# block 1

Fig. 1: block 1, clock wires, drivers and flops
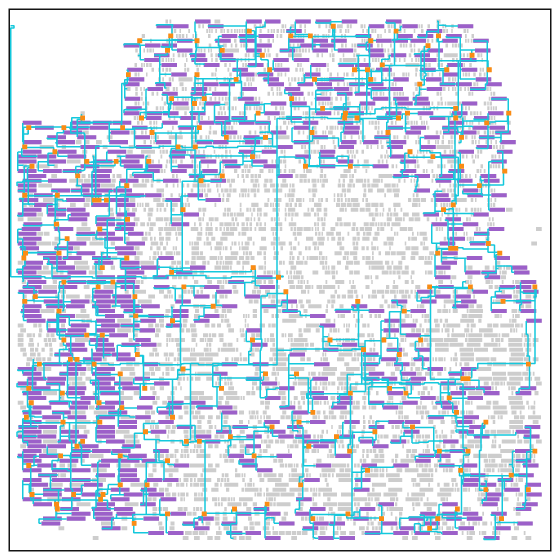

## src/rtl/cpu16_core.sv

```systemverilog
// Single-cycle 16-bit core: 16-word instruction memory, 16-word data RAM,
// 16x16 register file and ALU; one instruction fetched, executed and committed per clock.
module cpu16_core (
  input  logic        clk,
  input  logic        rst,
  input  logic        imem_we,
  input  logic [3:0]  imem_waddr,
  input  logic [15:0] imem_wdata,
  input  logic [3:0]  dbg_sel,
  output logic [15:0] dbg_reg,
  output logic [3:0]  pc,
  output logic [15:0] instr,
  output logic [15:0] alu_out,
  output logic        carry,
  output logic        halted
);

  typedef enum logic [3:0] {
    OP_ADD  = 4'h0,
    OP_ADDI = 4'h1,
    OP_SUB  = 4'h2,
    OP_SUBI = 4'h3,
    OP_AND  = 4'h4,
    OP_OR   = 4'h5,
    OP_XOR  = 4'h6,
    OP_NOR  = 4'h7,
    OP_NAND = 4'h8,
    OP_HALT = 4'h9,
    OP_LSL  = 4'hA,
    OP_NOP  = 4'hB,
    OP_BEQ  = 4'hC,
    OP_B    = 4'hD,
    OP_STUR = 4'hE,
    OP_LDUR = 4'hF
  } opcode_e;

  logic [15:0] imem_q [16];
  logic [15:0] imem_d [16];
  logic [15:0] regs_q [16];
  logic [15:0] regs_d [16];
  logic [15:0] ram_q  [16];
  logic [15:0] ram_d  [16];
  logic [3:0]  pc_q, pc_d;
  logic        carry_q, carry_d;
  logic        halted_q, halted_d;

  opcode_e     op;
  logic [3:0]  rd, rn, rm;
  logic [15:0] rn_val, rm_val, imm;
  logic [16:0] alu_wide;
  logic        alu_en;
  logic        alu_sets_carry;

  assign instr   = imem_q[pc_q];
  assign op      = opcode_e'(instr[15:12]);
  assign rd      = instr[11:8];
  assign rn      = instr[7:4];
  assign rm      = instr[3:0];
  assign rn_val  = regs_q[rn];
  assign rm_val  = regs_q[rm];
  assign imm     = {12'h000, rm};

  assign pc      = pc_q;
  assign carry   = carry_q;
  assign halted  = halted_q;
  assign dbg_reg = regs_q[dbg_sel];
  assign alu_out = alu_wide[15:0];

  // Bit 16 of the 17-bit difference is exactly the unsigned borrow (A < B).
  always_comb begin
    alu_wide       = '0;
    alu_en         = 1'b1;
    alu_sets_carry = 1'b0;
    case (op)
      OP_ADD: begin
        alu_wide       = {1'b0, rn_val} + {1'b0, rm_val};
        alu_sets_carry = 1'b1;
      end
      OP_ADDI: begin
        alu_wide       = {1'b0, rn_val} + {1'b0, imm};
        alu_sets_carry = 1'b1;
      end
      OP_SUB: begin
        alu_wide       = {1'b0, rn_val} - {1'b0, rm_val};
        alu_sets_carry = 1'b1;
      end
      OP_SUBI: begin
        alu_wide       = {1'b0, rn_val} - {1'b0, imm};
        alu_sets_carry = 1'b1;
      end
      OP_AND:  alu_wide = {1'b0, rn_val & rm_val};
      OP_OR:   alu_wide = {1'b0, rn_val | rm_val};
      OP_XOR:  alu_wide = {1'b0, rn_val ^ rm_val};
      OP_NOR:  alu_wide = {1'b0, ~(rn_val | rm_val)};
      OP_NAND: alu_wide = {1'b0, ~(rn_val & rm_val)};
      OP_LSL:  alu_wide = {1'b0, rn_val << rm};
      default: alu_en   = 1'b0;
    endcase
  end

  always_comb begin
    pc_d     = pc_q;
    carry_d  = carry_q;
    halted_d = halted_q;
    regs_d   = regs_q;
    ram_d    = ram_q;
    if (!halted_q) begin
      pc_d = pc_q + 4'd1;
      if (alu_en) begin
        regs_d[rd] = alu_out;
        if (alu_sets_carry) carry_d = alu_wide[16];
      end
      case (op)
        OP_HALT: begin
          halted_d = 1'b1;
          pc_d     = pc_q;
        end
        OP_BEQ:  if (rn_val == imm) pc_d = pc_q + rd;
        OP_B:    pc_d = pc_q - rd;
        OP_STUR: ram_d[rd] = rn_val;
        OP_LDUR: regs_d[rn] = ram_q[rd];
        default: ;
      endcase
    end
  end

  always_ff @(posedge clk or posedge rst) begin
    if (rst) begin
      pc_q     <= '0;
      carry_q  <= 1'b0;
      halted_q <= 1'b0;
      regs_q   <= '{default: '0};
      ram_q    <= '{default: '0};
    end else begin
      pc_q     <= pc_d;
      carry_q  <= carry_d;
      halted_q <= halted_d;
      regs_q   <= regs_d;
      ram_q    <= ram_d;
    end
  end

  // Program store survives reset and stays writable while halted.
  always_comb begin
    imem_d = imem_q;
    if (imem_we) imem_d[imem_waddr] = imem_wdata;
  end

  always_ff @(posedge clk) begin
    imem_q <= imem_d;
  end

endmodule

```

## config.mk

```make
export PLATFORM = sky130hd
export DESIGN_NAME = cpu16_core
export DESIGN_NICKNAME = d
export VERILOG_FILES = /design/src/rtl/cpu16_core.sv
export SDC_FILE = /design/constraint.sdc
export NUM_CORES = 2
export LEC_CHECK = 0
export CAP_MARGIN = 20
export CORE_MARGIN = 4
export CORE_UTILIZATION = 49
export CTS_BUF_LIST = sky130_fd_sc_hd__clkbuf_4
export DETAILED_ROUTE_END_ITERATION = 10
export MAX_ROUTING_LAYER = met4
export PLACE_DENSITY_LB_ADDON = 0.12
export SLEW_MARGIN = 15
export SYNTH_ARGS = -nofsm -noshare
export SYNTH_HDL_FRONTEND = slang
export SYNTH_SLANG_ARGS = --single-unit
```

## constraint.sdc

```tcl
create_clock -name clk -period 23.7 [get_ports clk]
set_clock_uncertainty 0.15 [all_clocks]
set_input_delay 7.11 -clock clk [delete_from_list [all_inputs] [get_ports clk]]
set_output_delay 7.11 -clock clk [all_outputs]
set_load 0.01 [all_outputs]
```

# block 2

`config.mk`:
```
export PLATFORM = sky130hd
export DESIGN_NAME = mtm_alu_rsp_rx
export DESIGN_NICKNAME = d
export VERILOG_FILES = /design/src/rtl/mtm_alu_rx_pkg.sv /design/src/rtl/mtm_alu_frame_rx.sv /design/src/rtl/mtm_alu_rsp_rx.sv
export SDC_FILE = /design/constraint.sdc
export NUM_CORES = 1
export LEC_CHECK = 0
export CORE_MARGIN = 2
export CORE_UTILIZATION = 60
export DETAILED_ROUTE_END_ITERATION = 12
export PLACE_DENSITY = 0.85
export SLEW_MARGIN = 20
export SYNTH_ARGS = -nofsm -noshare
export SYNTH_HDL_FRONTEND = slang
export SYNTH_SLANG_ARGS = --single-unit
```
`constraint.sdc`:
```
create_clock -name clk -period 3.6 [get_ports clk]
set_clock_uncertainty 0.1 [all_clocks]
set_input_delay 0.36 -clock clk [delete_from_list [all_inputs] [get_ports clk]]
set_output_delay 0.36 -clock clk [all_outputs]
set_load 0.05 [all_outputs]
```
`src/rtl/mtm_alu_rx_pkg.sv`:
```
// rtl/mtm_alu_rx_pkg.sv - shared types, frame constants and CRC-3 helper for the mtm_Alu response receiver
package mtm_alu_rx_pkg;

  localparam int FRAME_BITS = 11;

  typedef enum logic {
    DATA = 1'b0,
    CTL  = 1'b1
  } frame_type_t;

  typedef enum logic [2:0] {
    BIT_IDLE,
    BIT_TYPE,
    BIT_PAYLOAD,
    BIT_STOP,
    BIT_RESYNC
  } bit_state_t;

  typedef enum logic {
    RSP_IDLE,
    RSP_DATA
  } rsp_state_t;

  typedef struct packed {
    logic [31:0] data;
    logic [3:0]  flags;
    logic [2:0]  crc;
    logic        crc_ok;
    logic        err;
    logic [2:0]  err_flags;
    logic        parity_ok;
  } alu_result_t;

  // x^3+x+1, init 0, MSB first
  function automatic logic [2:0] crc3_37(input logic [36:0] d);
    logic [2:0] c;
    logic       fb;
    c = 3'b000;
    for (int i = 36; i >= 0; i--) begin
      fb = d[i] ^ c[2];
      c  = {c[1:0], 1'b0} ^ (fb ? 3'b011 : 3'b000);
    end
    return c;
  endfunction

endpackage

```
`src/rtl/mtm_alu_frame_rx.sv`:
```
// rtl/mtm_alu_frame_rx.sv - bit-level FSM turning the serial line into typed bytes
module mtm_alu_frame_rx
  import mtm_alu_rx_pkg::*;
(
  input  logic        clk,
  input  logic        rst_n,
  input  logic        sin,
  output logic        byte_valid,
  output frame_type_t byte_type,
  output logic [7:0]  byte_data,
  output logic        frame_err
);

  localparam int PAYLOAD_BITS = FRAME_BITS - 3;

  bit_state_t state;
  logic [2:0] bit_cnt;
  logic [7:0] shreg;

  always_ff @(posedge clk or negedge rst_n) begin
    if (!rst_n) begin
      state      <= BIT_IDLE;
      bit_cnt    <= '0;
      shreg      <= '0;
      byte_valid <= 1'b0;
      byte_type  <= DATA;
      byte_data  <= '0;
      frame_err  <= 1'b0;
    end else begin
      byte_valid <= 1'b0;
      frame_err  <= 1'b0;
      case (state)
        BIT_IDLE: begin
          if (!sin) state <= BIT_TYPE;
        end
        BIT_TYPE: begin
          byte_type <= frame_type_t'(sin);
          bit_cnt   <= '0;
          state     <= BIT_PAYLOAD;
        end
        BIT_PAYLOAD: begin
          shreg <= {shreg[6:0], sin};
          if (bit_cnt == 3'(PAYLOAD_BITS - 1)) state <= BIT_STOP;
          else bit_cnt <= bit_cnt + 3'd1;
        end
        BIT_STOP: begin
          // Returning straight to IDLE lets a start bit follow the stop bit with no gap
          if (sin) begin
            byte_valid <= 1'b1;
            byte_data  <= shreg;
            state      <= BIT_IDLE;
          end else begin
            frame_err <= 1'b1;
            state     <= BIT_RESYNC;
          end
        end
        BIT_RESYNC: begin
          if (sin) state <= BIT_IDLE;
        end
        default: state <= BIT_IDLE;
      endcase
    end
  end

endmodule

```
`src/rtl/mtm_alu_rsp_rx.sv`:
```
// rtl/mtm_alu_rsp_rx.sv - mtm_Alu response receiver: frame sequencing, CRC/parity check, valid/ready result register
module mtm_alu_rsp_rx
  import mtm_alu_rx_pkg::*;
#(
  parameter int NUM_DATA_FRAMES = 4
) (
  input  logic        clk,
  input  logic        rst_n,
  input  logic        sin,
  output logic        res_valid,
  input  logic        res_ready,
  output logic [31:0] res_data,
  output logic [3:0]  res_flags,
  output logic [2:0]  res_crc,
  output logic        res_crc_ok,
  output logic        res_err,
  output logic [2:0]  res_err_flags,
  output logic        res_parity_ok,
  output logic        frame_err,
  output logic        proto_err,
  output logic        overrun
);

  localparam int              DW        = $clog2(NUM_DATA_FRAMES + 1);
  localparam logic [DW-1:0]   DCNT_FULL = DW'(NUM_DATA_FRAMES);

  logic        byte_valid;
  frame_type_t byte_type;
  logic [7:0]  byte_data;
  logic        fr_err;

  rsp_state_t  rsp_state;
  logic [DW-1:0] dcnt;
  logic [31:0] c_acc;

  alu_result_t res_q;
  alu_result_t new_res;
  logic        new_valid;
  logic        new_proto;

  mtm_alu_frame_rx u_frame_rx (
    .clk        (clk),
    .rst_n      (rst_n),
    .sin        (sin),
    .byte_valid (byte_valid),
    .byte_type  (byte_type),
    .byte_data  (byte_data),
    .frame_err  (fr_err)
  );

  always_comb begin
    new_res   = '0;
    new_valid = 1'b0;
    new_proto = 1'b0;
    if (byte_valid) begin
      if (byte_type == DATA) begin
        if (dcnt == DCNT_FULL) new_proto = 1'b1;
      end else if (!byte_data[7] && dcnt == DCNT_FULL) begin
        new_valid      = 1'b1;
        new_res.data   = c_acc;
        new_res.flags  = byte_data[6:3];
        new_res.crc    = byte_data[2:0];
        new_res.crc_ok = (crc3_37({c_acc, 1'b0, byte_data[6:3]}) == byte_data[2:0]);
      end else if (byte_data[7] && rsp_state == RSP_IDLE) begin
        // Error frames carry the flags twice plus odd-free parity over bits 7..1
        new_valid         = 1'b1;
        new_res.err       = 1'b1;
        new_res.err_flags = byte_data[6:4];
        new_res.parity_ok = ((^byte_data[7:1]) == byte_data[0]) &&
                            (byte_data[6:4] == byte_data[3:1]);
      end else begin
        new_proto = 1'b1;
      end
    end
  end

  always_ff @(posedge clk or negedge rst_n) begin
    if (!rst_n) begin
      rsp_state <= RSP_IDLE;
      dcnt      <= '0;
      c_acc     <= '0;
    end else if (fr_err) begin
      rsp_state <= RSP_IDLE;
      dcnt      <= '0;
      c_acc     <= '0;
    end else if (byte_valid) begin
      if (byte_type == DATA && dcnt != DCNT_FULL) begin
        c_acc     <= {c_acc[23:0], byte_data};
        dcnt      <= dcnt + 1'b1;
        rsp_state <= RSP_DATA;
      end else begin
        c_acc     <= '0;
        dcnt      <= '0;
        rsp_state <= RSP_IDLE;
      end
    end
  end

  // The line cannot be stalled, so a result with nowhere to go is dropped
  always_ff @(posedge clk or negedge rst_n) begin
    if (!rst_n) begin
      res_valid <= 1'b0;
      res_q     <= '0;
      proto_err <= 1'b0;
      overrun   <= 1'b0;
    end else begin
      proto_err <= new_proto;
      overrun   <= 1'b0;
      if (new_valid) begin
        if (!res_valid || res_ready) begin
          res_q     <= new_res;
          res_valid <= 1'b1;
        end else begin
          overrun <= 1'b1;
        end
      end else if (res_valid && res_ready) begin
        res_valid <= 1'b0;
      end
    end
  end

  assign res_data      = res_q.data;
  assign res_flags     = res_q.flags;
  assign res_crc       = res_q.crc;
  assign res_crc_ok    = res_q.crc_ok;
  assign res_err       = res_q.err;
  assign res_err_flags = res_q.err_flags;
  assign res_parity_ok = res_q.parity_ok;
  assign frame_err     = fr_err;

endmodule

```
Fig. 2: block 2, cells by drive strength
Bar = 20 um.
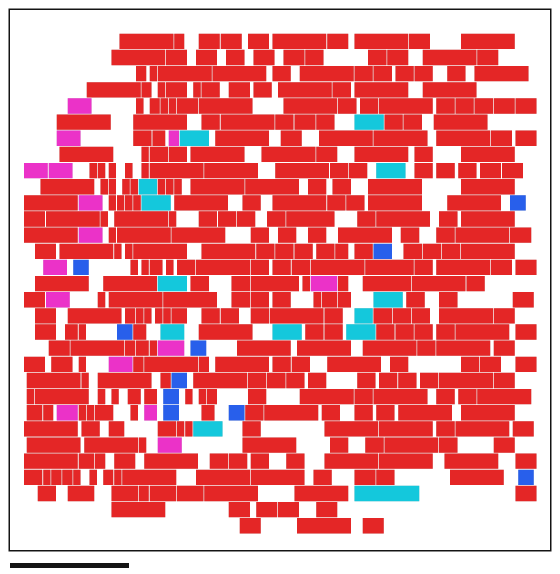
legend:
  blue:
    size: x3 and x4
    cells: 10
    share: 2.4%
  magenta:
    size: x2
    cells: 15
    share: 3.6%
  red:
    size: x1 and smaller
    cells: 377
    share: 91%
  cyan:
    size: x6 and larger
    cells: 13
    share: 3.1%
min setup slack post-route: 1.19 ns
area growth from synthesis to layout: 18.4%
total non-filler cell area in the finished layout: 5370 um2
number of signal-net buffers in the layout: 60

Fig. 3: block 2, sequential cells colored by netlist name
Bar = 20 um. Other sequential cells in the stronger gray, the rest of the logic in the fainter gray.
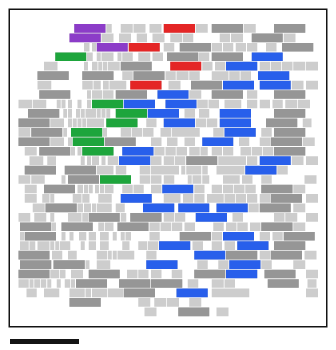
legend:
  purple:
    netlist_name: `res_err_flags`
    flops: 3
  red:
    netlist_name: `res_flags`
    flops: 4
    where: top middle
  green:
    netlist_name: `u_frame_rx.byte_data`
    flops: 8
  blue:
    netlist_name: `c_acc`
    flops: 32
not colored: 62
Flop area: 2730 um2
final standard cell utilization of the core: 73.7%

==> run summary, block 2 <==
This memo summarizes the results of the implementation run.

Logic synthesis
The combinational family with the most area after synthesis is AND-OR/OR-AND gates. Yosys attributes the largest share of cell area to sky130_fd_sc_hd__dfrtp_1, sky130_fd_sc_hd__a22o_1, sky130_fd_sc_hd__xnor2_1. The cell count after synthesis is 362. The compound-cell area share of the yosys netlist is 16.9%.

The post-synth register bit count is 109.

Clock network
The clock tree from TritonCTS is done. The number of sinks handled by clock tree synthesis is 109. The clock buffer count from CTS is 9.

Final layout
The layout report gives the multi-input gate share of total cell area as 32.0%.

Status
The run finished with clean final reports.

Placed design
According to the dpl log, the detail-placed design has an HPWL of 6.26 mm. The post-placement cell area is 5150 um2. The cell count after placement is 497.

Drt
The routed layout has 3,036 vias.

Worst setup path
The kind of critical path is reg2reg. The dominant cell type by count on the critical path is sky130_fd_sc_hd__xnor2_1.

Hold path
The path class of the tightest hold or removal check is reg2reg.

Floorplan
The starting density of the core is 62.2%.
-- block 2: final timing paths --
| check | end | slack (ns) | startpoint |
|---|---|---|---|
| setup reg to reg | res_crc_ok | 1.19 | c_acc[6] |
| min in group asynchronous | res_data[12] | 0.45 | rst_n |
| max in group asynchronous | c_acc[21] | 2.12 | rst_n |
| setup / recovery | res_crc_ok | 1.19 | c_acc[6] |
| hold reg to reg | u_frame_rx.byte_data[7] | 0.38 | u_frame_rx.shreg[7] |
| hold / removal | u_frame_rx.byte_data[7] | 0.38 | u_frame_rx.shreg[7] |
Fig. 4: block 1, sequential cells colored by netlist name
Bar = 100 um. Other sequential cells in the stronger gray, the rest of the logic in the fainter gray.
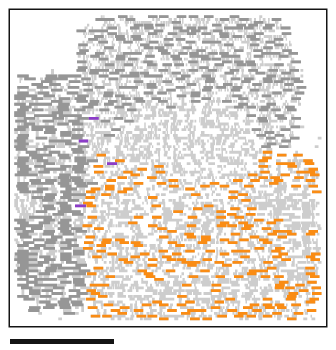
legend:
  orange:
    netlist_name: `regs_q`
    flops: 256
  purple:
    netlist_name: `pc`
    flops: 4
    where: left middle

Notes on Fig. 1 above:
legend:
  purple:
    item: flip-flops
    count: 774
  orange:
    item: clock-net drivers
    count: 203
  cyan:
    item: clock wires
    length: 11,500 um
flops lie: widely spread
routed clock nets: 204

==> run summary, block 1 <==
This memo summarizes the results of the implementation run.

Placed design
The post-placement cell area is 45,300 um2.

Run
The logs give a warning total of 52.

Final layout
The clock tree cell share of total cell area is 5.34%.

Status
The flow ran to the end, and the final reports show no timing, DRC or antenna violations.

Logic synthesis
The number of flip-flops and latches in the synthesized netlist is 774. The distinct cell type count of the synthesized netlist is 82. Per the synthesis report, the simple-gate share of the synthesized area is 13.7%.

Final timing
The worst-case headroom to the max-slew limit is 16.6%.

Floorplan
The number of I/O pins is 81.

Drt
The met3 routed wirelength is 16.8 mm. The count of nets left with antenna violations once routing finished came out at 0. The routed design shows a via density per instance of 6.64.

Hold path
The hold-critical path endpoint is ram_q[167].

Worst setup path
The worst setup path is launched from a flop.
[block 1: through the flow]
step                hold slack (ns)  cells
finish                        0.330   5537
global route                  0.350   5536
CTS                           0.334   5528
detailed placement            0.320   5169
global placement              0.311   5165
floorplan                     0.300   4120
[block 1: registers in the layout, indices dropped and copies added (netlist names)]
signal  count
imem_q    256
ram_q     256
regs_q    256
pc          4
carry       1
halted      1

==> screenshots <==
Cell classes on the final placement.
picture 1
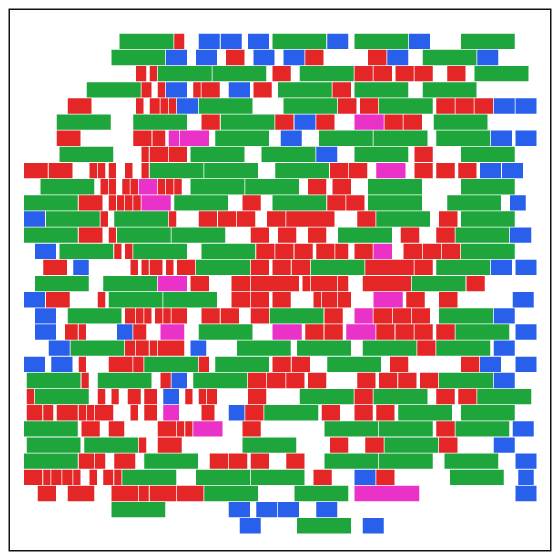
picture 2
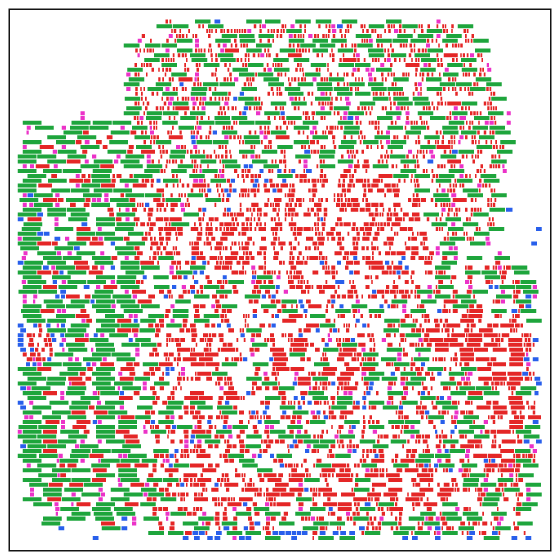
- block 1 = picture 2
- block 2 = picture 1

Key to picture 1:
legend:
  red:
    class: remaining logic cells
    cells: 230
    share_of_their_area: 33%
  blue:
    class: remaining buffers and delay cells
    cells: 60
    share_of_their_area: 11%
  green:
    class: sequential cells
    cells: 109
    share_of_their_area: 52%
  magenta:
    class: clock drivers and dummy loads
    cells: 16
    share_of_their_area: 3.9%


# block 3

Fig. 5: block 3, sequential cells colored by netlist name
Bar = 20 um. Other cells in gray.
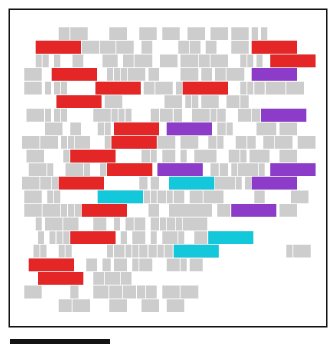

## config.mk

```make
export PLATFORM = sky130hd
export DESIGN_NAME = cpu_controller
export DESIGN_NICKNAME = d
export VERILOG_FILES = /design/src/rtl/cpu_controller.sv
export SDC_FILE = /design/constraint.sdc
export NUM_CORES = 1
export LEC_CHECK = 0
export CORE_MARGIN = 2
export CORE_UTILIZATION = 45
export DETAILED_ROUTE_END_ITERATION = 7
export HOLD_SLACK_MARGIN = 0.02
export PLACE_DENSITY_LB_ADDON = 0.25
export SLEW_MARGIN = 10
export SYNTH_ARGS = -nofsm -noshare
export SYNTH_HDL_FRONTEND = slang
export SYNTH_SLANG_ARGS = --single-unit
export TNS_END_PERCENT = 20
```

## constraint.sdc

```tcl
create_clock -name Clk -period 3.9 [get_ports Clk]
set_clock_uncertainty 0.05 [all_clocks]
set_input_delay 0.585 -clock Clk [delete_from_list [all_inputs] [get_ports Clk]]
set_output_delay 0.585 -clock Clk [all_outputs]
set_load 0.005 [all_outputs]
```

## src/rtl/cpu_controller.sv

```systemverilog
`default_nettype none
// ============================================================================
//  Module      : cpu_controller
//  Description : Multi-cycle control unit for a small 16-bit load/store CPU.
//                Moore FSM with a registered state and combinational outputs.
//                It fetches an instruction into IR and advances the 7-bit PC.
//                It then decodes the opcode and sequences the register file,
//                the ALU and the data memory for one instruction at a time.
//  Option      : CPU_CTRL_JMPZ_EN -- when defined, op 1010 executes JMPZ
//                (conditional jump on ALU_zero). When undefined, op 1010
//                is a NOOP.
//  Revision    : 1.0 - initial release
// ----------------------------------------------------------------------------
//  Ports
//    Clk         in   1   clock, rising edge
//    Reset       in   1   asynchronous active-high reset
//    IR_in       in  16   instruction word at PC_addr
//    ALU_zero    in   1   ALU result is zero
//    PC_addr     out  7   instruction memory address (= PC)
//    D_addr      out  8   data memory address
//    D_rd        out  1   data memory read strobe
//    D_wr        out  1   data memory write strobe
//    RF_s        out  1   RF write-data select (1 = memory, 0 = ALU)
//    RF_W_addr   out  4   RF write address
//    RF_W_en     out  1   RF write enable
//    RF_Ra_addr  out  4   RF read port A address
//    RF_Rb_addr  out  4   RF read port B address
//    ALU_s0      out  3   ALU function select
//    Halted      out  1   high while halted
// ============================================================================
module cpu_controller (
   input  logic        Clk,
   input  logic        Reset,
   input  logic [15:0] IR_in,
   input  logic        ALU_zero,
   output logic [6:0]  PC_addr,
   output logic [7:0]  D_addr,
   output logic        D_rd,
   output logic        D_wr,
   output logic        RF_s,
   output logic [3:0]  RF_W_addr,
   output logic        RF_W_en,
   output logic [3:0]  RF_Ra_addr,
   output logic [3:0]  RF_Rb_addr,
   output logic [2:0]  ALU_s0,
   output logic        Halted
);

   typedef enum logic [3:0] {
      ST_INIT   = 4'd0,
      ST_FETCH  = 4'd1,
      ST_DECODE = 4'd2,
      ST_LOAD_A = 4'd3,
      ST_LOAD_B = 4'd4,
      ST_STORE  = 4'd5,
      ST_EXEC   = 4'd6,
      ST_JMPZ   = 4'd7,
      ST_HALT   = 4'd8
   } state_t;

   localparam logic [3:0] c_OP_NOOP  = 4'b0000;
   localparam logic [3:0] c_OP_STORE = 4'b0001;
   localparam logic [3:0] c_OP_LOAD  = 4'b0010;
   localparam logic [3:0] c_OP_ADD   = 4'b0011;
   localparam logic [3:0] c_OP_SUB   = 4'b0100;
   localparam logic [3:0] c_OP_XOR   = 4'b0101;
   localparam logic [3:0] c_OP_OR    = 4'b0110;
   localparam logic [3:0] c_OP_AND   = 4'b0111;
   localparam logic [3:0] c_OP_INC   = 4'b1000;
   localparam logic [3:0] c_OP_MOV   = 4'b1001;
   localparam logic [3:0] c_OP_JMPZ  = 4'b1010;
   localparam logic [3:0] c_OP_HALT  = 4'b1111;

   state_t      r_state;
   state_t      w_next;
   logic [15:0] r_ir;
   logic [6:0]  r_pc;

   logic [3:0]  w_op;
   logic [3:0]  w_ra;
   logic [7:0]  w_addr;
   logic [3:0]  w_rb;
   logic [3:0]  w_rd3;

   assign w_op   = r_ir[15:12];
   assign w_ra   = r_ir[11:8];
   assign w_addr = r_ir[7:0];
   assign w_rb   = r_ir[7:4];
   assign w_rd3  = r_ir[3:0];

   assign PC_addr = r_pc;

   // ------------------------------------------------------------------------
   // State, IR and PC registers
   // ------------------------------------------------------------------------
   always_ff @(posedge Clk or posedge Reset) begin
      if (Reset) begin
         r_state <= ST_INIT;
         r_ir    <= 16'h0000;
         r_pc    <= 7'd0;
      end else begin
         r_state <= w_next;
         if (r_state == ST_FETCH) begin
            r_ir <= IR_in;
            r_pc <= r_pc + 7'd1;     // 7-bit add wraps 127 -> 0
         end else if ((r_state == ST_JMPZ) && ALU_zero) begin
            // JMPZ is reachable only when the jump option is compiled in,
            // so ALU_zero has no effect otherwise.
            r_pc <= r_ir[6:0];
         end
      end
   end

   // ------------------------------------------------------------------------
   // Next state and Moore outputs
   // ------------------------------------------------------------------------
   always_comb begin
      w_next     = r_state;
      D_addr     = 8'h00;
      D_rd       = 1'b0;
      D_wr       = 1'b0;
      RF_s       = 1'b0;
      RF_W_addr  = 4'h0;
      RF_W_en    = 1'b0;
      RF_Ra_addr = 4'h0;
      RF_Rb_addr = 4'h0;
      ALU_s0     = 3'd0;
      Halted     = 1'b0;

      case (r_state)
         ST_INIT: begin
            w_next = ST_FETCH;
         end

         ST_FETCH: begin
            w_next = ST_DECODE;
         end

         ST_DECODE: begin
            case (w_op)
               c_OP_NOOP:  w_next = ST_FETCH;
               c_OP_STORE: w_next = ST_STORE;
               c_OP_LOAD:  w_next = ST_LOAD_A;
               c_OP_ADD, c_OP_SUB, c_OP_XOR, c_OP_OR,
               c_OP_AND, c_OP_INC, c_OP_MOV:
                           w_next = ST_EXEC;
`ifdef CPU_CTRL_JMPZ_EN
               c_OP_JMPZ:  w_next = ST_JMPZ;
`else
               c_OP_JMPZ:  w_next = ST_FETCH;
`endif
               c_OP_HALT:  w_next = ST_HALT;
               default:    w_next = ST_FETCH;
            endcase
         end

         ST_STORE: begin
            D_addr     = w_addr;
            RF_Ra_addr = w_ra;
            D_wr       = 1'b1;
            w_next     = ST_FETCH;
         end

         ST_LOAD_A: begin
            D_addr    = w_addr;
            D_rd      = 1'b1;
            RF_s      = 1'b1;
            RF_W_addr = w_ra;
            w_next    = ST_LOAD_B;
         end

         ST_LOAD_B: begin
            // Memory data has had a full cycle to settle; commit it now.
            D_addr    = w_addr;
            D_rd      = 1'b1;
            RF_s      = 1'b1;
            RF_W_addr = w_ra;
            RF_W_en   = 1'b1;
            w_next    = ST_FETCH;
         end

         ST_EXEC: begin
            RF_Ra_addr = w_ra;
            RF_Rb_addr = w_rb;
            RF_W_addr  = w_rd3;
            RF_s       = 1'b0;
            RF_W_en    = 1'b1;
            case (w_op)
               c_OP_ADD: ALU_s0 = 3'd1;
               c_OP_SUB: ALU_s0 = 3'd2;
               c_OP_XOR: ALU_s0 = 3'd4;
               c_OP_OR:  ALU_s0 = 3'd5;
               c_OP_AND: ALU_s0 = 3'd6;
               c_OP_INC: ALU_s0 = 3'd7;
               c_OP_MOV: ALU_s0 = 3'd3;
               default:  ALU_s0 = 3'd0;
            endcase
            w_next = ST_FETCH;
         end

         ST_JMPZ: begin
            // Pass Ra through the ALU so ALU_zero reflects the register value.
            RF_Ra_addr = w_ra;
            ALU_s0     = 3'd3;
            w_next     = ST_FETCH;
         end

         ST_HALT: begin
            Halted = 1'b1;
            w_next = ST_HALT;
         end

         default: begin
            w_next = ST_INIT;
         end
      endcase
   end

endmodule
`default_nettype wire

```

# block 4

### src/rtl/fetch_unit.sv
// fetch_unit: instruction-fetch stage feeding decode.
// Issues sequential Thumb fetch requests over a req/gnt/rvalid handshake,
// buffers responses in a small FIFO and presents them to decode with
// valid/ready. A branch or flush from execute redirects fetch and discards
// every response that was already in flight (drained in state DRAIN).
//
// Ports:
//   clk_i, reset_i              clock, synchronous active-high reset
//   take_branch_i               redirect fetch to branch_target_i (active value TAKE_BRANCH = 1)
//   flush_pipeline_i            discard buffered/in-flight data (active value FLUSH_PIPELINE = 1)
//   branch_target_i             redirect address (bit 0 cleared on a taken branch)
//   imem_req_o/addr_o/gnt_i     request channel to instruction memory
//   imem_rvalid_i/rdata_i       in-order response channel
//   decode_ready_i              decode accepts the head instruction
//   is_valid_o                  instruction_o / program_counter_o valid
//   instruction_o               head-of-FIFO instruction
//   program_counter_o           fetch address of instruction_o + 4
// Optional feature, macro FETCH_PERF_CNT_EN:
//   redirect_count_o, starve_count_o  saturating 32-bit performance counters
module fetch_unit #(
   parameter logic [31:0] RESET_PC    = 32'h0000_0000,
   parameter int unsigned FIFO_DEPTH  = 4,
   parameter int unsigned INSTR_WIDTH = 16
) (
   input  logic                   clk_i,
   input  logic                   reset_i,
   input  logic                   take_branch_i,
   input  logic                   flush_pipeline_i,
   input  logic [31:0]            branch_target_i,
   output logic                   imem_req_o,
   output logic [31:0]            imem_addr_o,
   input  logic                   imem_gnt_i,
   input  logic                   imem_rvalid_i,
   input  logic [INSTR_WIDTH-1:0] imem_rdata_i,
   input  logic                   decode_ready_i,
   output logic                   is_valid_o,
   output logic [INSTR_WIDTH-1:0] instruction_o,
   output logic [31:0]            program_counter_o
`ifdef FETCH_PERF_CNT_EN
   ,
   output logic [31:0]            redirect_count_o,
   output logic [31:0]            starve_count_o
`endif
);

   localparam int unsigned WORD_W = 32;
   localparam int unsigned IDX_W  = $clog2(FIFO_DEPTH);
   localparam int unsigned PTR_W  = IDX_W + 1;
   localparam int unsigned SUM_W  = PTR_W + 1;
   localparam logic [WORD_W-1:0] PC_STEP = WORD_W'(INSTR_WIDTH / 8);
   localparam logic TAKE_BRANCH    = 1'b1;
   localparam logic FLUSH_PIPELINE = 1'b1;

   typedef enum logic {
      RUN   = 1'b0,
      DRAIN = 1'b1
   } state_e;

   state_e                 state_q;
   logic [WORD_W-1:0]      fetch_pc_q;
   logic [WORD_W-1:0]      rsp_pc_q;
   logic [PTR_W-1:0]       outstanding_q;
   logic [PTR_W-1:0]       drop_cnt_q;
   logic [PTR_W-1:0]       wr_ptr_q;
   logic [PTR_W-1:0]       rd_ptr_q;
   logic [INSTR_WIDTH-1:0] fifo_instr [FIFO_DEPTH];
   logic [WORD_W-1:0]      fifo_pc    [FIFO_DEPTH];

   logic                   redirect;
   logic                   branch_taken;
   logic [WORD_W-1:0]      target;
   logic [PTR_W-1:0]       fifo_count;
   logic                   credit_ok;
   logic                   fire;
   logic                   drop_rsp;
   logic                   push;
   logic                   pop;
   logic [PTR_W-1:0]       outstanding_next;
   logic [IDX_W-1:0]       rd_idx;
   logic [IDX_W-1:0]       wr_idx;

   // Redirect decode; a flush alone takes exec's recovery PC unmodified.
   assign branch_taken = (take_branch_i == TAKE_BRANCH);
   assign redirect     = branch_taken || (flush_pipeline_i == FLUSH_PIPELINE);
   assign target       = branch_taken ? {branch_target_i[WORD_W-1:1], 1'b0}
                                      : branch_target_i;

   // Credit: buffered plus in-flight never exceeds FIFO capacity.
   assign fifo_count = wr_ptr_q - rd_ptr_q;
   assign credit_ok  = (SUM_W'(fifo_count) + SUM_W'(outstanding_q)) < SUM_W'(FIFO_DEPTH);

   assign imem_req_o  = !reset_i && (state_q == RUN) && !redirect && credit_ok;
   assign imem_addr_o = fetch_pc_q;
   assign fire        = imem_req_o && imem_gnt_i;

   // Responses are dropped while drop_cnt is non-zero; any response arriving
   // in a redirect cycle belongs to the old path and is discarded too.
   assign drop_rsp = imem_rvalid_i && (drop_cnt_q != '0);
   assign push     = imem_rvalid_i && (drop_cnt_q == '0) && !redirect;
   assign pop      = is_valid_o && decode_ready_i && !redirect;

   assign outstanding_next = outstanding_q + PTR_W'(fire) - PTR_W'(imem_rvalid_i);

   assign rd_idx = rd_ptr_q[IDX_W-1:0];
   assign wr_idx = wr_ptr_q[IDX_W-1:0];

   // Decode-side view of the FIFO head; zero while empty.
   assign is_valid_o        = (wr_ptr_q != rd_ptr_q);
   assign instruction_o     = is_valid_o ? fifo_instr[rd_idx] : '0;
   assign program_counter_o = is_valid_o ? (fifo_pc[rd_idx] + 32'd4) : '0;

   // Fetch FSM, request/response bookkeeping and FIFO storage.
   always_ff @(posedge clk_i) begin
      if (reset_i) begin
         state_q       <= RUN;
         fetch_pc_q    <= RESET_PC;
         rsp_pc_q      <= RESET_PC;
         outstanding_q <= '0;
         drop_cnt_q    <= '0;
         wr_ptr_q      <= '0;
         rd_ptr_q      <= '0;
      end else begin
         outstanding_q <= outstanding_next;
         if (redirect) begin
            // Everything still in flight after this cycle is wrong-path.
            fetch_pc_q <= target;
            rsp_pc_q   <= target;
            drop_cnt_q <= outstanding_next;
            wr_ptr_q   <= '0;
            rd_ptr_q   <= '0;
            state_q    <= (outstanding_next != '0) ? DRAIN : RUN;
         end else begin
            if (fire) begin
               fetch_pc_q <= fetch_pc_q + PC_STEP;
            end
            if (drop_rsp) begin
               drop_cnt_q <= drop_cnt_q - PTR_W'(1);
               if (state_q == DRAIN && drop_cnt_q == PTR_W'(1)) begin
                  state_q <= RUN;
               end
            end
            if (push) begin
               fifo_instr[wr_idx] <= imem_rdata_i;
               fifo_pc[wr_idx]    <= rsp_pc_q;
               wr_ptr_q           <= wr_ptr_q + PTR_W'(1);
               rsp_pc_q           <= rsp_pc_q + PC_STEP;
            end
            if (pop) begin
               rd_ptr_q <= rd_ptr_q + PTR_W'(1);
            end
         end
      end
   end

`ifdef FETCH_PERF_CNT_EN
   // Saturating redirect and decode-starvation counters.
   always_ff @(posedge clk_i) begin
      if (reset_i) begin
         redirect_count_o <= '0;
         starve_count_o   <= '0;
      end else begin
         if (redirect && (redirect_count_o != '1)) begin
            redirect_count_o <= redirect_count_o + 32'd1;
         end
         if (decode_ready_i && !is_valid_o && (starve_count_o != '1)) begin
            starve_count_o <= starve_count_o + 32'd1;
         end
      end
   end
`endif

endmodule
### config.mk
export PLATFORM = sky130hd
export DESIGN_NAME = fetch_unit
export DESIGN_NICKNAME = d
export VERILOG_FILES = /design/src/rtl/fetch_unit.sv
export SDC_FILE = /design/constraint.sdc
export NUM_CORES = 1
export LEC_CHECK = 0
export CAP_MARGIN = 5
export CORE_MARGIN = 4
export CORE_UTILIZATION = 45
export CTS_CLUSTER_DIAMETER = 100
export DETAILED_ROUTE_END_ITERATION = 16
export GPL_ROUTABILITY_DRIVEN = 0
export GPL_TIMING_DRIVEN = 0
export PLACE_DENSITY = 0.65
export SYNTH_ARGS = -nofsm -noshare
export SYNTH_HDL_FRONTEND = slang
export SYNTH_SLANG_ARGS = --single-unit
export TNS_END_PERCENT = 100
### constraint.sdc
create_clock -name clk_i -period 5.6 [get_ports clk_i]
set_clock_uncertainty 0.1 [all_clocks]
set_input_delay 1.12 -clock clk_i [delete_from_list [all_inputs] [get_ports clk_i]]
set_output_delay 1.12 -clock clk_i [all_outputs]
set_load 0.02 [all_outputs]
# block 5

<file path="config.mk">
export PLATFORM = sky130hd
export DESIGN_NAME = shift_deserializer_flat
export DESIGN_NICKNAME = d
export VERILOG_FILES = /design/src/rtl/shift_deserializer_if.sv /design/src/rtl/shift_deserializer.sv /design/src/flat_wrapper.sv
export SDC_FILE = /design/constraint.sdc
export NUM_CORES = 1
export LEC_CHECK = 0
export ABC_CLOCK_PERIOD_IN_PS = 3700
export CAP_MARGIN = 20
export CORE_UTILIZATION = 50
export CTS_CLUSTER_SIZE = 16
export DETAILED_ROUTE_END_ITERATION = 16
export PLACE_DENSITY_LB_ADDON = 0.15
export RECOVER_POWER = 50
export SKIP_LAST_GASP = 1
export SYNTH_ARGS = -nofsm -noshare
export SYNTH_HDL_FRONTEND = slang
export SYNTH_SLANG_ARGS = --single-unit
</file>
<file path="constraint.sdc">
create_clock -name clk -period 3.7 [get_ports clk]
set_input_delay 0.74 -clock clk [delete_from_list [all_inputs] [get_ports clk]]
set_output_delay 0.74 -clock clk [all_outputs]
set_load 0.05 [all_outputs]
</file>
<file path="src/rtl/shift_deserializer_if.sv">
// Interface bundling the serial input, output word buffer and status pulses
// of shift_deserializer. The optional parity-error output exists only when
// DESER_PARITY_EN is defined.
//   master : the deserializer (drives the word buffer and status pulses)
//   slave  : the serial source / word consumer
interface shift_deserializer_if #(
  parameter int SIZE = 8
);
  logic            en;
  logic            sync;
  logic            serIn;
  logic [SIZE-1:0] dataOut;
  logic            dataValid;
  logic            dataReady;
  logic            overrun;
  logic            frameErr;
`ifdef DESER_PARITY_EN
  logic            parErr;

  modport master (
    input  en, sync, serIn, dataReady,
    output dataOut, dataValid, overrun, frameErr, parErr
  );

  modport slave (
    output en, sync, serIn, dataReady,
    input  dataOut, dataValid, overrun, frameErr, parErr
  );
`else
  modport master (
    input  en, sync, serIn, dataReady,
    output dataOut, dataValid, overrun, frameErr
  );

  modport slave (
    output en, sync, serIn, dataReady,
    input  dataOut, dataValid, overrun, frameErr
  );
`endif
endinterface

</file>
<file path="src/rtl/shift_deserializer.sv">
// shift_deserializer: serial-to-parallel receiver, MSB first.
// A frame starts with sync on a bit strobe; each completed word is offered on a
// one-deep valid/ready buffer. A completed word that finds the buffer full is
// dropped (overrun pulse); a sync inside a frame discards the partial word and
// restarts the frame (frameErr pulse).
// Optional feature macro: DESER_PARITY_EN -- each word is followed by an
// even-parity bit, and parErr is presented alongside dataOut.
module shift_deserializer #(
  parameter int SIZE = 8
) (
  input  logic                 clk,
  input  logic                 rst_n,
  shift_deserializer_if.master bus
);

  localparam int CNT_W = $clog2(SIZE + 1);

`ifdef DESER_PARITY_EN
  typedef enum logic [1:0] {
    IDLE   = 2'd0,
    SHIFT  = 2'd1,
    PARITY = 2'd2
  } state_t;
`else
  typedef enum logic [1:0] {
    IDLE   = 2'd0,
    SHIFT  = 2'd1
  } state_t;
`endif

  // Even-parity check over word and received parity bit: 1 means error.
  function automatic logic even_par_err(input logic [SIZE-1:0] word, input logic par);
    return ^{word, par};
  endfunction

  state_t          state_r, state_nx_s;
  logic [CNT_W-1:0] cnt_r, cnt_nx_s;
  logic [SIZE-1:0] sr_r, sr_nx_s;
  logic [SIZE-1:0] word_s;
  logic            complete_s;
  logic            frame_err_nx_s;
  logic            par_err_nx_s;
  logic            load_s;
  logic            overrun_nx_s;

  logic [SIZE-1:0] data_r;
  logic            valid_r;
  logic            overrun_r;
  logic            frame_err_r;
  logic            par_err_r;

  // Frame FSM: next state, bit counter, shift register and completion detect.
  always_comb begin
    state_nx_s     = state_r;
    cnt_nx_s       = cnt_r;
    sr_nx_s        = sr_r;
    word_s         = sr_r;
    complete_s     = 1'b0;
    frame_err_nx_s = 1'b0;
    par_err_nx_s   = 1'b0;
    case (state_r)
      IDLE: begin
        if (bus.en && bus.sync) begin
          sr_nx_s    = {{(SIZE-1){1'b0}}, bus.serIn};
          cnt_nx_s   = CNT_W'(1);
          state_nx_s = SHIFT;
        end else begin
          state_nx_s = IDLE;
        end
      end
      SHIFT: begin
        if (bus.en && bus.sync) begin
          // Restart: the current bit becomes bit 1 of a new frame.
          frame_err_nx_s = 1'b1;
          sr_nx_s        = {{(SIZE-1){1'b0}}, bus.serIn};
          cnt_nx_s       = CNT_W'(1);
        end else if (bus.en) begin
          sr_nx_s = {sr_r[SIZE-2:0], bus.serIn};
          if (cnt_r == CNT_W'(SIZE - 1)) begin
`ifdef DESER_PARITY_EN
            cnt_nx_s   = CNT_W'(SIZE);
            state_nx_s = PARITY;
`else
            complete_s = 1'b1;
            word_s     = sr_nx_s;
            cnt_nx_s   = {CNT_W{1'b0}};
            state_nx_s = IDLE;
`endif
          end else begin
            cnt_nx_s = cnt_r + CNT_W'(1);
          end
        end else begin
          state_nx_s = SHIFT;
        end
      end
`ifdef DESER_PARITY_EN
      PARITY: begin
        if (bus.en && bus.sync) begin
          frame_err_nx_s = 1'b1;
          sr_nx_s        = {{(SIZE-1){1'b0}}, bus.serIn};
          cnt_nx_s       = CNT_W'(1);
          state_nx_s     = SHIFT;
        end else if (bus.en) begin
          complete_s   = 1'b1;
          word_s       = sr_r;
          par_err_nx_s = even_par_err(sr_r, bus.serIn);
          cnt_nx_s     = {CNT_W{1'b0}};
          state_nx_s   = IDLE;
        end else begin
          state_nx_s = PARITY;
        end
      end
`endif
      default: begin
        state_nx_s = IDLE;
        cnt_nx_s   = {CNT_W{1'b0}};
      end
    endcase
  end

  // Buffer accepts a word when empty or being drained in the same cycle.
  always_comb begin
    load_s       = complete_s && (!valid_r || bus.dataReady);
    overrun_nx_s = complete_s && valid_r && !bus.dataReady;
  end

  // Frame FSM and shift datapath registers.
  always_ff @(posedge clk or negedge rst_n) begin
    if (!rst_n) begin
      state_r <= IDLE;
      cnt_r   <= {CNT_W{1'b0}};
      sr_r    <= {SIZE{1'b0}};
    end else begin
      state_r <= state_nx_s;
      cnt_r   <= cnt_nx_s;
      sr_r    <= sr_nx_s;
    end
  end

  // One-deep output buffer and status pulses.
  always_ff @(posedge clk or negedge rst_n) begin
    if (!rst_n) begin
      data_r      <= {SIZE{1'b0}};
      valid_r     <= 1'b0;
      overrun_r   <= 1'b0;
      frame_err_r <= 1'b0;
      par_err_r   <= 1'b0;
    end else begin
      overrun_r   <= overrun_nx_s;
      frame_err_r <= frame_err_nx_s;
      if (load_s) begin
        data_r    <= word_s;
        par_err_r <= par_err_nx_s;
        valid_r   <= 1'b1;
      end else if (valid_r && bus.dataReady) begin
        valid_r   <= 1'b0;
      end else begin
        valid_r   <= valid_r;
      end
    end
  end

  assign bus.dataOut   = data_r;
  assign bus.dataValid = valid_r;
  assign bus.overrun   = overrun_r;
  assign bus.frameErr  = frame_err_r;
`ifdef DESER_PARITY_EN
  assign bus.parErr    = par_err_r;
`endif

endmodule

</file>
<file path="src/flat_wrapper.sv">
// flat-port wrapper written by rule: the top's interface ports become plain ports
module shift_deserializer_flat 
#(
  parameter int SIZE = 8
)
  (clk, rst_n, bus_en, bus_sync, bus_serIn, bus_dataReady, bus_dataOut, bus_dataValid, bus_overrun, bus_frameErr);
  shift_deserializer_if #(.SIZE(SIZE)) bus_i ();
  input  logic clk;
  input  logic rst_n;
  input wire logic [$bits(bus_i.en)-1:0] bus_en;
  input wire logic [$bits(bus_i.sync)-1:0] bus_sync;
  input wire logic [$bits(bus_i.serIn)-1:0] bus_serIn;
  input wire logic [$bits(bus_i.dataReady)-1:0] bus_dataReady;
  output wire logic [$bits(bus_i.dataOut)-1:0] bus_dataOut;
  output wire logic [$bits(bus_i.dataValid)-1:0] bus_dataValid;
  output wire logic [$bits(bus_i.overrun)-1:0] bus_overrun;
  output wire logic [$bits(bus_i.frameErr)-1:0] bus_frameErr;
  assign bus_i.en = bus_en;
  assign bus_i.sync = bus_sync;
  assign bus_i.serIn = bus_serIn;
  assign bus_i.dataReady = bus_dataReady;
  assign bus_dataOut = bus_i.dataOut;
  assign bus_dataValid = bus_i.dataValid;
  assign bus_overrun = bus_i.overrun;
  assign bus_frameErr = bus_i.frameErr;
  shift_deserializer #(.SIZE(SIZE)) u_core (.clk(clk), .rst_n(rst_n), .bus(bus_i));
endmodule
</file>

==> notes/layouts.md <==
Pictures saved along the way, in no particular order.

Clock wires, drivers and flops.
(a)
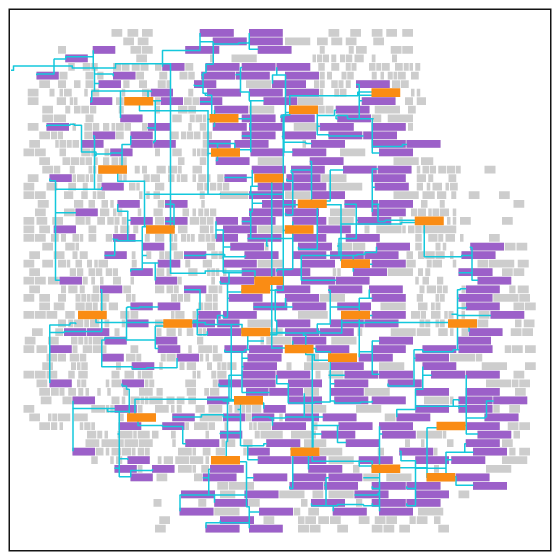
(b)
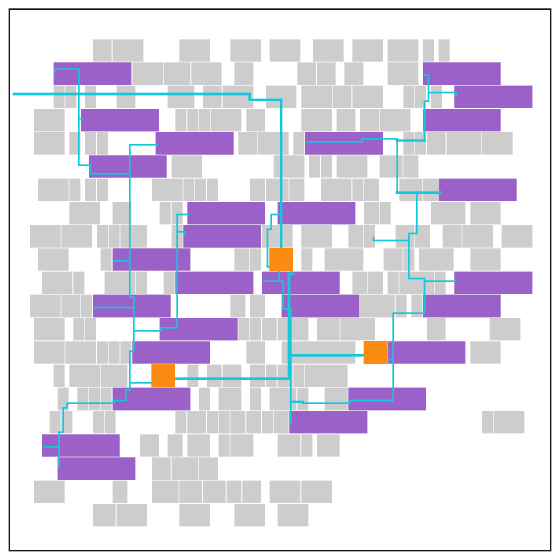
(c)
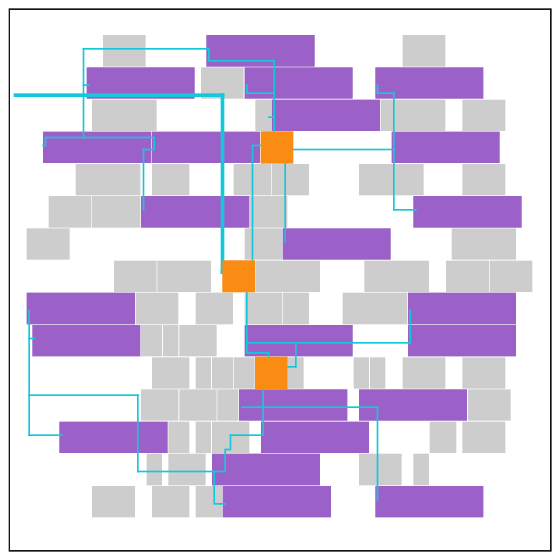
(a) is block 4.
(c) is block 5.
(b) is block 3.
- most sequential cells: (a)

Fig. 6: block 5, clock wiring as the flow saved it
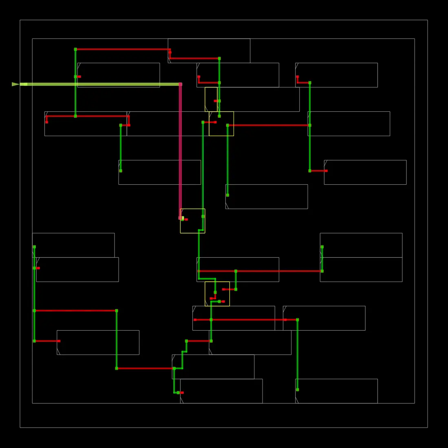
TritonCTS buffer count: 3
Fin Clk Skew: 0.00131 ns
reported clock group power: 0.109 mW
clock latency of the later-clocked register in the worst-skew pair: 0.30 ns
clk sinks: 23

Fig. 7: block 5, cell classes on the final placement
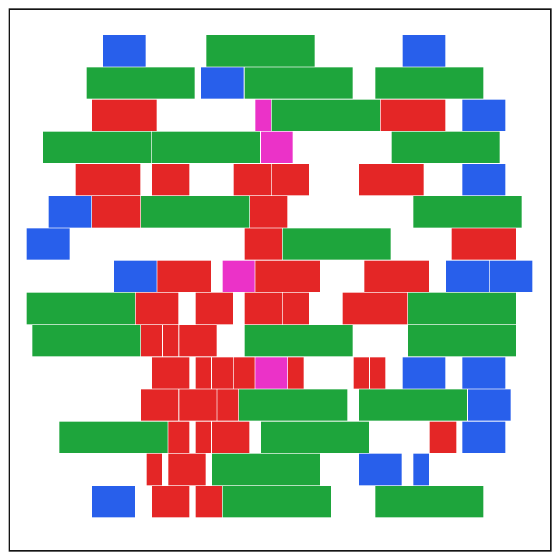
legend:
  blue:
    class: remaining buffers and delay cells
    cells: 17
    share_of_their_area: 15%
  green:
    class: sequential cells
    cells: 23
    share_of_their_area: 52%
  magenta:
    class: clock drivers and dummy loads
    cells: 4
    share_of_their_area: 2.4%
  red:
    class: remaining logic cells
    cells: 40
    share_of_their_area: 31%
total non-filler cell area in the finished layout: 1140 um2
final standard cell utilization of the core: 65.5%

==> run summary, block 5 <==
This memo summarizes the results of the implementation run.

Placed design
The post-placement worst setup slack is 0.907 ns. The congestion estimate from routability-driven global placement came to 0.768. Input and output buffers added on the ports amount to 16.

Logic synthesis
Counting flops with an async set or reset pin after synthesis yields a share of 100%. The distinct cell type count of the synthesized netlist is 21. Yosys mapped a number of flops with a built-in enable equal to 0. The synthesized netlist devotes 1.32% of its cell area to adder and majority cells. The area share of xor/xnor cells in the synthesized design is 0%. The most numerous cell in the Yosys netlist is sky130_fd_sc_hd__dfrtp_1.

Status
The flow ran to the end, and the final reports show no timing, DRC or antenna violations.

Final timing
The worst path in the final design needs a cycle of 2.54 ns, including I/O delays and setup.

Global route
The global routing met1 resource utilization is 23.8%. The met2 track demand over resource is 24.6%. The global-route wire length before repair is 2.39 mm.

Final layout
Ranking logic cells in the layout by count gives the top entries sky130_fd_sc_hd__dfrtp_1, sky130_fd_sc_hd__clkdlybuf4s50_1, sky130_fd_sc_hd__a22o_1. The sequential cell area in the final layout is 576 um2. Multi-input combinational cells in the finished layout were counted as 39. The synthesis-to-finish area growth is 20.3%.

Floorplan
Per the OpenROAD floorplan log, the area of the core is 1750 um2.

Worst setup path
Walking the critical path from launch to capture passes 4 cell instances. The worst setup path is captured at a flop. The worst flop-to-flop path endpoint is u_core.bus.dataOut[2].

Per the STA report, the cell with the highest stage delay on the worst path is sky130_fd_sc_hd__dlygate4sd3_1.

Clock network
The total of cells resized after clock tree synthesis is 0.

Hold path
In the hold report, the worst path ends at u_core.sr_r[6]. The type of the most critical hold path is reg2reg.

Drt
The routed length per placed instance is 14.1 um. The detailed-routing iteration count for the pre-antenna-repair pass is 4. The sum of routed wire segments on met1 is 717 um. The detailed router placed 599 vias in this run.
==> block 5: worst register-to-register path: cells and delay by family, from the launching register on <==
kind	cells	cell delay, ns
mux	1	0.35
simple gates	2	0.95
flops	1	0.48
==> block 5: registers in the layout (all words and copies together) (netlist names) <==
register and flops:
u_core.sr_r 7, u_core.bus.dataOut 8, u_core.bus.frameErr 1, u_core.cnt_r 4, u_core.bus.dataValid 1, u_core.bus.overrun 1
u_core.state_r 1
==> block 5: power by group <==
part,switching (mW),leakage (nW),internal (mW)
clock network,0.0674,0.0150,0.0419
registers,0.0165,0.306,0.272
logic,0.0550,0.213,0.0425
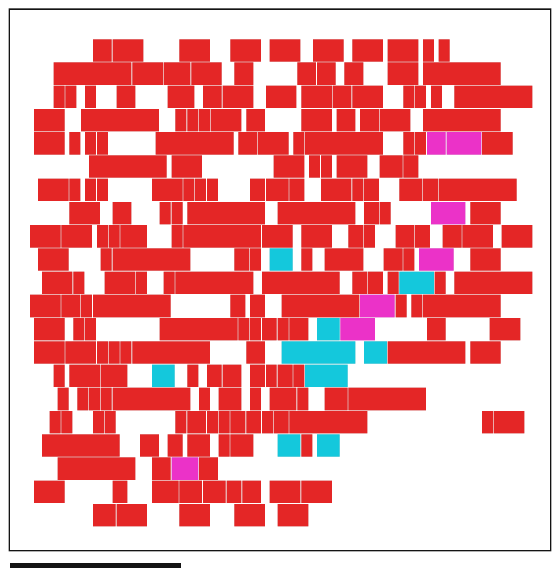
Fig. 8. Cells by drive strength (block 3).
Bar = 20 um.
legend:
  cyan:
    size: x3 and x4
    cells: 9
    share: 3.8%
  magenta:
    size: x2
    cells: 7
    share: 2.9%
  red:
    size: x1 and smaller
    cells: 222
    share: 93%

## Picture notes: Fig. 5
legend:
  purple:
    netlist_name: `PC_addr`
    flops: 7
    where: right middle
  cyan:
    netlist_name: `r_state`
    flops: 4
  red:
    netlist_name: `r_ir`
    flops: 16

==> run summary, block 3 <==
This memo summarizes the results of the implementation run.

Status
The run finished with clean final reports.

Pwr
The total power density per cell area is 713 nW/um2. The top contributor to total power is combinational logic. Per report_power, the combinational group accounts for 53.6% of the total. The internal power is 0.888 mW. The part of the total power dissipated in sequential elements is 38.3%.

Logic synthesis
Yosys mapped the design onto 39 distinct sky130hd cell types. Looking at area per cell type in the netlist, the leader is sky130_fd_sc_hd__dfrtp_1.

Drt
Per the detail_route report, DRC violations left total 0.

Global route
The first global-routing pass estimated 6.31 mm of wire.

Final layout
Sequential cells placed in the final layout were counted as 27. The relative area of non-clock buffer cells in the final design is 25.9%. The count of buffers not belonging to the clock network in the layout is 56. The number of multi-input combinational cells is 148.

Placed design
The count of buffers inserted at the top-level ports is 53.

Final timing
Setup repair after global routing left no endpoint under its margin.

Floorplan
The placeable core area is 3360 um2.

Hold path
The worst hold path passes through 2 cells.

Clock network
The number of sinks handled by clock tree synthesis is 27.
block 3: per-stage QoR:
step	area, um2	utilization (%)	power, mW	setup WS [ns]
final	2140	63.6	1.53	0.875
after global routing	2140	63.6	1.67	0.734
after CTS	2140	63.6	1.53	0.873
after detailed placement	2110	62.8	1.41	1.27
after global placement	2110	62.8	1.39	1.36
after floorplan	1580	-	1.09	1.96
Fig. 9: block 4, clock wiring as the flow saved it
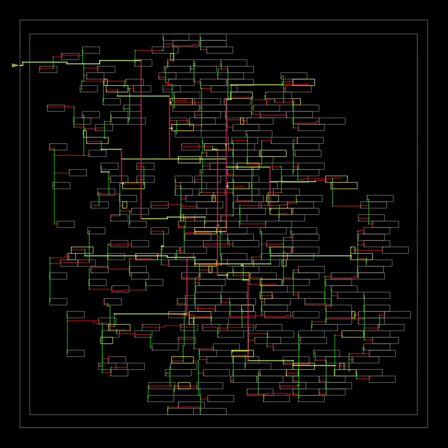
TritonCTS buffer count: 28
clock latency of the later-clocked register in the worst-skew pair: 0.53 ns
reported clock group power: 1.86 mW
seq_cells: 270

Fig. 10: block 4, cells by drive strength
Bar = 50 um.
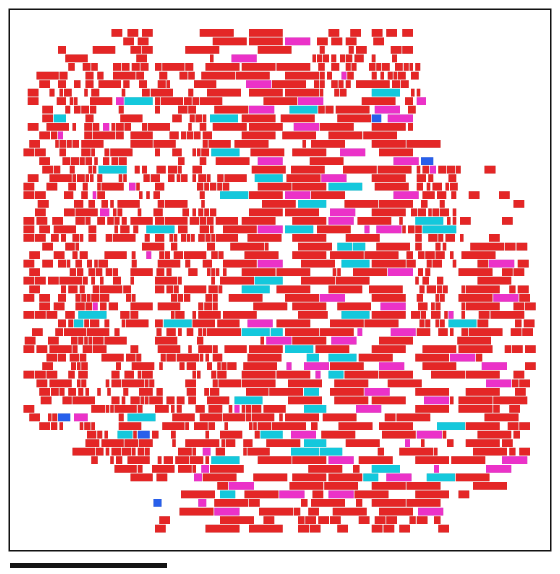
legend:
  cyan:
    size: x6 and larger
    cells: 46
    share: 4.2%
  blue:
    size: x3 and x4
    cells: 5
    share: 0.45%
  magenta:
    size: x2
    cells: 71
    share: 6.4%
  red:
    size: x1 and smaller
    cells: 980
    share: 89%
area growth from synthesis to layout: 23.3%
total non-filler cell area in the finished layout: 14,900 um2
number of signal-net buffers in the layout: 189
min setup slack post-route: 0.458 ns

==> run summary, block 4 <==
This memo summarizes the results of the implementation run.

Status
The flow ran to the end, and the final reports show no timing, DRC or antenna violations.

Final timing
Hold-check failures listed in the final report amount to 0.

Drt
Dividing the detail-routed wire length by the instance count gives 19.9 um. For this block, the routed nets add up to 28.7 mm of wire. The DRC violation total left in the routed layout is recorded as 0. The detailed router's first-iteration violation count is 535.

Logic synthesis
The top cell type's share of synthesized area is 47.7%. The compound-cell area share of the yosys netlist is 8.15%. The cell area after technology mapping is 12,100 um2.

Of the synthesized area, sequential elements account for 60.7%. The most numerous cell in the Yosys netlist is sky130_fd_sc_hd__edfxtp_1. Warnings reported by Yosys during synthesis add up to 0. The largest total area in the synthesized netlist belongs to sky130_fd_sc_hd__edfxtp_1.

The number of nets at floorplan is 983. Per the synthesis report, the adder-cell share of the synthesized area is 2.09%. Of the combinational cells, the family taking the most area is simple AND/OR/NAND/NOR gates.

Floorplan
The flow inserted 335 tap cells.

Final layout
After filler insertion, the fill cell instance count of the layout stands at 2,096. Sequential cells make up 49.2% of the cell area. In the final layout, multi-input gates take up 29.8% of the cell area. The number of non-clock inverters in the layout is 26.

Global route
The layer with the highest usage after global routing is met2. The number of global-route vias before repair came to 8,311.

Placed design
The placed wire-length estimate is 20.3 mm.

Hold path
The worst hold path passes through 2 cells. The hold path startpoint is rd_ptr_q[1].

Worst setup path
The required time of the critical path is 4.38 ns.
-- block 4: per-stage QoR --
step	area [um2]	utilization (%)	total power, mW	hold WS (ns)	std cells
6_report	14900	56.8	4.51	0.416	1437
5_1_grt	14900	56.8	4.67	0.452	1437
3_3_place_gp	13900	52.9	2.68	0.397	1380
3_5_place_dp	13900	53.2	2.69	0.402	1385
2_1_floorplan	12100	-	2.50	0.367	909
4_1_cts	14900	56.8	4.54	0.410	1437
-- block 4: report_power, final --
group / total (mW) / switching [mW] / internal (mW)
Combinational: 0.379 / 0.205 / 0.174
Clock: 1.86 / 0.736 / 1.12
Sequential: 2.27 / 0.0747 / 2.20

# block 6

Fig. 11: block 6, cells by drive strength
Bar = 20 um.
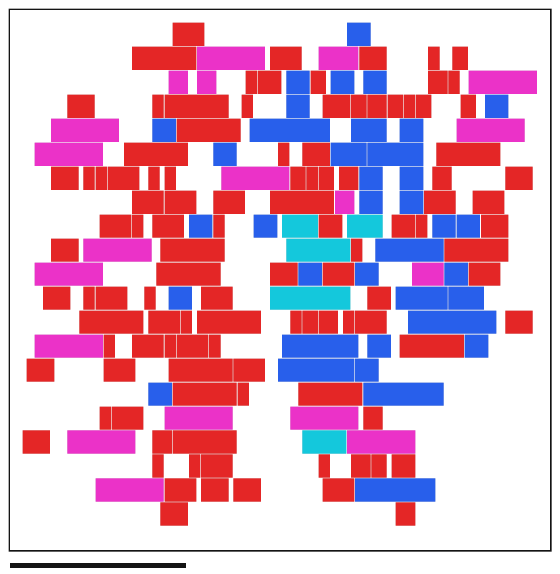

## src/rtl/uart_rx_if.sv

```systemverilog
// Bus between the UART receiver, its stimulus side (pad + baud tick) and the RX FIFO.
// master drives line/tick/full; slave (the receiver) drives the received word and status.
interface uart_rx_if #(
  parameter int unsigned DBIT = 8
);
  logic            rx;
  logic            s_tick;
  logic            fifo_full;
  logic [DBIT-1:0] rx_data;
  logic            rx_wr;
  logic            frame_err;
  logic            overrun_err;
  logic            busy;

  modport master (
    output rx, s_tick, fifo_full,
    input  rx_data, rx_wr, frame_err, overrun_err, busy
  );

  modport slave (
    input  rx, s_tick, fifo_full,
    output rx_data, rx_wr, frame_err, overrun_err, busy
  );
endinterface

```

## src/rtl/uart_rx.sv

```systemverilog
// Oversampled UART receiver: samples rx mid-bit, shifts DBIT bits LSB first and
// writes good words to the RX FIFO, flagging framing and overrun errors.
module uart_rx #(
  parameter int unsigned DBIT       = 8,
  parameter int unsigned OVERSAMPLE = 16,
  parameter int unsigned SB_TICK    = 16
) (
  input logic     clk,
  input logic     rst,
  uart_rx_if.slave bus
);

  localparam int unsigned S_MAX = (OVERSAMPLE > SB_TICK) ? OVERSAMPLE : SB_TICK;
  localparam int unsigned SW    = $clog2(S_MAX);
  localparam int unsigned NW    = (DBIT > 1) ? $clog2(DBIT) : 1;

  localparam logic [SW-1:0] S_MID  = SW'(OVERSAMPLE / 2 - 1);
  localparam logic [SW-1:0] S_BIT  = SW'(OVERSAMPLE - 1);
  localparam logic [SW-1:0] S_STOP = SW'(SB_TICK - 1);
  localparam logic [NW-1:0] N_LAST = NW'(DBIT - 1);

  typedef enum logic [1:0] {
    IDLE,
    START,
    DATA,
    STOP
  } state_t;

  state_t          state_q, state_d;
  logic [SW-1:0]   s_q, s_d;
  logic [NW-1:0]   n_q, n_d;
  logic [DBIT-1:0] b_q, b_d;
  logic [DBIT-1:0] data_q, data_d;
  logic            wr_q, wr_d;
  logic            ferr_q, ferr_d;
  logic            oerr_q, oerr_d;
  logic            busy_q, busy_d;
  logic            lock_q, lock_d;
  logic [1:0]      sync_q;
  logic            rx_s;

  // Two-flop synchroniser; resets to the idle (high) line level.
  always_ff @(posedge clk) begin
    if (rst) sync_q <= 2'b11;
    else     sync_q <= {sync_q[0], bus.rx};
  end

  assign rx_s = sync_q[1];

  always_ff @(posedge clk) begin
    if (rst) begin
      state_q <= IDLE;
      s_q     <= '0;
      n_q     <= '0;
      b_q     <= '0;
      data_q  <= '0;
      wr_q    <= 1'b0;
      ferr_q  <= 1'b0;
      oerr_q  <= 1'b0;
      busy_q  <= 1'b0;
      lock_q  <= 1'b0;
    end else begin
      state_q <= state_d;
      s_q     <= s_d;
      n_q     <= n_d;
      b_q     <= b_d;
      data_q  <= data_d;
      wr_q    <= wr_d;
      ferr_q  <= ferr_d;
      oerr_q  <= oerr_d;
      busy_q  <= busy_d;
      lock_q  <= lock_d;
    end
  end

  always_comb begin
    state_d = state_q;
    s_d     = s_q;
    n_d     = n_q;
    b_d     = b_q;
    data_d  = data_q;
    wr_d    = 1'b0;
    ferr_d  = 1'b0;
    oerr_d  = 1'b0;
    lock_d  = lock_q;

    unique case (state_q)
      IDLE: begin
        // After a framing error the line must go high once before a new start is armed.
        if (lock_q) begin
          if (rx_s) lock_d = 1'b0;
        end else if (!rx_s) begin
          state_d = START;
          s_d     = '0;
        end
      end

      START: begin
        if (bus.s_tick) begin
          if (s_q == S_MID) begin
            s_d = '0;
            n_d = '0;
            state_d = rx_s ? IDLE : DATA;
          end else begin
            s_d = s_q + SW'(1);
          end
        end
      end

      DATA: begin
        if (bus.s_tick) begin
          if (s_q == S_BIT) begin
            b_d = {rx_s, b_q[DBIT-1:1]};
            s_d = '0;
            if (n_q == N_LAST) state_d = STOP;
            else               n_d = n_q + NW'(1);
          end else begin
            s_d = s_q + SW'(1);
          end
        end
      end

      STOP: begin
        if (bus.s_tick) begin
          if (s_q == S_STOP) begin
            state_d = IDLE;
            s_d     = '0;
            if (!rx_s) begin
              ferr_d = 1'b1;
              lock_d = 1'b1;
            end else if (bus.fifo_full) begin
              oerr_d = 1'b1;
            end else begin
              wr_d   = 1'b1;
              data_d = b_q;
            end
          end else begin
            s_d = s_q + SW'(1);
          end
        end
      end

      default: state_d = IDLE;
    endcase

    busy_d = (state_d != IDLE);
  end

  assign bus.rx_data     = data_q;
  assign bus.rx_wr       = wr_q;
  assign bus.frame_err   = ferr_q;
  assign bus.overrun_err = oerr_q;
  assign bus.busy        = busy_q;

endmodule

```

## src/flat_wrapper.sv

```systemverilog
// flat-port wrapper written by rule: the top's interface ports become plain ports
module uart_rx_flat 
#(
  parameter int unsigned DBIT       = 8,
  parameter int unsigned OVERSAMPLE = 16,
  parameter int unsigned SB_TICK    = 16
)
  (clk, rst, bus_rx, bus_s_tick, bus_fifo_full, bus_rx_data, bus_rx_wr, bus_frame_err, bus_overrun_err, bus_busy);
  uart_rx_if #(.DBIT(DBIT)) bus_i ();
  input logic clk;
  input logic rst;
  input wire logic [$bits(bus_i.rx)-1:0] bus_rx;
  input wire logic [$bits(bus_i.s_tick)-1:0] bus_s_tick;
  input wire logic [$bits(bus_i.fifo_full)-1:0] bus_fifo_full;
  output wire logic [$bits(bus_i.rx_data)-1:0] bus_rx_data;
  output wire logic [$bits(bus_i.rx_wr)-1:0] bus_rx_wr;
  output wire logic [$bits(bus_i.frame_err)-1:0] bus_frame_err;
  output wire logic [$bits(bus_i.overrun_err)-1:0] bus_overrun_err;
  output wire logic [$bits(bus_i.busy)-1:0] bus_busy;
  assign bus_i.rx = bus_rx;
  assign bus_i.s_tick = bus_s_tick;
  assign bus_i.fifo_full = bus_fifo_full;
  assign bus_rx_data = bus_i.rx_data;
  assign bus_rx_wr = bus_i.rx_wr;
  assign bus_frame_err = bus_i.frame_err;
  assign bus_overrun_err = bus_i.overrun_err;
  assign bus_busy = bus_i.busy;
  uart_rx #(.DBIT(DBIT), .OVERSAMPLE(OVERSAMPLE), .SB_TICK(SB_TICK)) u_core (.clk(clk), .rst(rst), .bus(bus_i));
endmodule
```

## config.mk

```make
export PLATFORM = sky130hd
export DESIGN_NAME = uart_rx_flat
export DESIGN_NICKNAME = d
export VERILOG_FILES = /design/src/rtl/uart_rx_if.sv /design/src/rtl/uart_rx.sv /design/src/flat_wrapper.sv
export SDC_FILE = /design/constraint.sdc
export NUM_CORES = 1
export LEC_CHECK = 0
export CELL_PAD_IN_SITES_DETAIL_PLACEMENT = 0
export CELL_PAD_IN_SITES_GLOBAL_PLACEMENT = 1
export CORE_UTILIZATION = 37
export DETAILED_ROUTE_END_ITERATION = 6
export PLACE_DENSITY = 0.72
export SLEW_MARGIN = 10
export SYNTH_ARGS = -nofsm -noshare
export SYNTH_HDL_FRONTEND = slang
export SYNTH_SLANG_ARGS = --single-unit
```

## constraint.sdc

```tcl
create_clock -name clk -period 1.4 [get_ports clk]
set_input_delay 0.35 -clock clk [delete_from_list [all_inputs] [get_ports clk]]
set_output_delay 0.35 -clock clk [all_outputs]
set_load 0.005 [all_outputs]
```

# block 7

==> config.mk <==
export PLATFORM = sky130hd
export DESIGN_NAME = load_use_scoreboard_flat
export DESIGN_NICKNAME = d
export VERILOG_FILES = /design/src/rtl/load_use_scoreboard_pkg.sv /design/src/rtl/load_use_scoreboard_if.sv /design/src/rtl/load_use_scoreboard_sb_entry.sv /design/src/rtl/load_use_scoreboard.sv /design/src/flat_wrapper.sv
export SDC_FILE = /design/constraint.sdc
export NUM_CORES = 1
export LEC_CHECK = 0
export CAP_MARGIN = 15
export CORE_AREA = 2 2 93 95
export CTS_BUF_LIST = sky130_fd_sc_hd__clkbuf_4
export DETAILED_ROUTE_END_ITERATION = 8
export DIE_AREA = 0 0 95 97
export PLACE_DENSITY = 0.77
export SYNTH_ARGS = -nofsm -noshare
export SYNTH_HDL_FRONTEND = slang
export SYNTH_HIERARCHICAL = 1
export SYNTH_SLANG_ARGS = --single-unit
==> constraint.sdc <==
create_clock -name clk -period 3.85 [get_ports clk]
set_clock_uncertainty 0.2 [all_clocks]
set_input_delay 0.9625 -clock clk [delete_from_list [all_inputs] [get_ports clk]]
set_output_delay 0.9625 -clock clk [all_outputs]
set_load 0.1 [all_outputs]
==> src/rtl/load_use_scoreboard_pkg.sv <==
// Shared constants and helpers for the load-use hazard scoreboard.
package load_use_scoreboard_pkg;

  localparam int unsigned REG_ADDR_W_DEF = 5;
  localparam int unsigned XZR_IDX        = 31;

  // Countdown width able to hold the value LOAD_LAT.
  function automatic int unsigned lat_w(input int unsigned lat);
    return $clog2(lat + 1);
  endfunction

endpackage

==> src/rtl/load_use_scoreboard_if.sv <==
// ID-stage hazard bus: decoded instruction fields in, stall/status out.
interface load_use_scoreboard_if #(
  parameter int unsigned REG_ADDR_W = 5,
  parameter int unsigned PERF_W     = 32
);
  logic                  id_valid;
  logic [REG_ADDR_W-1:0] id_rn;
  logic [REG_ADDR_W-1:0] id_rm;
  logic                  id_rn_used;
  logic                  id_rm_used;
  logic [REG_ADDR_W-1:0] id_rd;
  logic                  id_reg_write;
  logic                  id_mem_read;
  logic                  id_flush;
  logic                  stall;
  logic                  pc_stall;
  logic                  pending_any;
  logic [PERF_W-1:0]     stall_cycles;

  modport master (
    output id_valid, id_rn, id_rm, id_rn_used, id_rm_used, id_rd, id_reg_write, id_mem_read,
           id_flush,
    input  stall, pc_stall, pending_any, stall_cycles
  );

  modport slave (
    input  id_valid, id_rn, id_rm, id_rn_used, id_rm_used, id_rd, id_reg_write, id_mem_read,
           id_flush,
    output stall, pc_stall, pending_any, stall_cycles
  );
endinterface

==> src/rtl/load_use_scoreboard_sb_entry.sv <==
// One scoreboard entry: countdown of cycles until a pending load's data is forwardable.
module load_use_scoreboard_sb_entry
  import load_use_scoreboard_pkg::*;
#(
  parameter int unsigned LOAD_LAT = 1
) (
  input  logic clk,
  input  logic reset,
  input  logic i_load,
  input  logic i_clear,
  output logic o_busy
);

  localparam int unsigned CNT_W = lat_w(LOAD_LAT);

  logic [CNT_W-1:0] r_cnt;

  // A reload wins over a clear; a younger ALU write makes the load result irrelevant.
  always_ff @(posedge clk) begin
    if (reset) begin
      r_cnt <= '0;
    end else if (i_load) begin
      r_cnt <= CNT_W'(LOAD_LAT);
    end else if (i_clear) begin
      r_cnt <= '0;
    end else if (r_cnt != '0) begin
      r_cnt <= r_cnt - CNT_W'(1);
    end
  end

  assign o_busy = (r_cnt != '0);

endmodule

==> src/rtl/load_use_scoreboard.sv <==
// Multi-cycle load-use stall logic: per-register countdowns gate dependants in ID.
module load_use_scoreboard
  import load_use_scoreboard_pkg::*;
#(
  parameter int unsigned REG_ADDR_W   = REG_ADDR_W_DEF,
  parameter int unsigned NUM_REGS     = 32,
  parameter int unsigned LOAD_LAT     = 1,
  parameter int unsigned ZERO_REG     = XZR_IDX,
  parameter int unsigned HAS_ZERO_REG = 1,
  parameter int unsigned PERF_W       = 32
) (
  input  logic                  clk,
  input  logic                  reset,
  load_use_scoreboard_if.slave  id_bus
);

  localparam int unsigned NUM_IDX = 2 ** REG_ADDR_W;

  logic [NUM_REGS-1:0] w_busy;
  logic [NUM_IDX-1:0]  w_busy_idx;
  logic                w_rn_zero;
  logic                w_rm_zero;
  logic                w_rd_zero;
  logic                w_rn_hz;
  logic                w_rm_hz;
  logic                w_live;
  logic                w_stall;
  logic                w_issue;
  logic [PERF_W-1:0]   r_stall_cycles;

  // Zero-extended so indices at or above NUM_REGS read as never busy.
  assign w_busy_idx = NUM_IDX'(w_busy);

  assign w_rn_zero = (HAS_ZERO_REG != 0) && (id_bus.id_rn == REG_ADDR_W'(ZERO_REG));
  assign w_rm_zero = (HAS_ZERO_REG != 0) && (id_bus.id_rm == REG_ADDR_W'(ZERO_REG));
  assign w_rd_zero = (HAS_ZERO_REG != 0) && (id_bus.id_rd == REG_ADDR_W'(ZERO_REG));

  assign w_rn_hz = id_bus.id_rn_used && w_busy_idx[id_bus.id_rn] && !w_rn_zero;
  assign w_rm_hz = id_bus.id_rm_used && w_busy_idx[id_bus.id_rm] && !w_rm_zero;

  assign w_live  = id_bus.id_valid && !id_bus.id_flush;
  assign w_stall = w_live && (w_rn_hz || w_rm_hz);
  assign w_issue = w_live && !w_stall && id_bus.id_reg_write && !w_rd_zero;

  for (genvar g = 0; g < NUM_REGS; g++) begin : g_entry
    logic w_hit;
    assign w_hit = w_issue && (id_bus.id_rd == REG_ADDR_W'(g));

    load_use_scoreboard_sb_entry #(
      .LOAD_LAT (LOAD_LAT)
    ) u_entry (
      .clk     (clk),
      .reset   (reset),
      .i_load  (w_hit && id_bus.id_mem_read),
      .i_clear (w_hit && !id_bus.id_mem_read),
      .o_busy  (w_busy[g])
    );
  end

  always_ff @(posedge clk) begin
    if (reset) begin
      r_stall_cycles <= '0;
    end else if (w_stall && (r_stall_cycles != {PERF_W{1'b1}})) begin
      r_stall_cycles <= r_stall_cycles + PERF_W'(1);
    end
  end

  assign id_bus.stall        = w_stall;
  assign id_bus.pc_stall     = w_stall;
  assign id_bus.pending_any  = |w_busy;
  assign id_bus.stall_cycles = r_stall_cycles;

endmodule

==> src/flat_wrapper.sv <==
// flat-port wrapper written by rule: the top's interface ports become plain ports
module load_use_scoreboard_flat import load_use_scoreboard_pkg::*;
#(
  parameter int unsigned REG_ADDR_W   = REG_ADDR_W_DEF,
  parameter int unsigned NUM_REGS     = 32,
  parameter int unsigned LOAD_LAT     = 1,
  parameter int unsigned ZERO_REG     = XZR_IDX,
  parameter int unsigned HAS_ZERO_REG = 1,
  parameter int unsigned PERF_W       = 32
)
  (clk, reset, id_bus_id_valid, id_bus_id_rn, id_bus_id_rm, id_bus_id_rn_used, id_bus_id_rm_used, id_bus_id_rd, id_bus_id_reg_write, id_bus_id_mem_read, id_bus_id_flush, id_bus_stall, id_bus_pc_stall, id_bus_pending_any, id_bus_stall_cycles);
  load_use_scoreboard_if #(.REG_ADDR_W(REG_ADDR_W), .PERF_W(PERF_W)) id_bus_i ();
  input  logic clk;
  input  logic reset;
  input wire logic [$bits(id_bus_i.id_valid)-1:0] id_bus_id_valid;
  input wire logic [$bits(id_bus_i.id_rn)-1:0] id_bus_id_rn;
  input wire logic [$bits(id_bus_i.id_rm)-1:0] id_bus_id_rm;
  input wire logic [$bits(id_bus_i.id_rn_used)-1:0] id_bus_id_rn_used;
  input wire logic [$bits(id_bus_i.id_rm_used)-1:0] id_bus_id_rm_used;
  input wire logic [$bits(id_bus_i.id_rd)-1:0] id_bus_id_rd;
  input wire logic [$bits(id_bus_i.id_reg_write)-1:0] id_bus_id_reg_write;
  input wire logic [$bits(id_bus_i.id_mem_read)-1:0] id_bus_id_mem_read;
  input wire logic [$bits(id_bus_i.id_flush)-1:0] id_bus_id_flush;
  output wire logic [$bits(id_bus_i.stall)-1:0] id_bus_stall;
  output wire logic [$bits(id_bus_i.pc_stall)-1:0] id_bus_pc_stall;
  output wire logic [$bits(id_bus_i.pending_any)-1:0] id_bus_pending_any;
  output wire logic [$bits(id_bus_i.stall_cycles)-1:0] id_bus_stall_cycles;
  assign id_bus_i.id_valid = id_bus_id_valid;
  assign id_bus_i.id_rn = id_bus_id_rn;
  assign id_bus_i.id_rm = id_bus_id_rm;
  assign id_bus_i.id_rn_used = id_bus_id_rn_used;
  assign id_bus_i.id_rm_used = id_bus_id_rm_used;
  assign id_bus_i.id_rd = id_bus_id_rd;
  assign id_bus_i.id_reg_write = id_bus_id_reg_write;
  assign id_bus_i.id_mem_read = id_bus_id_mem_read;
  assign id_bus_i.id_flush = id_bus_id_flush;
  assign id_bus_stall = id_bus_i.stall;
  assign id_bus_pc_stall = id_bus_i.pc_stall;
  assign id_bus_pending_any = id_bus_i.pending_any;
  assign id_bus_stall_cycles = id_bus_i.stall_cycles;
  load_use_scoreboard #(.REG_ADDR_W(REG_ADDR_W), .NUM_REGS(NUM_REGS), .LOAD_LAT(LOAD_LAT), .ZERO_REG(ZERO_REG), .HAS_ZERO_REG(HAS_ZERO_REG), .PERF_W(PERF_W)) u_core (.clk(clk), .reset(reset), .id_bus(id_bus_i));
endmodule

==> layout pictures side by side <==
Clock wiring as the flow saved it.
Plate I
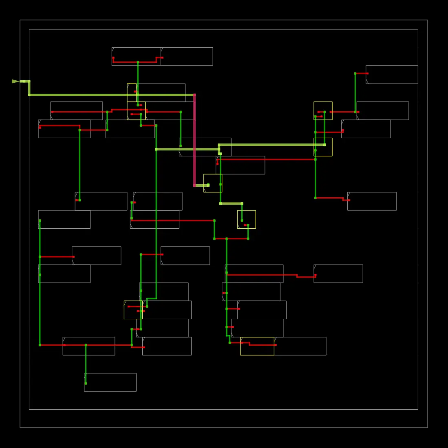
Plate II
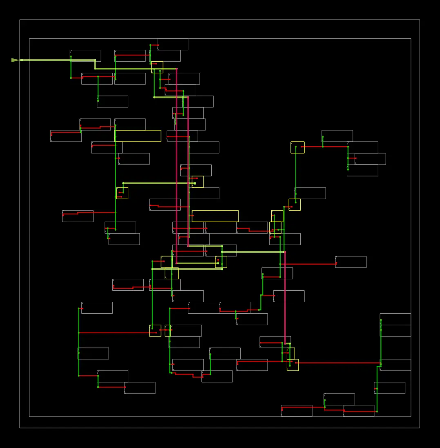
Plate I: block 6
Plate II: block 7
Of these, most sequential cells: Plate II

Fig. 12: block 6, sequential cells colored by netlist name
Bar = 20 um. Other sequential cells in the stronger gray, the rest of the logic in the fainter gray.
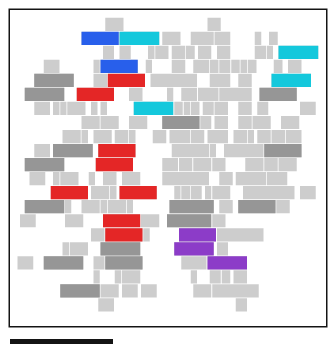
legend:
  cyan:
    netlist_name: `u_core.s_q`
    flops: 4
  blue:
    netlist_name: `u_core.sync_q`
    flops: 2
  red:
    netlist_name: `u_core.b_q`
    flops: 8
  purple:
    netlist_name: `u_core.n_q`
    flops: 3
not colored: 15

Notes on Fig. 11 above:
legend:
  magenta:
    size: x2
    cells: 19
    share: 11%
  red:
    size: x1 and smaller
    cells: 109
    share: 64%
  cyan:
    size: x6 and larger
    cells: 5
    share: 2.9%
  blue:
    size: x3 and x4
    cells: 37
    share: 22%

==> run summary, block 6 <==
This memo summarizes the results of the implementation run.

Drt
The tally of nets with antenna violations remaining after routing is 0. The detailed router placed 1,050 vias in this run. The remaining design rule violation count is 0.

Pwr
The script extracted a net switching power of 0.343 mW. The power attributed to sequential cells is 0.920 mW. The power in combinational cells is 0.0739 mW.

Logic synthesis
The synth_stat.txt file lists the number of cells as 129. In this run, synthesis inferred 0 flip-flops with an integrated enable. Synthesis instantiated 36 different standard cells from the library. The cell area after technology mapping is 1300 um2.

Worst setup path
In this design, the stage delay of the slowest critical-path cell is 0.36 ns. Walking the worst path, the cells encountered are ha_4 -> buf_6 -> and3_4 -> and3_4 -> clkbuf_16 -> mux2i_1 -> nor2_1. The dominant cell type by count on the critical path is sky130_fd_sc_hd__and3_4.

The worst register-to-register path has a depth of 7. The required time of the critical path is 1.63 ns.

Final layout
The cell area after layout is 1860 um2. The proportion of layout cells with a drive suffix above 1 is 35.9%.

Final timing
The number of failing setup endpoints in the final timing report is 18. The final timing report derives a shortest allowable period of 1.49 ns. The achievable frequency is 669 MHz.

Hold timing on the final database bottoms out at a slack of 0.421 ns. The worst setup margin is -0.0938 ns.

Status
The checks that failed: negative setup slack. The flow ran to the end, but the final reports show violations.

Global route
The first global-routing pass estimated 4.49 mm of wire. The global routing met3 resource utilization is 6.51%.

Clock network
The count of hold buffers inserted by post-cts repair is 0. The clock buffer count from CTS is 5. The clock tree root buffer cell is sky130_fd_sc_hd__clkbuf_4. CTS saw 32 sinks.
-- block 6: final cells by class --
cell class,instances,area (um2)
inverters,2,7.51
multi-input cells,89,711
fillers,327,1480
well taps,46,57.6
repair buffers,39,354
clock buffers,7,55.1
clock inverters,1,7.51
flip-flops and latches,32,666
-- block 6: worst max path at each step --
| stage | endpoint | slack [ns] |
|---|---|---|
| floorplan | u_core.n_q[1] | 0.01 |
| global placement | u_core.bus.rx_data[1] | -0.48 |
| detailed placement | u_core.bus.rx_data[5] | -0.47 |
| CTS | u_core.n_q[2] | -0.04 |
| global route | u_core.b_q[4] | -0.14 |
| finish | u_core.b_q[7] | -0.09 |
Fig. 13: block 7, cells by drive strength
Bar = 20 um.
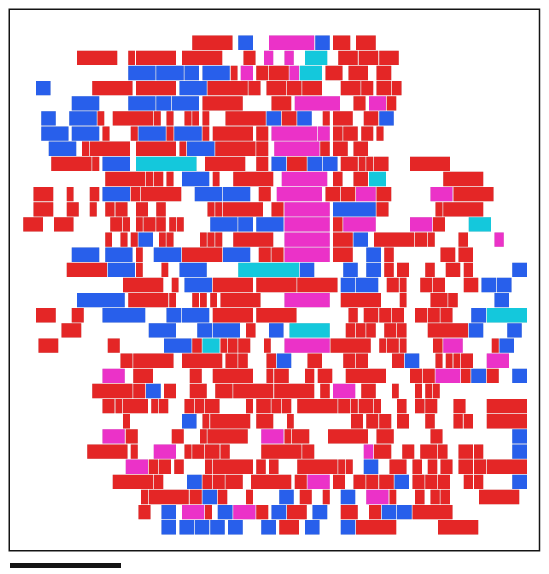
legend:
  cyan:
    size: x6 and larger
    cells: 9
    share: 1.8%
  red:
    size: x1 and smaller
    cells: 351
    share: 71%
  blue:
    size: x3 and x4
    cells: 96
    share: 19%
  magenta:
    size: x2
    cells: 37
    share: 7.5%

==> run summary, block 7 <==
This memo summarizes the results of the implementation run.

Pwr
In this run switching power makes up 25.7% of total power. The share of total power dissipated in the clock network is 39.2%. The largest share of the power goes to sequential cells.

Global route
The number of global-route vias before repair was 3,336. The global routing met3 resource utilization is 3.35%. The global routing met1 resource utilization is 28.1%.

Final layout
The area used by multi-input combinational logic is 2510 um2. In the layout the commonest cells are sky130_fd_sc_hd__dfxtp_1, sky130_fd_sc_hd__nor2_1, sky130_fd_sc_hd__buf_4. Leaving out fill and tap cells, the most frequent cell in the layout is sky130_fd_sc_hd__dfxtp_1.

In this run the layout overhead on the synthesized area is reported as 20.7%.

Hold path
The worst hold path begins at u_core/id_bus.stall_cycles[21].

Drt
Detailed routing placed a total of 4.70 mm of wire on met2. The via-per-instance ratio is 5.73. For this block, the via count after detailed routing is 3,426.

The detailed-routing iteration count for the pre-antenna-repair pass is 4. Once detail routing completed, the nets flagged for antenna violations numbered 0.

Final timing
The setup total negative slack is 0 ns. In the final report, the number of endpoints failing setup comes to 0. Setup repair after global routing left no endpoint under its margin.

Status
The flow ran to the end, and the final reports show no timing, DRC or antenna violations.

Worst setup path
The critical path crosses 7 cells after its start point. The cell family with the largest share of critical-path delay is buffers and inverters. The required time of the critical path is 2.69 ns. STA shows the worst reg2reg path with a cell count of 8.

Clock network
Post-CTS repair ended up resizing 16 cells.

Floorplan
The vertical die dimension reported for this design is 97 um.

Logic synthesis
The number of nets at floorplan is 450.
[block 7: worst reg2reg max path: cells and delay by family (launching register included)]
kind	cells	cell delay, ns
multiplexers	1	0.46
flip-flops	1	0.36
AND-OR/OR-AND	1	0.17
AND/OR/NAND/NOR	5	1.22
buffers and inverters	1	0.48
[block 7: area by class of cell]
cell class | instances | share of cell area, %
Sequential cell | 64 | 27.1
Tap cell | 105 | 2.78
Timing Repair Buffer | 76 | 13.5
Clock inverter | 7 | 1.99
Clock buffer | 9 | 1.43
Multi-Input combinational cell | 337 | 53.2

# block 8

$ cat config.mk
export PLATFORM = sky130hd
export DESIGN_NAME = ddr3_audio_reader
export DESIGN_NICKNAME = d
export VERILOG_FILES = /design/src/rtl/ddr3_audio_pkg.sv /design/src/rtl/audio_word_fifo.sv /design/src/rtl/ddr3_audio_reader.sv
export SDC_FILE = /design/constraint.sdc
export NUM_CORES = 2
export LEC_CHECK = 0
export CAP_MARGIN = 40
export CORE_MARGIN = 8
export CORE_UTILIZATION = 60
export CTS_BUF_LIST = sky130_fd_sc_hd__clkbuf_4 sky130_fd_sc_hd__clkbuf_8 sky130_fd_sc_hd__clkbuf_16
export CTS_CLUSTER_DIAMETER = 120
export DETAILED_ROUTE_END_ITERATION = 8
export PLACE_DENSITY_LB_ADDON = 0.08
export REMOVE_ABC_BUFFERS = 1
export SYNTH_ARGS = -nofsm -noshare
export SYNTH_HDL_FRONTEND = slang
export SYNTH_SLANG_ARGS = --single-unit
$ cat constraint.sdc
create_clock -name clk -period 28.1 [get_ports clk]
set_clock_uncertainty 0.05 [all_clocks]
set_input_delay 7.025 -clock clk [delete_from_list [all_inputs] [get_ports clk]]
set_output_delay 7.025 -clock clk [all_outputs]
set_load 0.03 [all_outputs]
$ cat src/rtl/ddr3_audio_pkg.sv
// ----------------------------------------------------------------------------
// ddr3_audio_pkg : shared command codes, framing constant and FSM encoding for
//                  the DDR3 PCM reader.
// Revision 1.0
// ----------------------------------------------------------------------------
`default_nettype none

package ddr3_audio_pkg;

  localparam logic [2:0] CMD_RD = 3'b001;
  localparam logic [2:0] CMD_WR = 3'b000;

  // 256-bit word split into 32-bit stereo frames
  localparam int SAMPLES_PER_WORD = 8;

  typedef enum logic [2:0] {
    ST_IDLE     = 3'd0,
    ST_WAIT_CAL = 3'd1,
    ST_ISSUE    = 3'd2,
    ST_DRAIN    = 3'd3,
    ST_ABORT    = 3'd4
  } state_t;

endpackage

`default_nettype wire

$ cat src/rtl/audio_word_fifo.sv
// ----------------------------------------------------------------------------
// audio_word_fifo : synchronous first-word-fall-through FIFO holding returned
//                   DDR3 words until the unpacker consumes them.
// Revision 1.0
// ----------------------------------------------------------------------------
`default_nettype none

module audio_word_fifo #(
  parameter int DATA_W = 256,
  parameter int DEPTH  = 8,
  localparam int AW    = $clog2(DEPTH),
  localparam int CW    = AW + 1
) (
  input  logic              clk,
  input  logic              rst,
  input  logic              clr,
  input  logic              push,
  input  logic [DATA_W-1:0] wr_data,
  input  logic              pop,
  output logic [DATA_W-1:0] rd_data,
  output logic              full,
  output logic              empty,
  output logic [CW-1:0]     count
);

  logic [DATA_W-1:0] mem_q [DEPTH];
  logic [AW-1:0]     wr_ptr_q, wr_ptr_d;
  logic [AW-1:0]     rd_ptr_q, rd_ptr_d;
  logic [CW-1:0]     count_q, count_d;
  logic              do_push;
  logic              do_pop;

  assign full    = (count_q == CW'(DEPTH));
  assign empty   = (count_q == '0);
  assign count   = count_q;
  assign rd_data = mem_q[rd_ptr_q];
  assign do_push = push && !full;
  assign do_pop  = pop && !empty;

  always_comb begin
    wr_ptr_d = wr_ptr_q;
    rd_ptr_d = rd_ptr_q;
    count_d  = count_q;
    if (clr) begin
      wr_ptr_d = '0;
      rd_ptr_d = '0;
      count_d  = '0;
    end else begin
      if (do_push) wr_ptr_d = wr_ptr_q + AW'(1);
      if (do_pop)  rd_ptr_d = rd_ptr_q + AW'(1);
      case ({do_push, do_pop})
        2'b10:   count_d = count_q + CW'(1);
        2'b01:   count_d = count_q - CW'(1);
        default: count_d = count_q;
      endcase
    end
  end

  always_ff @(posedge clk) begin
    if (rst) begin
      wr_ptr_q <= '0;
      rd_ptr_q <= '0;
      count_q  <= '0;
    end else begin
      wr_ptr_q <= wr_ptr_d;
      rd_ptr_q <= rd_ptr_d;
      count_q  <= count_d;
    end
  end

  // Storage is not reset; occupancy is tracked by the pointers alone
  always_ff @(posedge clk) begin
    if (do_push) mem_q[wr_ptr_q] <= wr_data;
  end

endmodule

`default_nettype wire

$ cat src/rtl/ddr3_audio_reader.sv
// ----------------------------------------------------------------------------
// ddr3_audio_reader : streams a PCM region out of DDR3 with credit-limited
//                     reads and unpacks each word into eight stereo frames.
// Revision 1.0
// ----------------------------------------------------------------------------
`default_nettype none

module ddr3_audio_reader
  import ddr3_audio_pkg::*;
#(
  parameter int ADDR_W     = 29,
  parameter int DATA_W     = 256,
  parameter int ADDR_STEP  = 8,
  parameter int FIFO_DEPTH = 8,
  parameter int LEN_W      = 24
) (
  input  logic              clk,
  input  logic              rst,
  input  logic              start,
  input  logic              stop,
  input  logic [ADDR_W-1:0] base_addr,
  input  logic [LEN_W-1:0]  num_words,
  input  logic              init_calib_complete,
  input  logic              cmd_ready,
  output logic [2:0]        cmd,
  output logic              cmd_en,
  output logic [ADDR_W-1:0] addr,
  input  logic [DATA_W-1:0] rd_data,
  input  logic              rd_data_valid,
  output logic [31:0]       smp_data,
  output logic              smp_valid,
  input  logic              smp_ready,
  output logic              smp_last,
  output logic              busy,
  output logic              done
);

  localparam int CW     = $clog2(FIFO_DEPTH) + 1;
  localparam int LANE_W = $clog2(SAMPLES_PER_WORD);
  localparam logic [LANE_W-1:0] LANE_LAST = LANE_W'(SAMPLES_PER_WORD - 1);

  state_t              state_q, state_d;
  logic [ADDR_W-1:0]   addr_q, addr_d;
  logic [LEN_W-1:0]    num_q, num_d;
  logic [LEN_W-1:0]    issued_q, issued_d;
  logic [LEN_W-1:0]    popped_q, popped_d;
  logic [CW-1:0]       outstanding_q, outstanding_d;
  logic [LANE_W-1:0]   lane_q, lane_d;
  logic                done_q, done_d;

  logic [DATA_W-1:0]   fifo_rdata;
  logic [CW-1:0]       fifo_count;
  logic                fifo_full;
  logic                fifo_empty;
  logic                fifo_push;
  logic                fifo_pop;
  logic                fifo_clr;
  logic                credit_ok;
  logic                cmd_accept;
  logic                rsp;
  logic                smp_fire;
  logic                last_word;

  // Words buffered plus words in flight may never exceed the FIFO depth
  assign credit_ok  = ({1'b0, fifo_count} + {1'b0, outstanding_q}) < (CW+1)'(FIFO_DEPTH);
  assign cmd_accept = cmd_en && cmd_ready;
  assign rsp        = rd_data_valid && (outstanding_q != '0);
  assign fifo_push  = rsp && (state_q != ST_ABORT) && !fifo_full;
  assign smp_fire   = smp_valid && smp_ready;
  assign fifo_pop   = smp_fire && (lane_q == LANE_LAST);
  assign fifo_clr   = (state_q == ST_ABORT) && (outstanding_q == '0);
  assign last_word  = (popped_q == num_q - LEN_W'(1));

  audio_word_fifo #(
    .DATA_W (DATA_W),
    .DEPTH  (FIFO_DEPTH)
  ) u_fifo (
    .clk     (clk),
    .rst     (rst),
    .clr     (fifo_clr),
    .push    (fifo_push),
    .wr_data (rd_data),
    .pop     (fifo_pop),
    .rd_data (fifo_rdata),
    .full    (fifo_full),
    .empty   (fifo_empty),
    .count   (fifo_count)
  );

  always_ff @(posedge clk) begin
    if (rst) begin
      state_q       <= ST_IDLE;
      addr_q        <= '0;
      num_q         <= '0;
      issued_q      <= '0;
      popped_q      <= '0;
      outstanding_q <= '0;
      lane_q        <= '0;
      done_q        <= 1'b0;
    end else begin
      state_q       <= state_d;
      addr_q        <= addr_d;
      num_q         <= num_d;
      issued_q      <= issued_d;
      popped_q      <= popped_d;
      outstanding_q <= outstanding_d;
      lane_q        <= lane_d;
      done_q        <= done_d;
    end
  end

  always_comb begin
    state_d       = state_q;
    addr_d        = addr_q;
    num_d         = num_q;
    issued_d      = issued_q;
    popped_d      = popped_q;
    lane_d        = lane_q;
    done_d        = 1'b0;
    outstanding_d = outstanding_q;

    case ({cmd_accept, rsp})
      2'b10:   outstanding_d = outstanding_q + CW'(1);
      2'b01:   outstanding_d = outstanding_q - CW'(1);
      default: outstanding_d = outstanding_q;
    endcase

    if (cmd_accept) begin
      addr_d   = addr_q + ADDR_W'(ADDR_STEP);
      issued_d = issued_q + LEN_W'(1);
    end

    if (smp_fire) begin
      lane_d = lane_q + LANE_W'(1);
      if (lane_q == LANE_LAST) popped_d = popped_q + LEN_W'(1);
    end

    case (state_q)
      ST_IDLE: begin
        if (start) begin
          addr_d        = base_addr;
          num_d         = num_words;
          issued_d      = '0;
          popped_d      = '0;
          lane_d        = '0;
          outstanding_d = '0;
          if (num_words == '0) done_d  = 1'b1;
          else                 state_d = ST_WAIT_CAL;
        end
      end
      ST_WAIT_CAL: begin
        if (stop)                     state_d = ST_ABORT;
        else if (init_calib_complete) state_d = ST_ISSUE;
      end
      ST_ISSUE: begin
        if (stop)                                   state_d = ST_ABORT;
        else if (cmd_accept && (issued_d == num_q)) state_d = ST_DRAIN;
      end
      ST_DRAIN: begin
        if (stop) begin
          state_d = ST_ABORT;
        end else if (smp_fire && smp_last) begin
          state_d = ST_IDLE;
          done_d  = 1'b1;
        end
      end
      ST_ABORT: begin
        // Late read data is dropped; the FIFO is flushed once nothing is in flight
        if (outstanding_q == '0) begin
          state_d = ST_IDLE;
          done_d  = 1'b1;
        end
      end
      default: state_d = ST_IDLE;
    endcase
  end

  always_comb begin
    cmd       = CMD_RD;
    cmd_en    = (state_q == ST_ISSUE) && credit_ok && (issued_q < num_q);
    addr      = addr_q;
    busy      = (state_q != ST_IDLE);
    done      = done_q;
    smp_valid = ((state_q == ST_ISSUE) || (state_q == ST_DRAIN)) && !fifo_empty;
    smp_data  = smp_valid ? fifo_rdata[{lane_q, 5'd0} +: 32] : 32'd0;
    smp_last  = smp_valid && (lane_q == LANE_LAST) && last_word;
  end

endmodule

`default_nettype wire

# block 9

`config.mk`:
```
export PLATFORM = sky130hd
export DESIGN_NAME = fetch_unit_flat
export DESIGN_NICKNAME = d
export VERILOG_FILES = /design/src/rtl/fetch_pkg.sv /design/src/rtl/fetch_unit_if.sv /design/src/rtl/fetch_unit_jump_lut.sv /design/src/rtl/fetch_unit.sv /design/src/flat_wrapper.sv
export SDC_FILE = /design/constraint.sdc
export NUM_CORES = 1
export LEC_CHECK = 0
export CAP_MARGIN = 40
export CORE_MARGIN = 4
export CORE_UTILIZATION = 60
export DETAILED_ROUTE_END_ITERATION = 10
export PLACE_DENSITY = 0.76
export SETUP_SLACK_MARGIN = 0.02
export SLEW_MARGIN = 25
export SYNTH_ARGS = -nofsm -noshare
export SYNTH_HDL_FRONTEND = slang
export SYNTH_HIERARCHICAL = 1
export SYNTH_SLANG_ARGS = --single-unit
```
`constraint.sdc`:
```
create_clock -name Clk -period 3.5 [get_ports Clk]
set_input_delay 0.7 -clock Clk [delete_from_list [all_inputs] [get_ports Clk]]
set_output_delay 0.7 -clock Clk [all_outputs]
set_load 0.01 [all_outputs]
```
`src/rtl/fetch_pkg.sv`:
```
// rtl/fetch_pkg.sv - shared types, defaults and helpers for the fetch unit
package fetch_pkg;

    typedef enum logic [1:0] {
        IDLE  = 2'd0,
        FETCH = 2'd1,
        STALL = 2'd2,
        HALT  = 2'd3
    } fetch_state_t;

    localparam int PC_W_DEF   = 8;
    localparam int JPTR_W_DEF = 6;
    localparam int PERF_W     = 16;

    // Saturating increment for the performance counters
    function automatic logic [PERF_W-1:0] sat_inc(input logic [PERF_W-1:0] v);
        return (&v) ? v : v + PERF_W'(1);
    endfunction

endpackage

```
`src/rtl/fetch_unit_if.sv`:
```
// rtl/fetch_unit_if.sv - decoder/datapath/LUT-programming bundle of the fetch unit (FETCH_PERF_CNT_EN adds counters)
interface fetch_unit_if
    import fetch_pkg::*;
#(
    parameter int PC_W   = PC_W_DEF,
    parameter int JPTR_W = JPTR_W_DEF
);

    logic              Start;
    logic              Jen;
    logic [JPTR_W-1:0] Jptr;
    logic              BrTaken;
    logic              Stall;
    logic              DoneIn;
    logic              LutWe;
    logic [JPTR_W-1:0] LutAddr;
    logic [PC_W-1:0]   LutData;
    logic [PC_W-1:0]   ProgCtr;
    logic              Running;
    logic              Halted;
    logic              Overrun;
`ifdef FETCH_PERF_CNT_EN
    logic [PERF_W-1:0] CycleCnt;
    logic [PERF_W-1:0] InstrCnt;
`endif

    // Fetch-unit side
    modport slave (
        input  Start, Jen, Jptr, BrTaken, Stall, DoneIn, LutWe, LutAddr, LutData,
        output ProgCtr, Running, Halted, Overrun
`ifdef FETCH_PERF_CNT_EN
        , output CycleCnt, InstrCnt
`endif
    );

    // Decoder / control side
    modport master (
        output Start, Jen, Jptr, BrTaken, Stall, DoneIn, LutWe, LutAddr, LutData,
        input  ProgCtr, Running, Halted, Overrun
`ifdef FETCH_PERF_CNT_EN
        , input CycleCnt, InstrCnt
`endif
    );

endinterface

```
`src/rtl/fetch_unit_jump_lut.sv`:
```
// rtl/fetch_unit_jump_lut.sv - branch-pointer to PC-target table, sync write, async read, no reset
module jump_lut #(
    parameter int PC_W   = 8,
    parameter int JPTR_W = 6
) (
    input  logic              clk,
    input  logic              we,
    input  logic [JPTR_W-1:0] waddr,
    input  logic [PC_W-1:0]   wdata,
    input  logic [JPTR_W-1:0] raddr,
    output logic [PC_W-1:0]   rdata
);

    logic [PC_W-1:0] mem [2**JPTR_W];

    // Table write; a same-cycle read of the written entry still sees the old value
    always_ff @(posedge clk) begin
        if (we) begin
            mem[waddr] <= wdata;
        end
    end

    assign rdata = mem[raddr];

endmodule

```
`src/rtl/fetch_unit.sv`:
```
// rtl/fetch_unit.sv - PC owner and start/run/stall/halt sequencer (FETCH_PERF_CNT_EN adds cycle/instr counters)
module fetch_unit
    import fetch_pkg::*;
#(
    parameter int          PC_W       = PC_W_DEF,
    parameter int          JPTR_W     = JPTR_W_DEF,
    parameter int unsigned START_ADDR = 0
) (
    input  logic         Clk,
    input  logic         Reset,
    fetch_unit_if.slave  bus
);

    localparam logic [PC_W-1:0] START_PC = PC_W'(START_ADDR);

    fetch_state_t    state_q, state_d;
    logic [PC_W-1:0] pc_q, pc_d;
    logic            overrun_q, overrun_d;
    logic [PC_W-1:0] lut_rdata;
    logic [PC_W-1:0] pc_inc;
    logic            pc_wrap;
    logic            br_take;
    logic            start_accept;

    jump_lut #(
        .PC_W   (PC_W),
        .JPTR_W (JPTR_W)
    ) u_jump_lut (
        .clk   (Clk),
        .we    (bus.LutWe),
        .waddr (bus.LutAddr),
        .wdata (bus.LutData),
        .raddr (bus.Jptr),
        .rdata (lut_rdata)
    );

    assign pc_inc       = pc_q + PC_W'(1);
    assign pc_wrap      = &pc_q;
    assign br_take      = bus.Jen & bus.BrTaken;
    assign start_accept = bus.Start & ((state_q == IDLE) | (state_q == HALT));

    // State, PC and sticky overrun registers
    always_ff @(posedge Clk or negedge Reset) begin
        if (!Reset) begin
            state_q   <= IDLE;
            pc_q      <= '0;
            overrun_q <= 1'b0;
        end else begin
            state_q   <= state_d;
            pc_q      <= pc_d;
            overrun_q <= overrun_d;
        end
    end

    // Next-state and next-PC selection; halt beats stall beats branch beats increment
    always_comb begin
        state_d   = state_q;
        pc_d      = pc_q;
        overrun_d = overrun_q;
        case (state_q)
            IDLE: begin
                if (bus.Start) begin
                    pc_d      = START_PC;
                    overrun_d = 1'b0;
                    state_d   = FETCH;
                end
            end
            FETCH: begin
                if (bus.DoneIn) begin
                    state_d = HALT;
                end else if (bus.Stall) begin
                    state_d = STALL;
                end else if (br_take) begin
                    pc_d = lut_rdata;
                end else begin
                    pc_d = pc_inc;
                    if (pc_wrap) overrun_d = 1'b1;
                end
            end
            STALL: begin
                // Stall is still high for the same instruction, so it is not looked at here
                state_d = FETCH;
                if (br_take) begin
                    pc_d = lut_rdata;
                end else begin
                    pc_d = pc_inc;
                    if (pc_wrap) overrun_d = 1'b1;
                end
            end
            HALT: begin
                if (bus.Start) begin
                    pc_d      = START_PC;
                    overrun_d = 1'b0;
                    state_d   = FETCH;
                end
            end
            default: begin
                state_d = IDLE;
            end
        endcase
    end

    assign bus.ProgCtr = pc_q;
    assign bus.Running = (state_q == FETCH) | (state_q == STALL);
    assign bus.Halted  = (state_q == HALT);
    assign bus.Overrun = overrun_q;

`ifdef FETCH_PERF_CNT_EN
    logic [PERF_W-1:0] cycle_cnt_q;
    logic [PERF_W-1:0] instr_cnt_q;

    // Every FETCH cycle either advances the PC or leaves FETCH, so it retires one instruction
    always_ff @(posedge Clk or negedge Reset) begin
        if (!Reset) begin
            cycle_cnt_q <= '0;
            instr_cnt_q <= '0;
        end else if (start_accept) begin
            cycle_cnt_q <= '0;
            instr_cnt_q <= '0;
        end else begin
            if (bus.Running)       cycle_cnt_q <= sat_inc(cycle_cnt_q);
            if (state_q == FETCH)  instr_cnt_q <= sat_inc(instr_cnt_q);
        end
    end

    assign bus.CycleCnt = cycle_cnt_q;
    assign bus.InstrCnt = instr_cnt_q;
`else
    logic unused_start_accept;
    assign unused_start_accept = start_accept;
`endif

endmodule

```
`src/flat_wrapper.sv`:
```
// flat-port wrapper written by rule: the top's interface ports become plain ports
module fetch_unit_flat import fetch_pkg::*;
#(
    parameter int          PC_W       = PC_W_DEF,
    parameter int          JPTR_W     = JPTR_W_DEF,
    parameter int unsigned START_ADDR = 0
)
  (Clk, Reset, bus_Start, bus_Jen, bus_Jptr, bus_BrTaken, bus_Stall, bus_DoneIn, bus_LutWe, bus_LutAddr, bus_LutData, bus_ProgCtr, bus_Running, bus_Halted, bus_Overrun);
  fetch_unit_if #(.PC_W(PC_W), .JPTR_W(JPTR_W)) bus_i ();
  input  logic Clk;
  input  logic Reset;
  input wire logic [$bits(bus_i.Start)-1:0] bus_Start;
  input wire logic [$bits(bus_i.Jen)-1:0] bus_Jen;
  input wire logic [$bits(bus_i.Jptr)-1:0] bus_Jptr;
  input wire logic [$bits(bus_i.BrTaken)-1:0] bus_BrTaken;
  input wire logic [$bits(bus_i.Stall)-1:0] bus_Stall;
  input wire logic [$bits(bus_i.DoneIn)-1:0] bus_DoneIn;
  input wire logic [$bits(bus_i.LutWe)-1:0] bus_LutWe;
  input wire logic [$bits(bus_i.LutAddr)-1:0] bus_LutAddr;
  input wire logic [$bits(bus_i.LutData)-1:0] bus_LutData;
  output wire logic [$bits(bus_i.ProgCtr)-1:0] bus_ProgCtr;
  output wire logic [$bits(bus_i.Running)-1:0] bus_Running;
  output wire logic [$bits(bus_i.Halted)-1:0] bus_Halted;
  output wire logic [$bits(bus_i.Overrun)-1:0] bus_Overrun;
  assign bus_i.Start = bus_Start;
  assign bus_i.Jen = bus_Jen;
  assign bus_i.Jptr = bus_Jptr;
  assign bus_i.BrTaken = bus_BrTaken;
  assign bus_i.Stall = bus_Stall;
  assign bus_i.DoneIn = bus_DoneIn;
  assign bus_i.LutWe = bus_LutWe;
  assign bus_i.LutAddr = bus_LutAddr;
  assign bus_i.LutData = bus_LutData;
  assign bus_ProgCtr = bus_i.ProgCtr;
  assign bus_Running = bus_i.Running;
  assign bus_Halted = bus_i.Halted;
  assign bus_Overrun = bus_i.Overrun;
  fetch_unit #(.PC_W(PC_W), .JPTR_W(JPTR_W), .START_ADDR(START_ADDR)) u_core (.Clk(Clk), .Reset(Reset), .bus(bus_i));
endmodule
```
# block 10

--- src/rtl/spm_pkg.sv ---
// rtl/spm_pkg.sv - shared widths, responder states and opcodes for the 8-bit RISC SPM
package spm_pkg;

  localparam int SPM_ADDR_W = 8;
  localparam int SPM_DATA_W = 8;

  typedef enum logic {
    ST_IDLE = 1'b0,
    ST_WAIT = 1'b1
  } resp_state_e;

  // Instruction opcodes, decoded by the control unit
  localparam logic [3:0] OP_NOP  = 4'd0;
  localparam logic [3:0] OP_ADD  = 4'd1;
  localparam logic [3:0] OP_SUB  = 4'd2;
  localparam logic [3:0] OP_AND  = 4'd3;
  localparam logic [3:0] OP_NOT  = 4'd4;
  localparam logic [3:0] OP_RD   = 4'd5;
  localparam logic [3:0] OP_WR   = 4'd6;
  localparam logic [3:0] OP_BR   = 4'd7;
  localparam logic [3:0] OP_BRZ  = 4'd8;
  localparam logic [3:0] OP_HALT = 4'd15;

endpackage

--- src/rtl/spm_ram.sv ---
// rtl/spm_ram.sv - byte store with one synchronous write port and one asynchronous read port
module spm_ram #(
  parameter int ADDR_W = 8,
  parameter int DATA_W = 8
) (
  input  logic              clk_i,
  input  logic              we_i,
  input  logic [ADDR_W-1:0] waddr_i,
  input  logic [DATA_W-1:0] wdata_i,
  input  logic [ADDR_W-1:0] raddr_i,
  output logic [DATA_W-1:0] rdata_o
);

  logic [DATA_W-1:0] mem_q [2**ADDR_W];

  always_ff @(posedge clk_i) begin
    if (we_i) mem_q[waddr_i] <= wdata_i;
  end

  assign rdata_o = mem_q[raddr_i];

endmodule

--- src/rtl/spm_mem_responder.sv ---
// rtl/spm_mem_responder.sv - SPM memory responder: address register, wait-state FSM, byte store
// Defining SPM_MEM_LOAD_PORT_EN adds the ld_* program preload port, active only during reset.
module spm_mem_responder
  import spm_pkg::*;
#(
  parameter int ADDR_W      = SPM_ADDR_W,
  parameter int DATA_W      = SPM_DATA_W,
  parameter int WAIT_CYCLES = 0
) (
  input  logic              in_clk,
  input  logic              in_rst,
  input  logic              addr_wr_en,
  input  logic [ADDR_W-1:0] addr_in,
  input  logic              mem_rd_en,
  input  logic              mem_wr_en,
  input  logic [DATA_W-1:0] data_in,
`ifdef SPM_MEM_LOAD_PORT_EN
  input  logic              ld_en,
  input  logic [ADDR_W-1:0] ld_addr,
  input  logic [DATA_W-1:0] ld_data,
`endif
  output logic [DATA_W-1:0] data_out,
  output logic              mem_ready,
  output logic              mem_busy,
  output logic [ADDR_W-1:0] addr_q
);

  localparam bit         ZERO_WAIT = (WAIT_CYCLES == 0);
  localparam logic [3:0] CNT_INIT  = ZERO_WAIT ? 4'd0 : 4'(WAIT_CYCLES - 1);

  resp_state_e       state_q, state_d;
  logic [3:0]        cnt_q, cnt_d;
  logic              op_rd_q, op_wr_q;
  logic [ADDR_W-1:0] lat_addr_q;
  logic [DATA_W-1:0] lat_data_q;
  logic [DATA_W-1:0] dout_q;

  logic              strobe, start, fire, acc_rd, acc_wr;
  logic [ADDR_W-1:0] acc_addr;
  logic [DATA_W-1:0] acc_data, ram_rdata;
  logic              ram_we;
  logic [ADDR_W-1:0] ram_waddr;
  logic [DATA_W-1:0] ram_wdata;

  assign strobe = mem_rd_en | mem_wr_en;
  assign start  = !ZERO_WAIT && (state_q == ST_IDLE) && strobe && !in_rst;

  always_ff @(posedge in_clk) begin
    if (in_rst) begin
      state_q <= ST_IDLE;
      cnt_q   <= '0;
    end else begin
      state_q <= state_d;
      cnt_q   <= cnt_d;
    end
  end

  // Strobes seen while waiting are ignored; the latched op finishes regardless
  always_comb begin
    state_d = state_q;
    cnt_d   = cnt_q;
    case (state_q)
      ST_IDLE: begin
        if (start) begin
          state_d = ST_WAIT;
          cnt_d   = CNT_INIT;
        end
      end
      ST_WAIT: begin
        if (cnt_q == 4'd0) state_d = ST_IDLE;
        else               cnt_d   = cnt_q - 4'd1;
      end
      default: state_d = ST_IDLE;
    endcase
  end

  always_comb begin
    if (ZERO_WAIT) begin
      fire     = strobe && !in_rst;
      acc_rd   = mem_rd_en;
      acc_wr   = mem_wr_en;
      acc_addr = addr_q;
      acc_data = data_in;
    end else begin
      fire     = (state_q == ST_WAIT) && (cnt_q == 4'd0) && !in_rst;
      acc_rd   = op_rd_q;
      acc_wr   = op_wr_q;
      acc_addr = lat_addr_q;
      acc_data = lat_data_q;
    end
    mem_ready = fire;
    mem_busy  = (state_q == ST_WAIT) && !in_rst;
    // Async read shows pre-write contents when a write commits in the same cycle
    data_out  = (fire && acc_rd) ? ram_rdata : dout_q;
  end

  always_ff @(posedge in_clk) begin
    if (in_rst) begin
      addr_q     <= '0;
      op_rd_q    <= 1'b0;
      op_wr_q    <= 1'b0;
      lat_addr_q <= '0;
      lat_data_q <= '0;
      dout_q     <= '0;
    end else begin
      if (addr_wr_en) addr_q <= addr_in;
      if (start) begin
        op_rd_q    <= mem_rd_en;
        op_wr_q    <= mem_wr_en;
        lat_addr_q <= addr_q;
        lat_data_q <= data_in;
      end
      dout_q <= data_out;
    end
  end

`ifdef SPM_MEM_LOAD_PORT_EN
  logic preload;
  assign preload   = in_rst && ld_en;
  assign ram_we    = preload || (fire && acc_wr);
  assign ram_waddr = preload ? ld_addr : acc_addr;
  assign ram_wdata = preload ? ld_data : acc_data;
`else
  assign ram_we    = fire && acc_wr;
  assign ram_waddr = acc_addr;
  assign ram_wdata = acc_data;
`endif

  spm_ram #(
    .ADDR_W (ADDR_W),
    .DATA_W (DATA_W)
  ) u_ram (
    .clk_i   (in_clk),
    .we_i    (ram_we),
    .waddr_i (ram_waddr),
    .wdata_i (ram_wdata),
    .raddr_i (acc_addr),
    .rdata_o (ram_rdata)
  );

endmodule

--- config.mk ---
export PLATFORM = sky130hd
export DESIGN_NAME = spm_mem_responder
export DESIGN_NICKNAME = d
export VERILOG_FILES = /design/src/rtl/spm_pkg.sv /design/src/rtl/spm_ram.sv /design/src/rtl/spm_mem_responder.sv
export SDC_FILE = /design/constraint.sdc
export NUM_CORES = 2
export LEC_CHECK = 0
export CAP_MARGIN = 20
export CORE_UTILIZATION = 40
export DETAILED_ROUTE_END_ITERATION = 6
export GPL_ROUTABILITY_DRIVEN = 0
export HOLD_SLACK_MARGIN = 0.15
export PLACE_DENSITY = 0.54
export SLEW_MARGIN = 20
export SYNTH_ARGS = -nofsm -noshare
export SYNTH_HDL_FRONTEND = slang
export SYNTH_SLANG_ARGS = --single-unit
--- constraint.sdc ---
create_clock -name in_clk -period 6.3 [get_ports in_clk]
set_input_delay 1.575 -clock in_clk [delete_from_list [all_inputs] [get_ports in_clk]]
set_output_delay 1.575 -clock in_clk [all_outputs]
set_load 0.005 [all_outputs]
Fig. 14: block 9, cell classes on the final placement
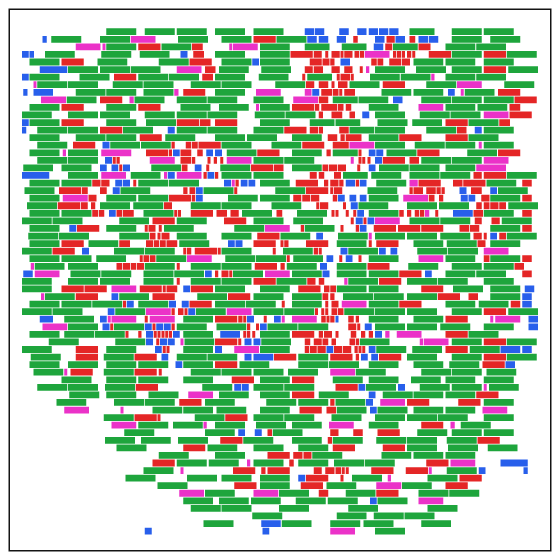
legend:
  green:
    class: sequential cells
    cells: 523
    share_of_their_area: 67%
  magenta:
    class: clock drivers and dummy loads
    cells: 89
    share_of_their_area: 6.4%
  blue:
    class: remaining buffers and delay cells
    cells: 151
    share_of_their_area: 5.7%
  red:
    class: remaining logic cells
    cells: 432
    share_of_their_area: 21%
sequential share of cell area: 65.7%
final standard cell utilization of the core: 70.3%

==> run summary, block 9 <==
This memo summarizes the results of the implementation run.

Pwr
The analysis reports a worst IR drop on VDD of 0.461 mV.

Logic synthesis
The top cell type's share of synthesized area is 74.0%. The fraction of registers with async set or reset after synthesis is 2.10%. The number of flip-flops and latches in the synthesized netlist is 523. The synthesized netlist devotes 3.31% of its cell area to compound gates. The area fraction in mux cells is 15.5%. After synthesis, the design contains 1,009 cells according to Yosys.

Final timing
The worst-case headroom to the max-slew limit is 50.7%.

Floorplan
Per the OpenROAD floorplan log, the width of the die is 194 um.

Clock network
Buffers added to address setup during post-CTS repair amount to 0. The clock latency of the later-clocked register in the worst-skew pair is 0.57 ns. The worst-case clock buffer depth is 3. The clock buffer count from CTS is 50.

Final layout
The count of buffers not belonging to the clock network in the layout is 151. The dominant kind of cell is flip-flops and latches. The total number of nets in the final design is 1,189. The share of cell area taken by multi-input logic gates is 20.1%. Counting the inverters off the clock network in the layout gives 3. The area used by multi-input combinational logic is 4780 um2.

Placed design
The count of buffers inserted at the top-level ports is 38. The final estimated routing congestion in global placement is 0.858. The instance area at placement is 22,300 um2.

Worst setup path
The number of gates on the worst path with buffers counted is 9. For reference, the critical path cell chain is clkbuf_8 -> mux4_2 -> mux2_2 -> o221a_2 -> nor3_1 -> o32ai_1 -> nand3_1 -> o41ai_2 -> a221o_1. In this design, the largest share of critical-path delay is due to AND-OR/OR-AND gates. The top fanout value on the critical path is 22.

Status
The run finished with clean final reports.

Drt
The tally of nets with antenna violations remaining after routing is 0.

Hold path
The worst hold path belongs to the class in2async.
-- block 9: cells in the final DEF, fill, tap and decap left out, types with 15 or more instances in the layout --
master and instances:
sky130_fd_sc_hd__edfxtp_1 512, sky130_fd_sc_hd__mux4_2 126, sky130_fd_sc_hd__buf_4 109, sky130_fd_sc_hd__nor2_1 85, sky130_fd_sc_hd__clkbuf_16 51, sky130_fd_sc_hd__clkdlybuf4s50_1 26, sky130_fd_sc_hd__nand2_1 25, sky130_fd_sc_hd__mux2i_1 24
sky130_fd_sc_hd__nand3_1 20, sky130_fd_sc_hd__nor2b_1 18, sky130_fd_sc_hd__clkinv_1 15
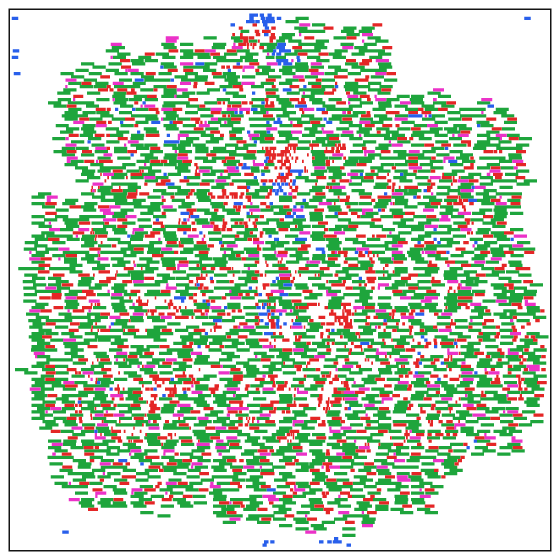
Fig. 15. Cell classes on the final placement (block 10).
legend:
  magenta:
    class: clock drivers and dummy loads
    cells: 401
    share_of_their_area: 7.9%
  green:
    class: sequential cells
    cells: 2,077
    share_of_their_area: 70%
  blue:
    class: remaining buffers and delay cells
    cells: 223
    share_of_their_area: 2.6%
  red:
    class: remaining logic cells
    cells: 1,522
    share_of_their_area: 20%

==> run summary, block 10 <==
This memo summarizes the results of the implementation run.

Drt
Detailed routing placed a total of 102 mm of wire on met2. The script logs the ratio of routed vias to standard cells as 5.75.

Pwr
Summed over all combinational cells, the power is 1.60 mW. The power attributed to sequential cells is 15.2 mW.

Global route
The first global-routing pass estimated 305 mm of wire. Global routing consumed, on the met2 layer, 33.0% of the routing resources.

Final timing
Setup slack closes at 0.114 ns. Headroom to the max-slew limit came out at 24.0%. For the pin with the worst max-slew slack, the measured transition is 1.14 ns.

Final layout
The design has 2,077 sequential cells. The number of non-clock inverters in the layout is 8.

Clock network
The count of hold buffers inserted by post-cts repair is 0. The clock latency of the later-clocked register in the worst-skew pair is 0.86 ns.

Worst setup path
Per the timing report, the biggest fanout along the worst path comes to 60.

Status
The flow ran to the end, and the final reports show no timing, DRC or antenna violations.

Logic synthesis
The commonest cells after synthesis are sky130_fd_sc_hd__edfxtp_1, sky130_fd_sc_hd__mux4_2, sky130_fd_sc_hd__nor2_1. The synthesis report lists the Yosys warning total as 0.

Floorplan
The die outline height is 452 um. The tap cell count is 2,656.

Placed design
In the placement report, post-DP HPWL is listed as 132 mm.
[block 10: critical path, cell delays in order (launching register included)]
cell                              delay, ns
sky130_fd_sc_hd__dfxtp_4               0.63
sky130_fd_sc_hd__buf_12                0.38
sky130_fd_sc_hd__mux4_2                0.38
sky130_fd_sc_hd__and2_1                0.20
sky130_fd_sc_hd__a211oi_1              0.49
sky130_fd_sc_hd__a221oi_1              0.15
sky130_fd_sc_hd__a221oi_2              0.60
sky130_fd_sc_hd__o211ai_1              0.30
sky130_fd_sc_hd__clkdlybuf4s50_1       0.52
Fig. 16: block 8, clock wiring as the flow saved it
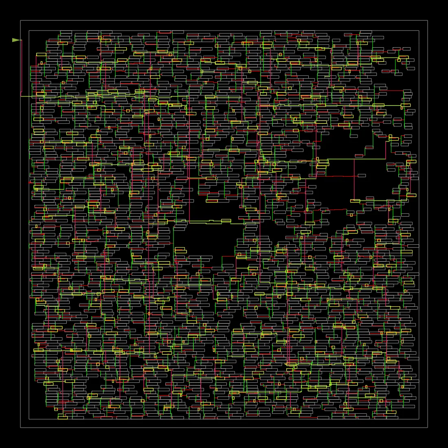
reported clock group power: 2.81 mW
seq_cells: 2,173
TritonCTS buffer count: 210
clock latency of the later-clocked register in the worst-skew pair: 0.84 ns
clk sinks: 2,173

==> run summary, block 8 <==
This memo summarizes the results of the implementation run.

Status
The run finished with clean final reports.

Global route
The global routing met3 resource utilization is 4.96%. The total overflow reported by the global router is 0. The overall global routing resource usage is 23.4%.

Entering global routing, the biggest net connects 168 pins.

Final layout
In the final layout, flip-flops and latches take up 64.5% of the cell area. The number of antenna repair diodes is 19.

Floorplan
In this run the count of I/O pins placed on the die edge is 386. The die outline height is 393 um.

Hold path
The hold path startpoint is u_fifo.rd_ptr_q[1]. The min-delay analysis places its worst path in the category reg2reg.

Worst setup path
The top fanout value on the critical path is 115.

Clock network
In this run the deepest clock path goes through 3 buffers.

Logic synthesis
Per the synthesis report, the single largest cell type by area occupies 72.0% of cell area.

Pwr
The power report lists the combinational group at 0.163 mW.
-- block 8: state kept, by name (all words and copies together), names as in the netlist, named ones only --
register         cells
u_fifo.count         4
u_fifo.rd_ptr_q      3
u_fifo.mem_q      2048
done                 1
outstanding_q        4
issued_q            24
u_fifo.wr_ptr_q      3
lane_q               3
state_q              3
popped_q            24
num_q               24
addr                29
-- block 8: worst min-delay path, stage by stage (launching register included) --
cell                      delay (ns)
sky130_fd_sc_hd__dfxtp_1        0.31
sky130_fd_sc_hd__nand2_1        0.05
sky130_fd_sc_hd__a21oi_1        0.08


==> screenshots <==
Sequential cells colored by netlist name.
shot_01.png
Bar = 50 um. Other sequential cells in the stronger gray, the rest of the logic in the fainter gray.
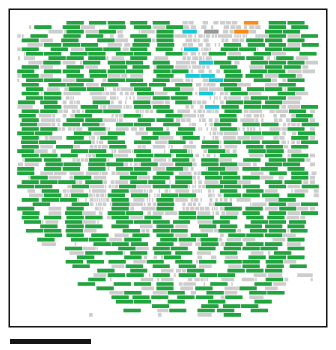
shot_02.png
Bar = 100 um. Other sequential cells in the stronger gray, the rest of the logic in the fainter gray.
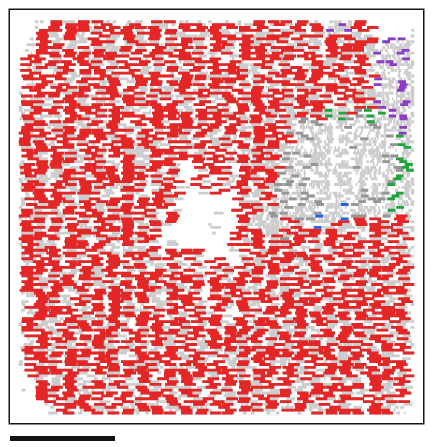
shot_03.png
Bar = 10 um. Other sequential cells in the stronger gray, the rest of the logic in the fainter gray.
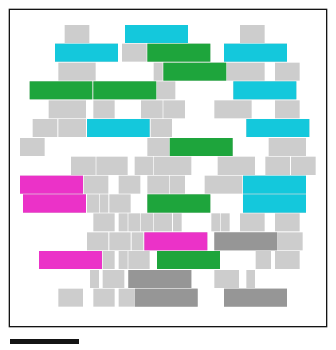
shot_04.png
Bar = 100 um. Other sequential cells in the stronger gray, the rest of the logic in the fainter gray.
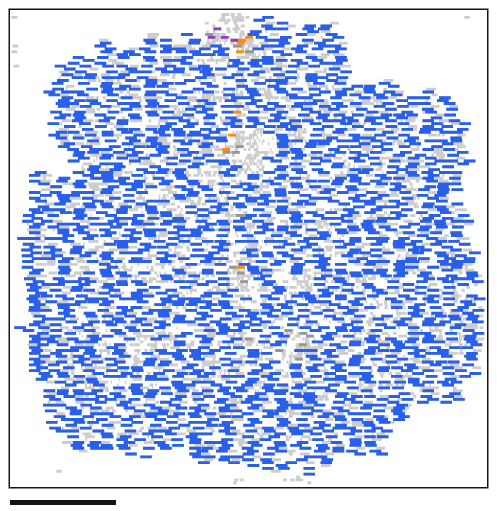
shot_05.png
Bar = 50 um. Other sequential cells in the stronger gray, the rest of the logic in the fainter gray.
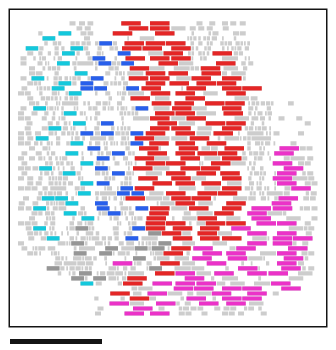
- shot_01.png = block 9
- shot_03.png = block 5
- shot_04.png = block 10
- shot_02.png = block 8
- shot_05.png = block 4

Key to shot_01.png:
legend:
  cyan:
    netlist_name: `u_core/bus.ProgCtr`
    flops: 8
  orange:
    netlist_name: `u_core/state_q`
    flops: 2
  green:
    netlist_name: `u_core/u_jump_lut/mem`
    flops: 512
    where: widely spread


==> notes/layouts.md <==
Pictures saved along the way, in no particular order.

Cells by drive strength.
panel A
Bar = 10 um.
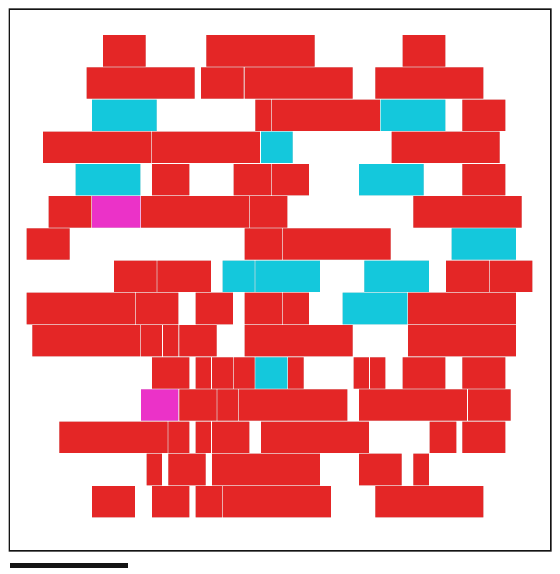
panel B
Bar = 100 um.
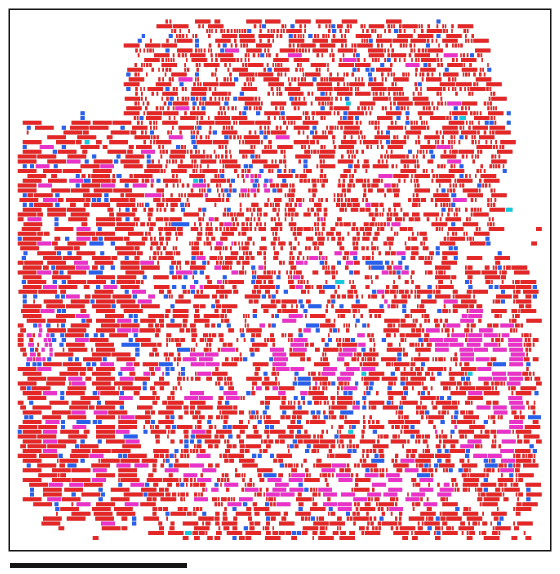
panel C
Bar = 50 um.
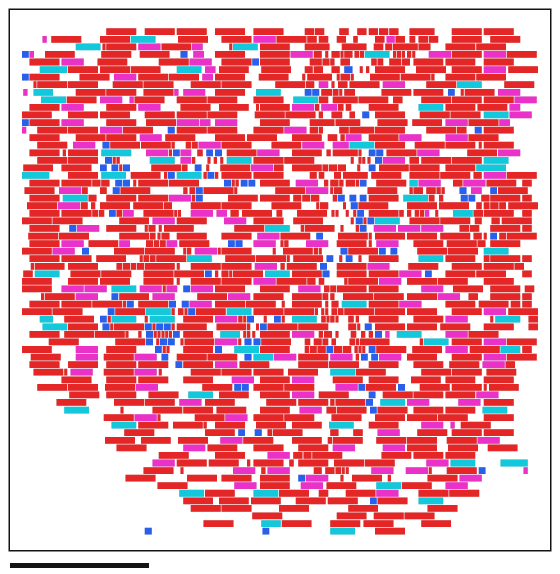
panel D
Bar = 100 um.
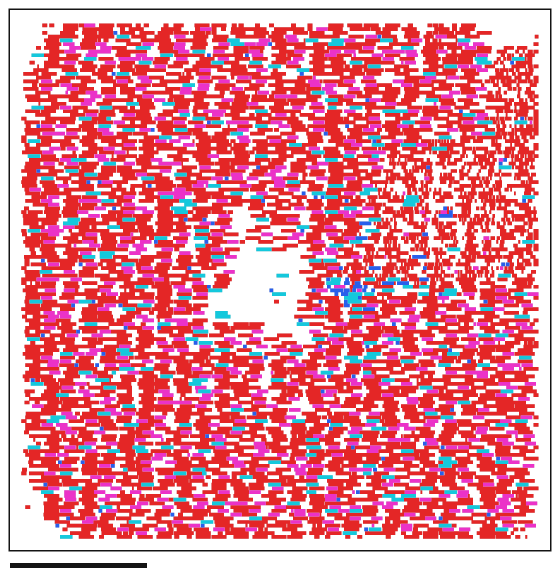
| picture | from |
|---|---|
| panel C | block 9 |
| panel D | block 8 |
| panel A | block 5 |
| panel B | block 1 |
Of these, fewest cells: panel A
Of these, largest die: panel D

Key to panel C:
legend:
  cyan:
    size: x6 and larger
    cells: 64
    share: 5.4%
  red:
    size: x1 and smaller
    cells: 864
    share: 72%
  blue:
    size: x3 and x4
    cells: 111
    share: 9.3%
  magenta:
    size: x2
    cells: 156
    share: 13%

Power figures rest on the tool's default switching activity, not on a simulated workload.
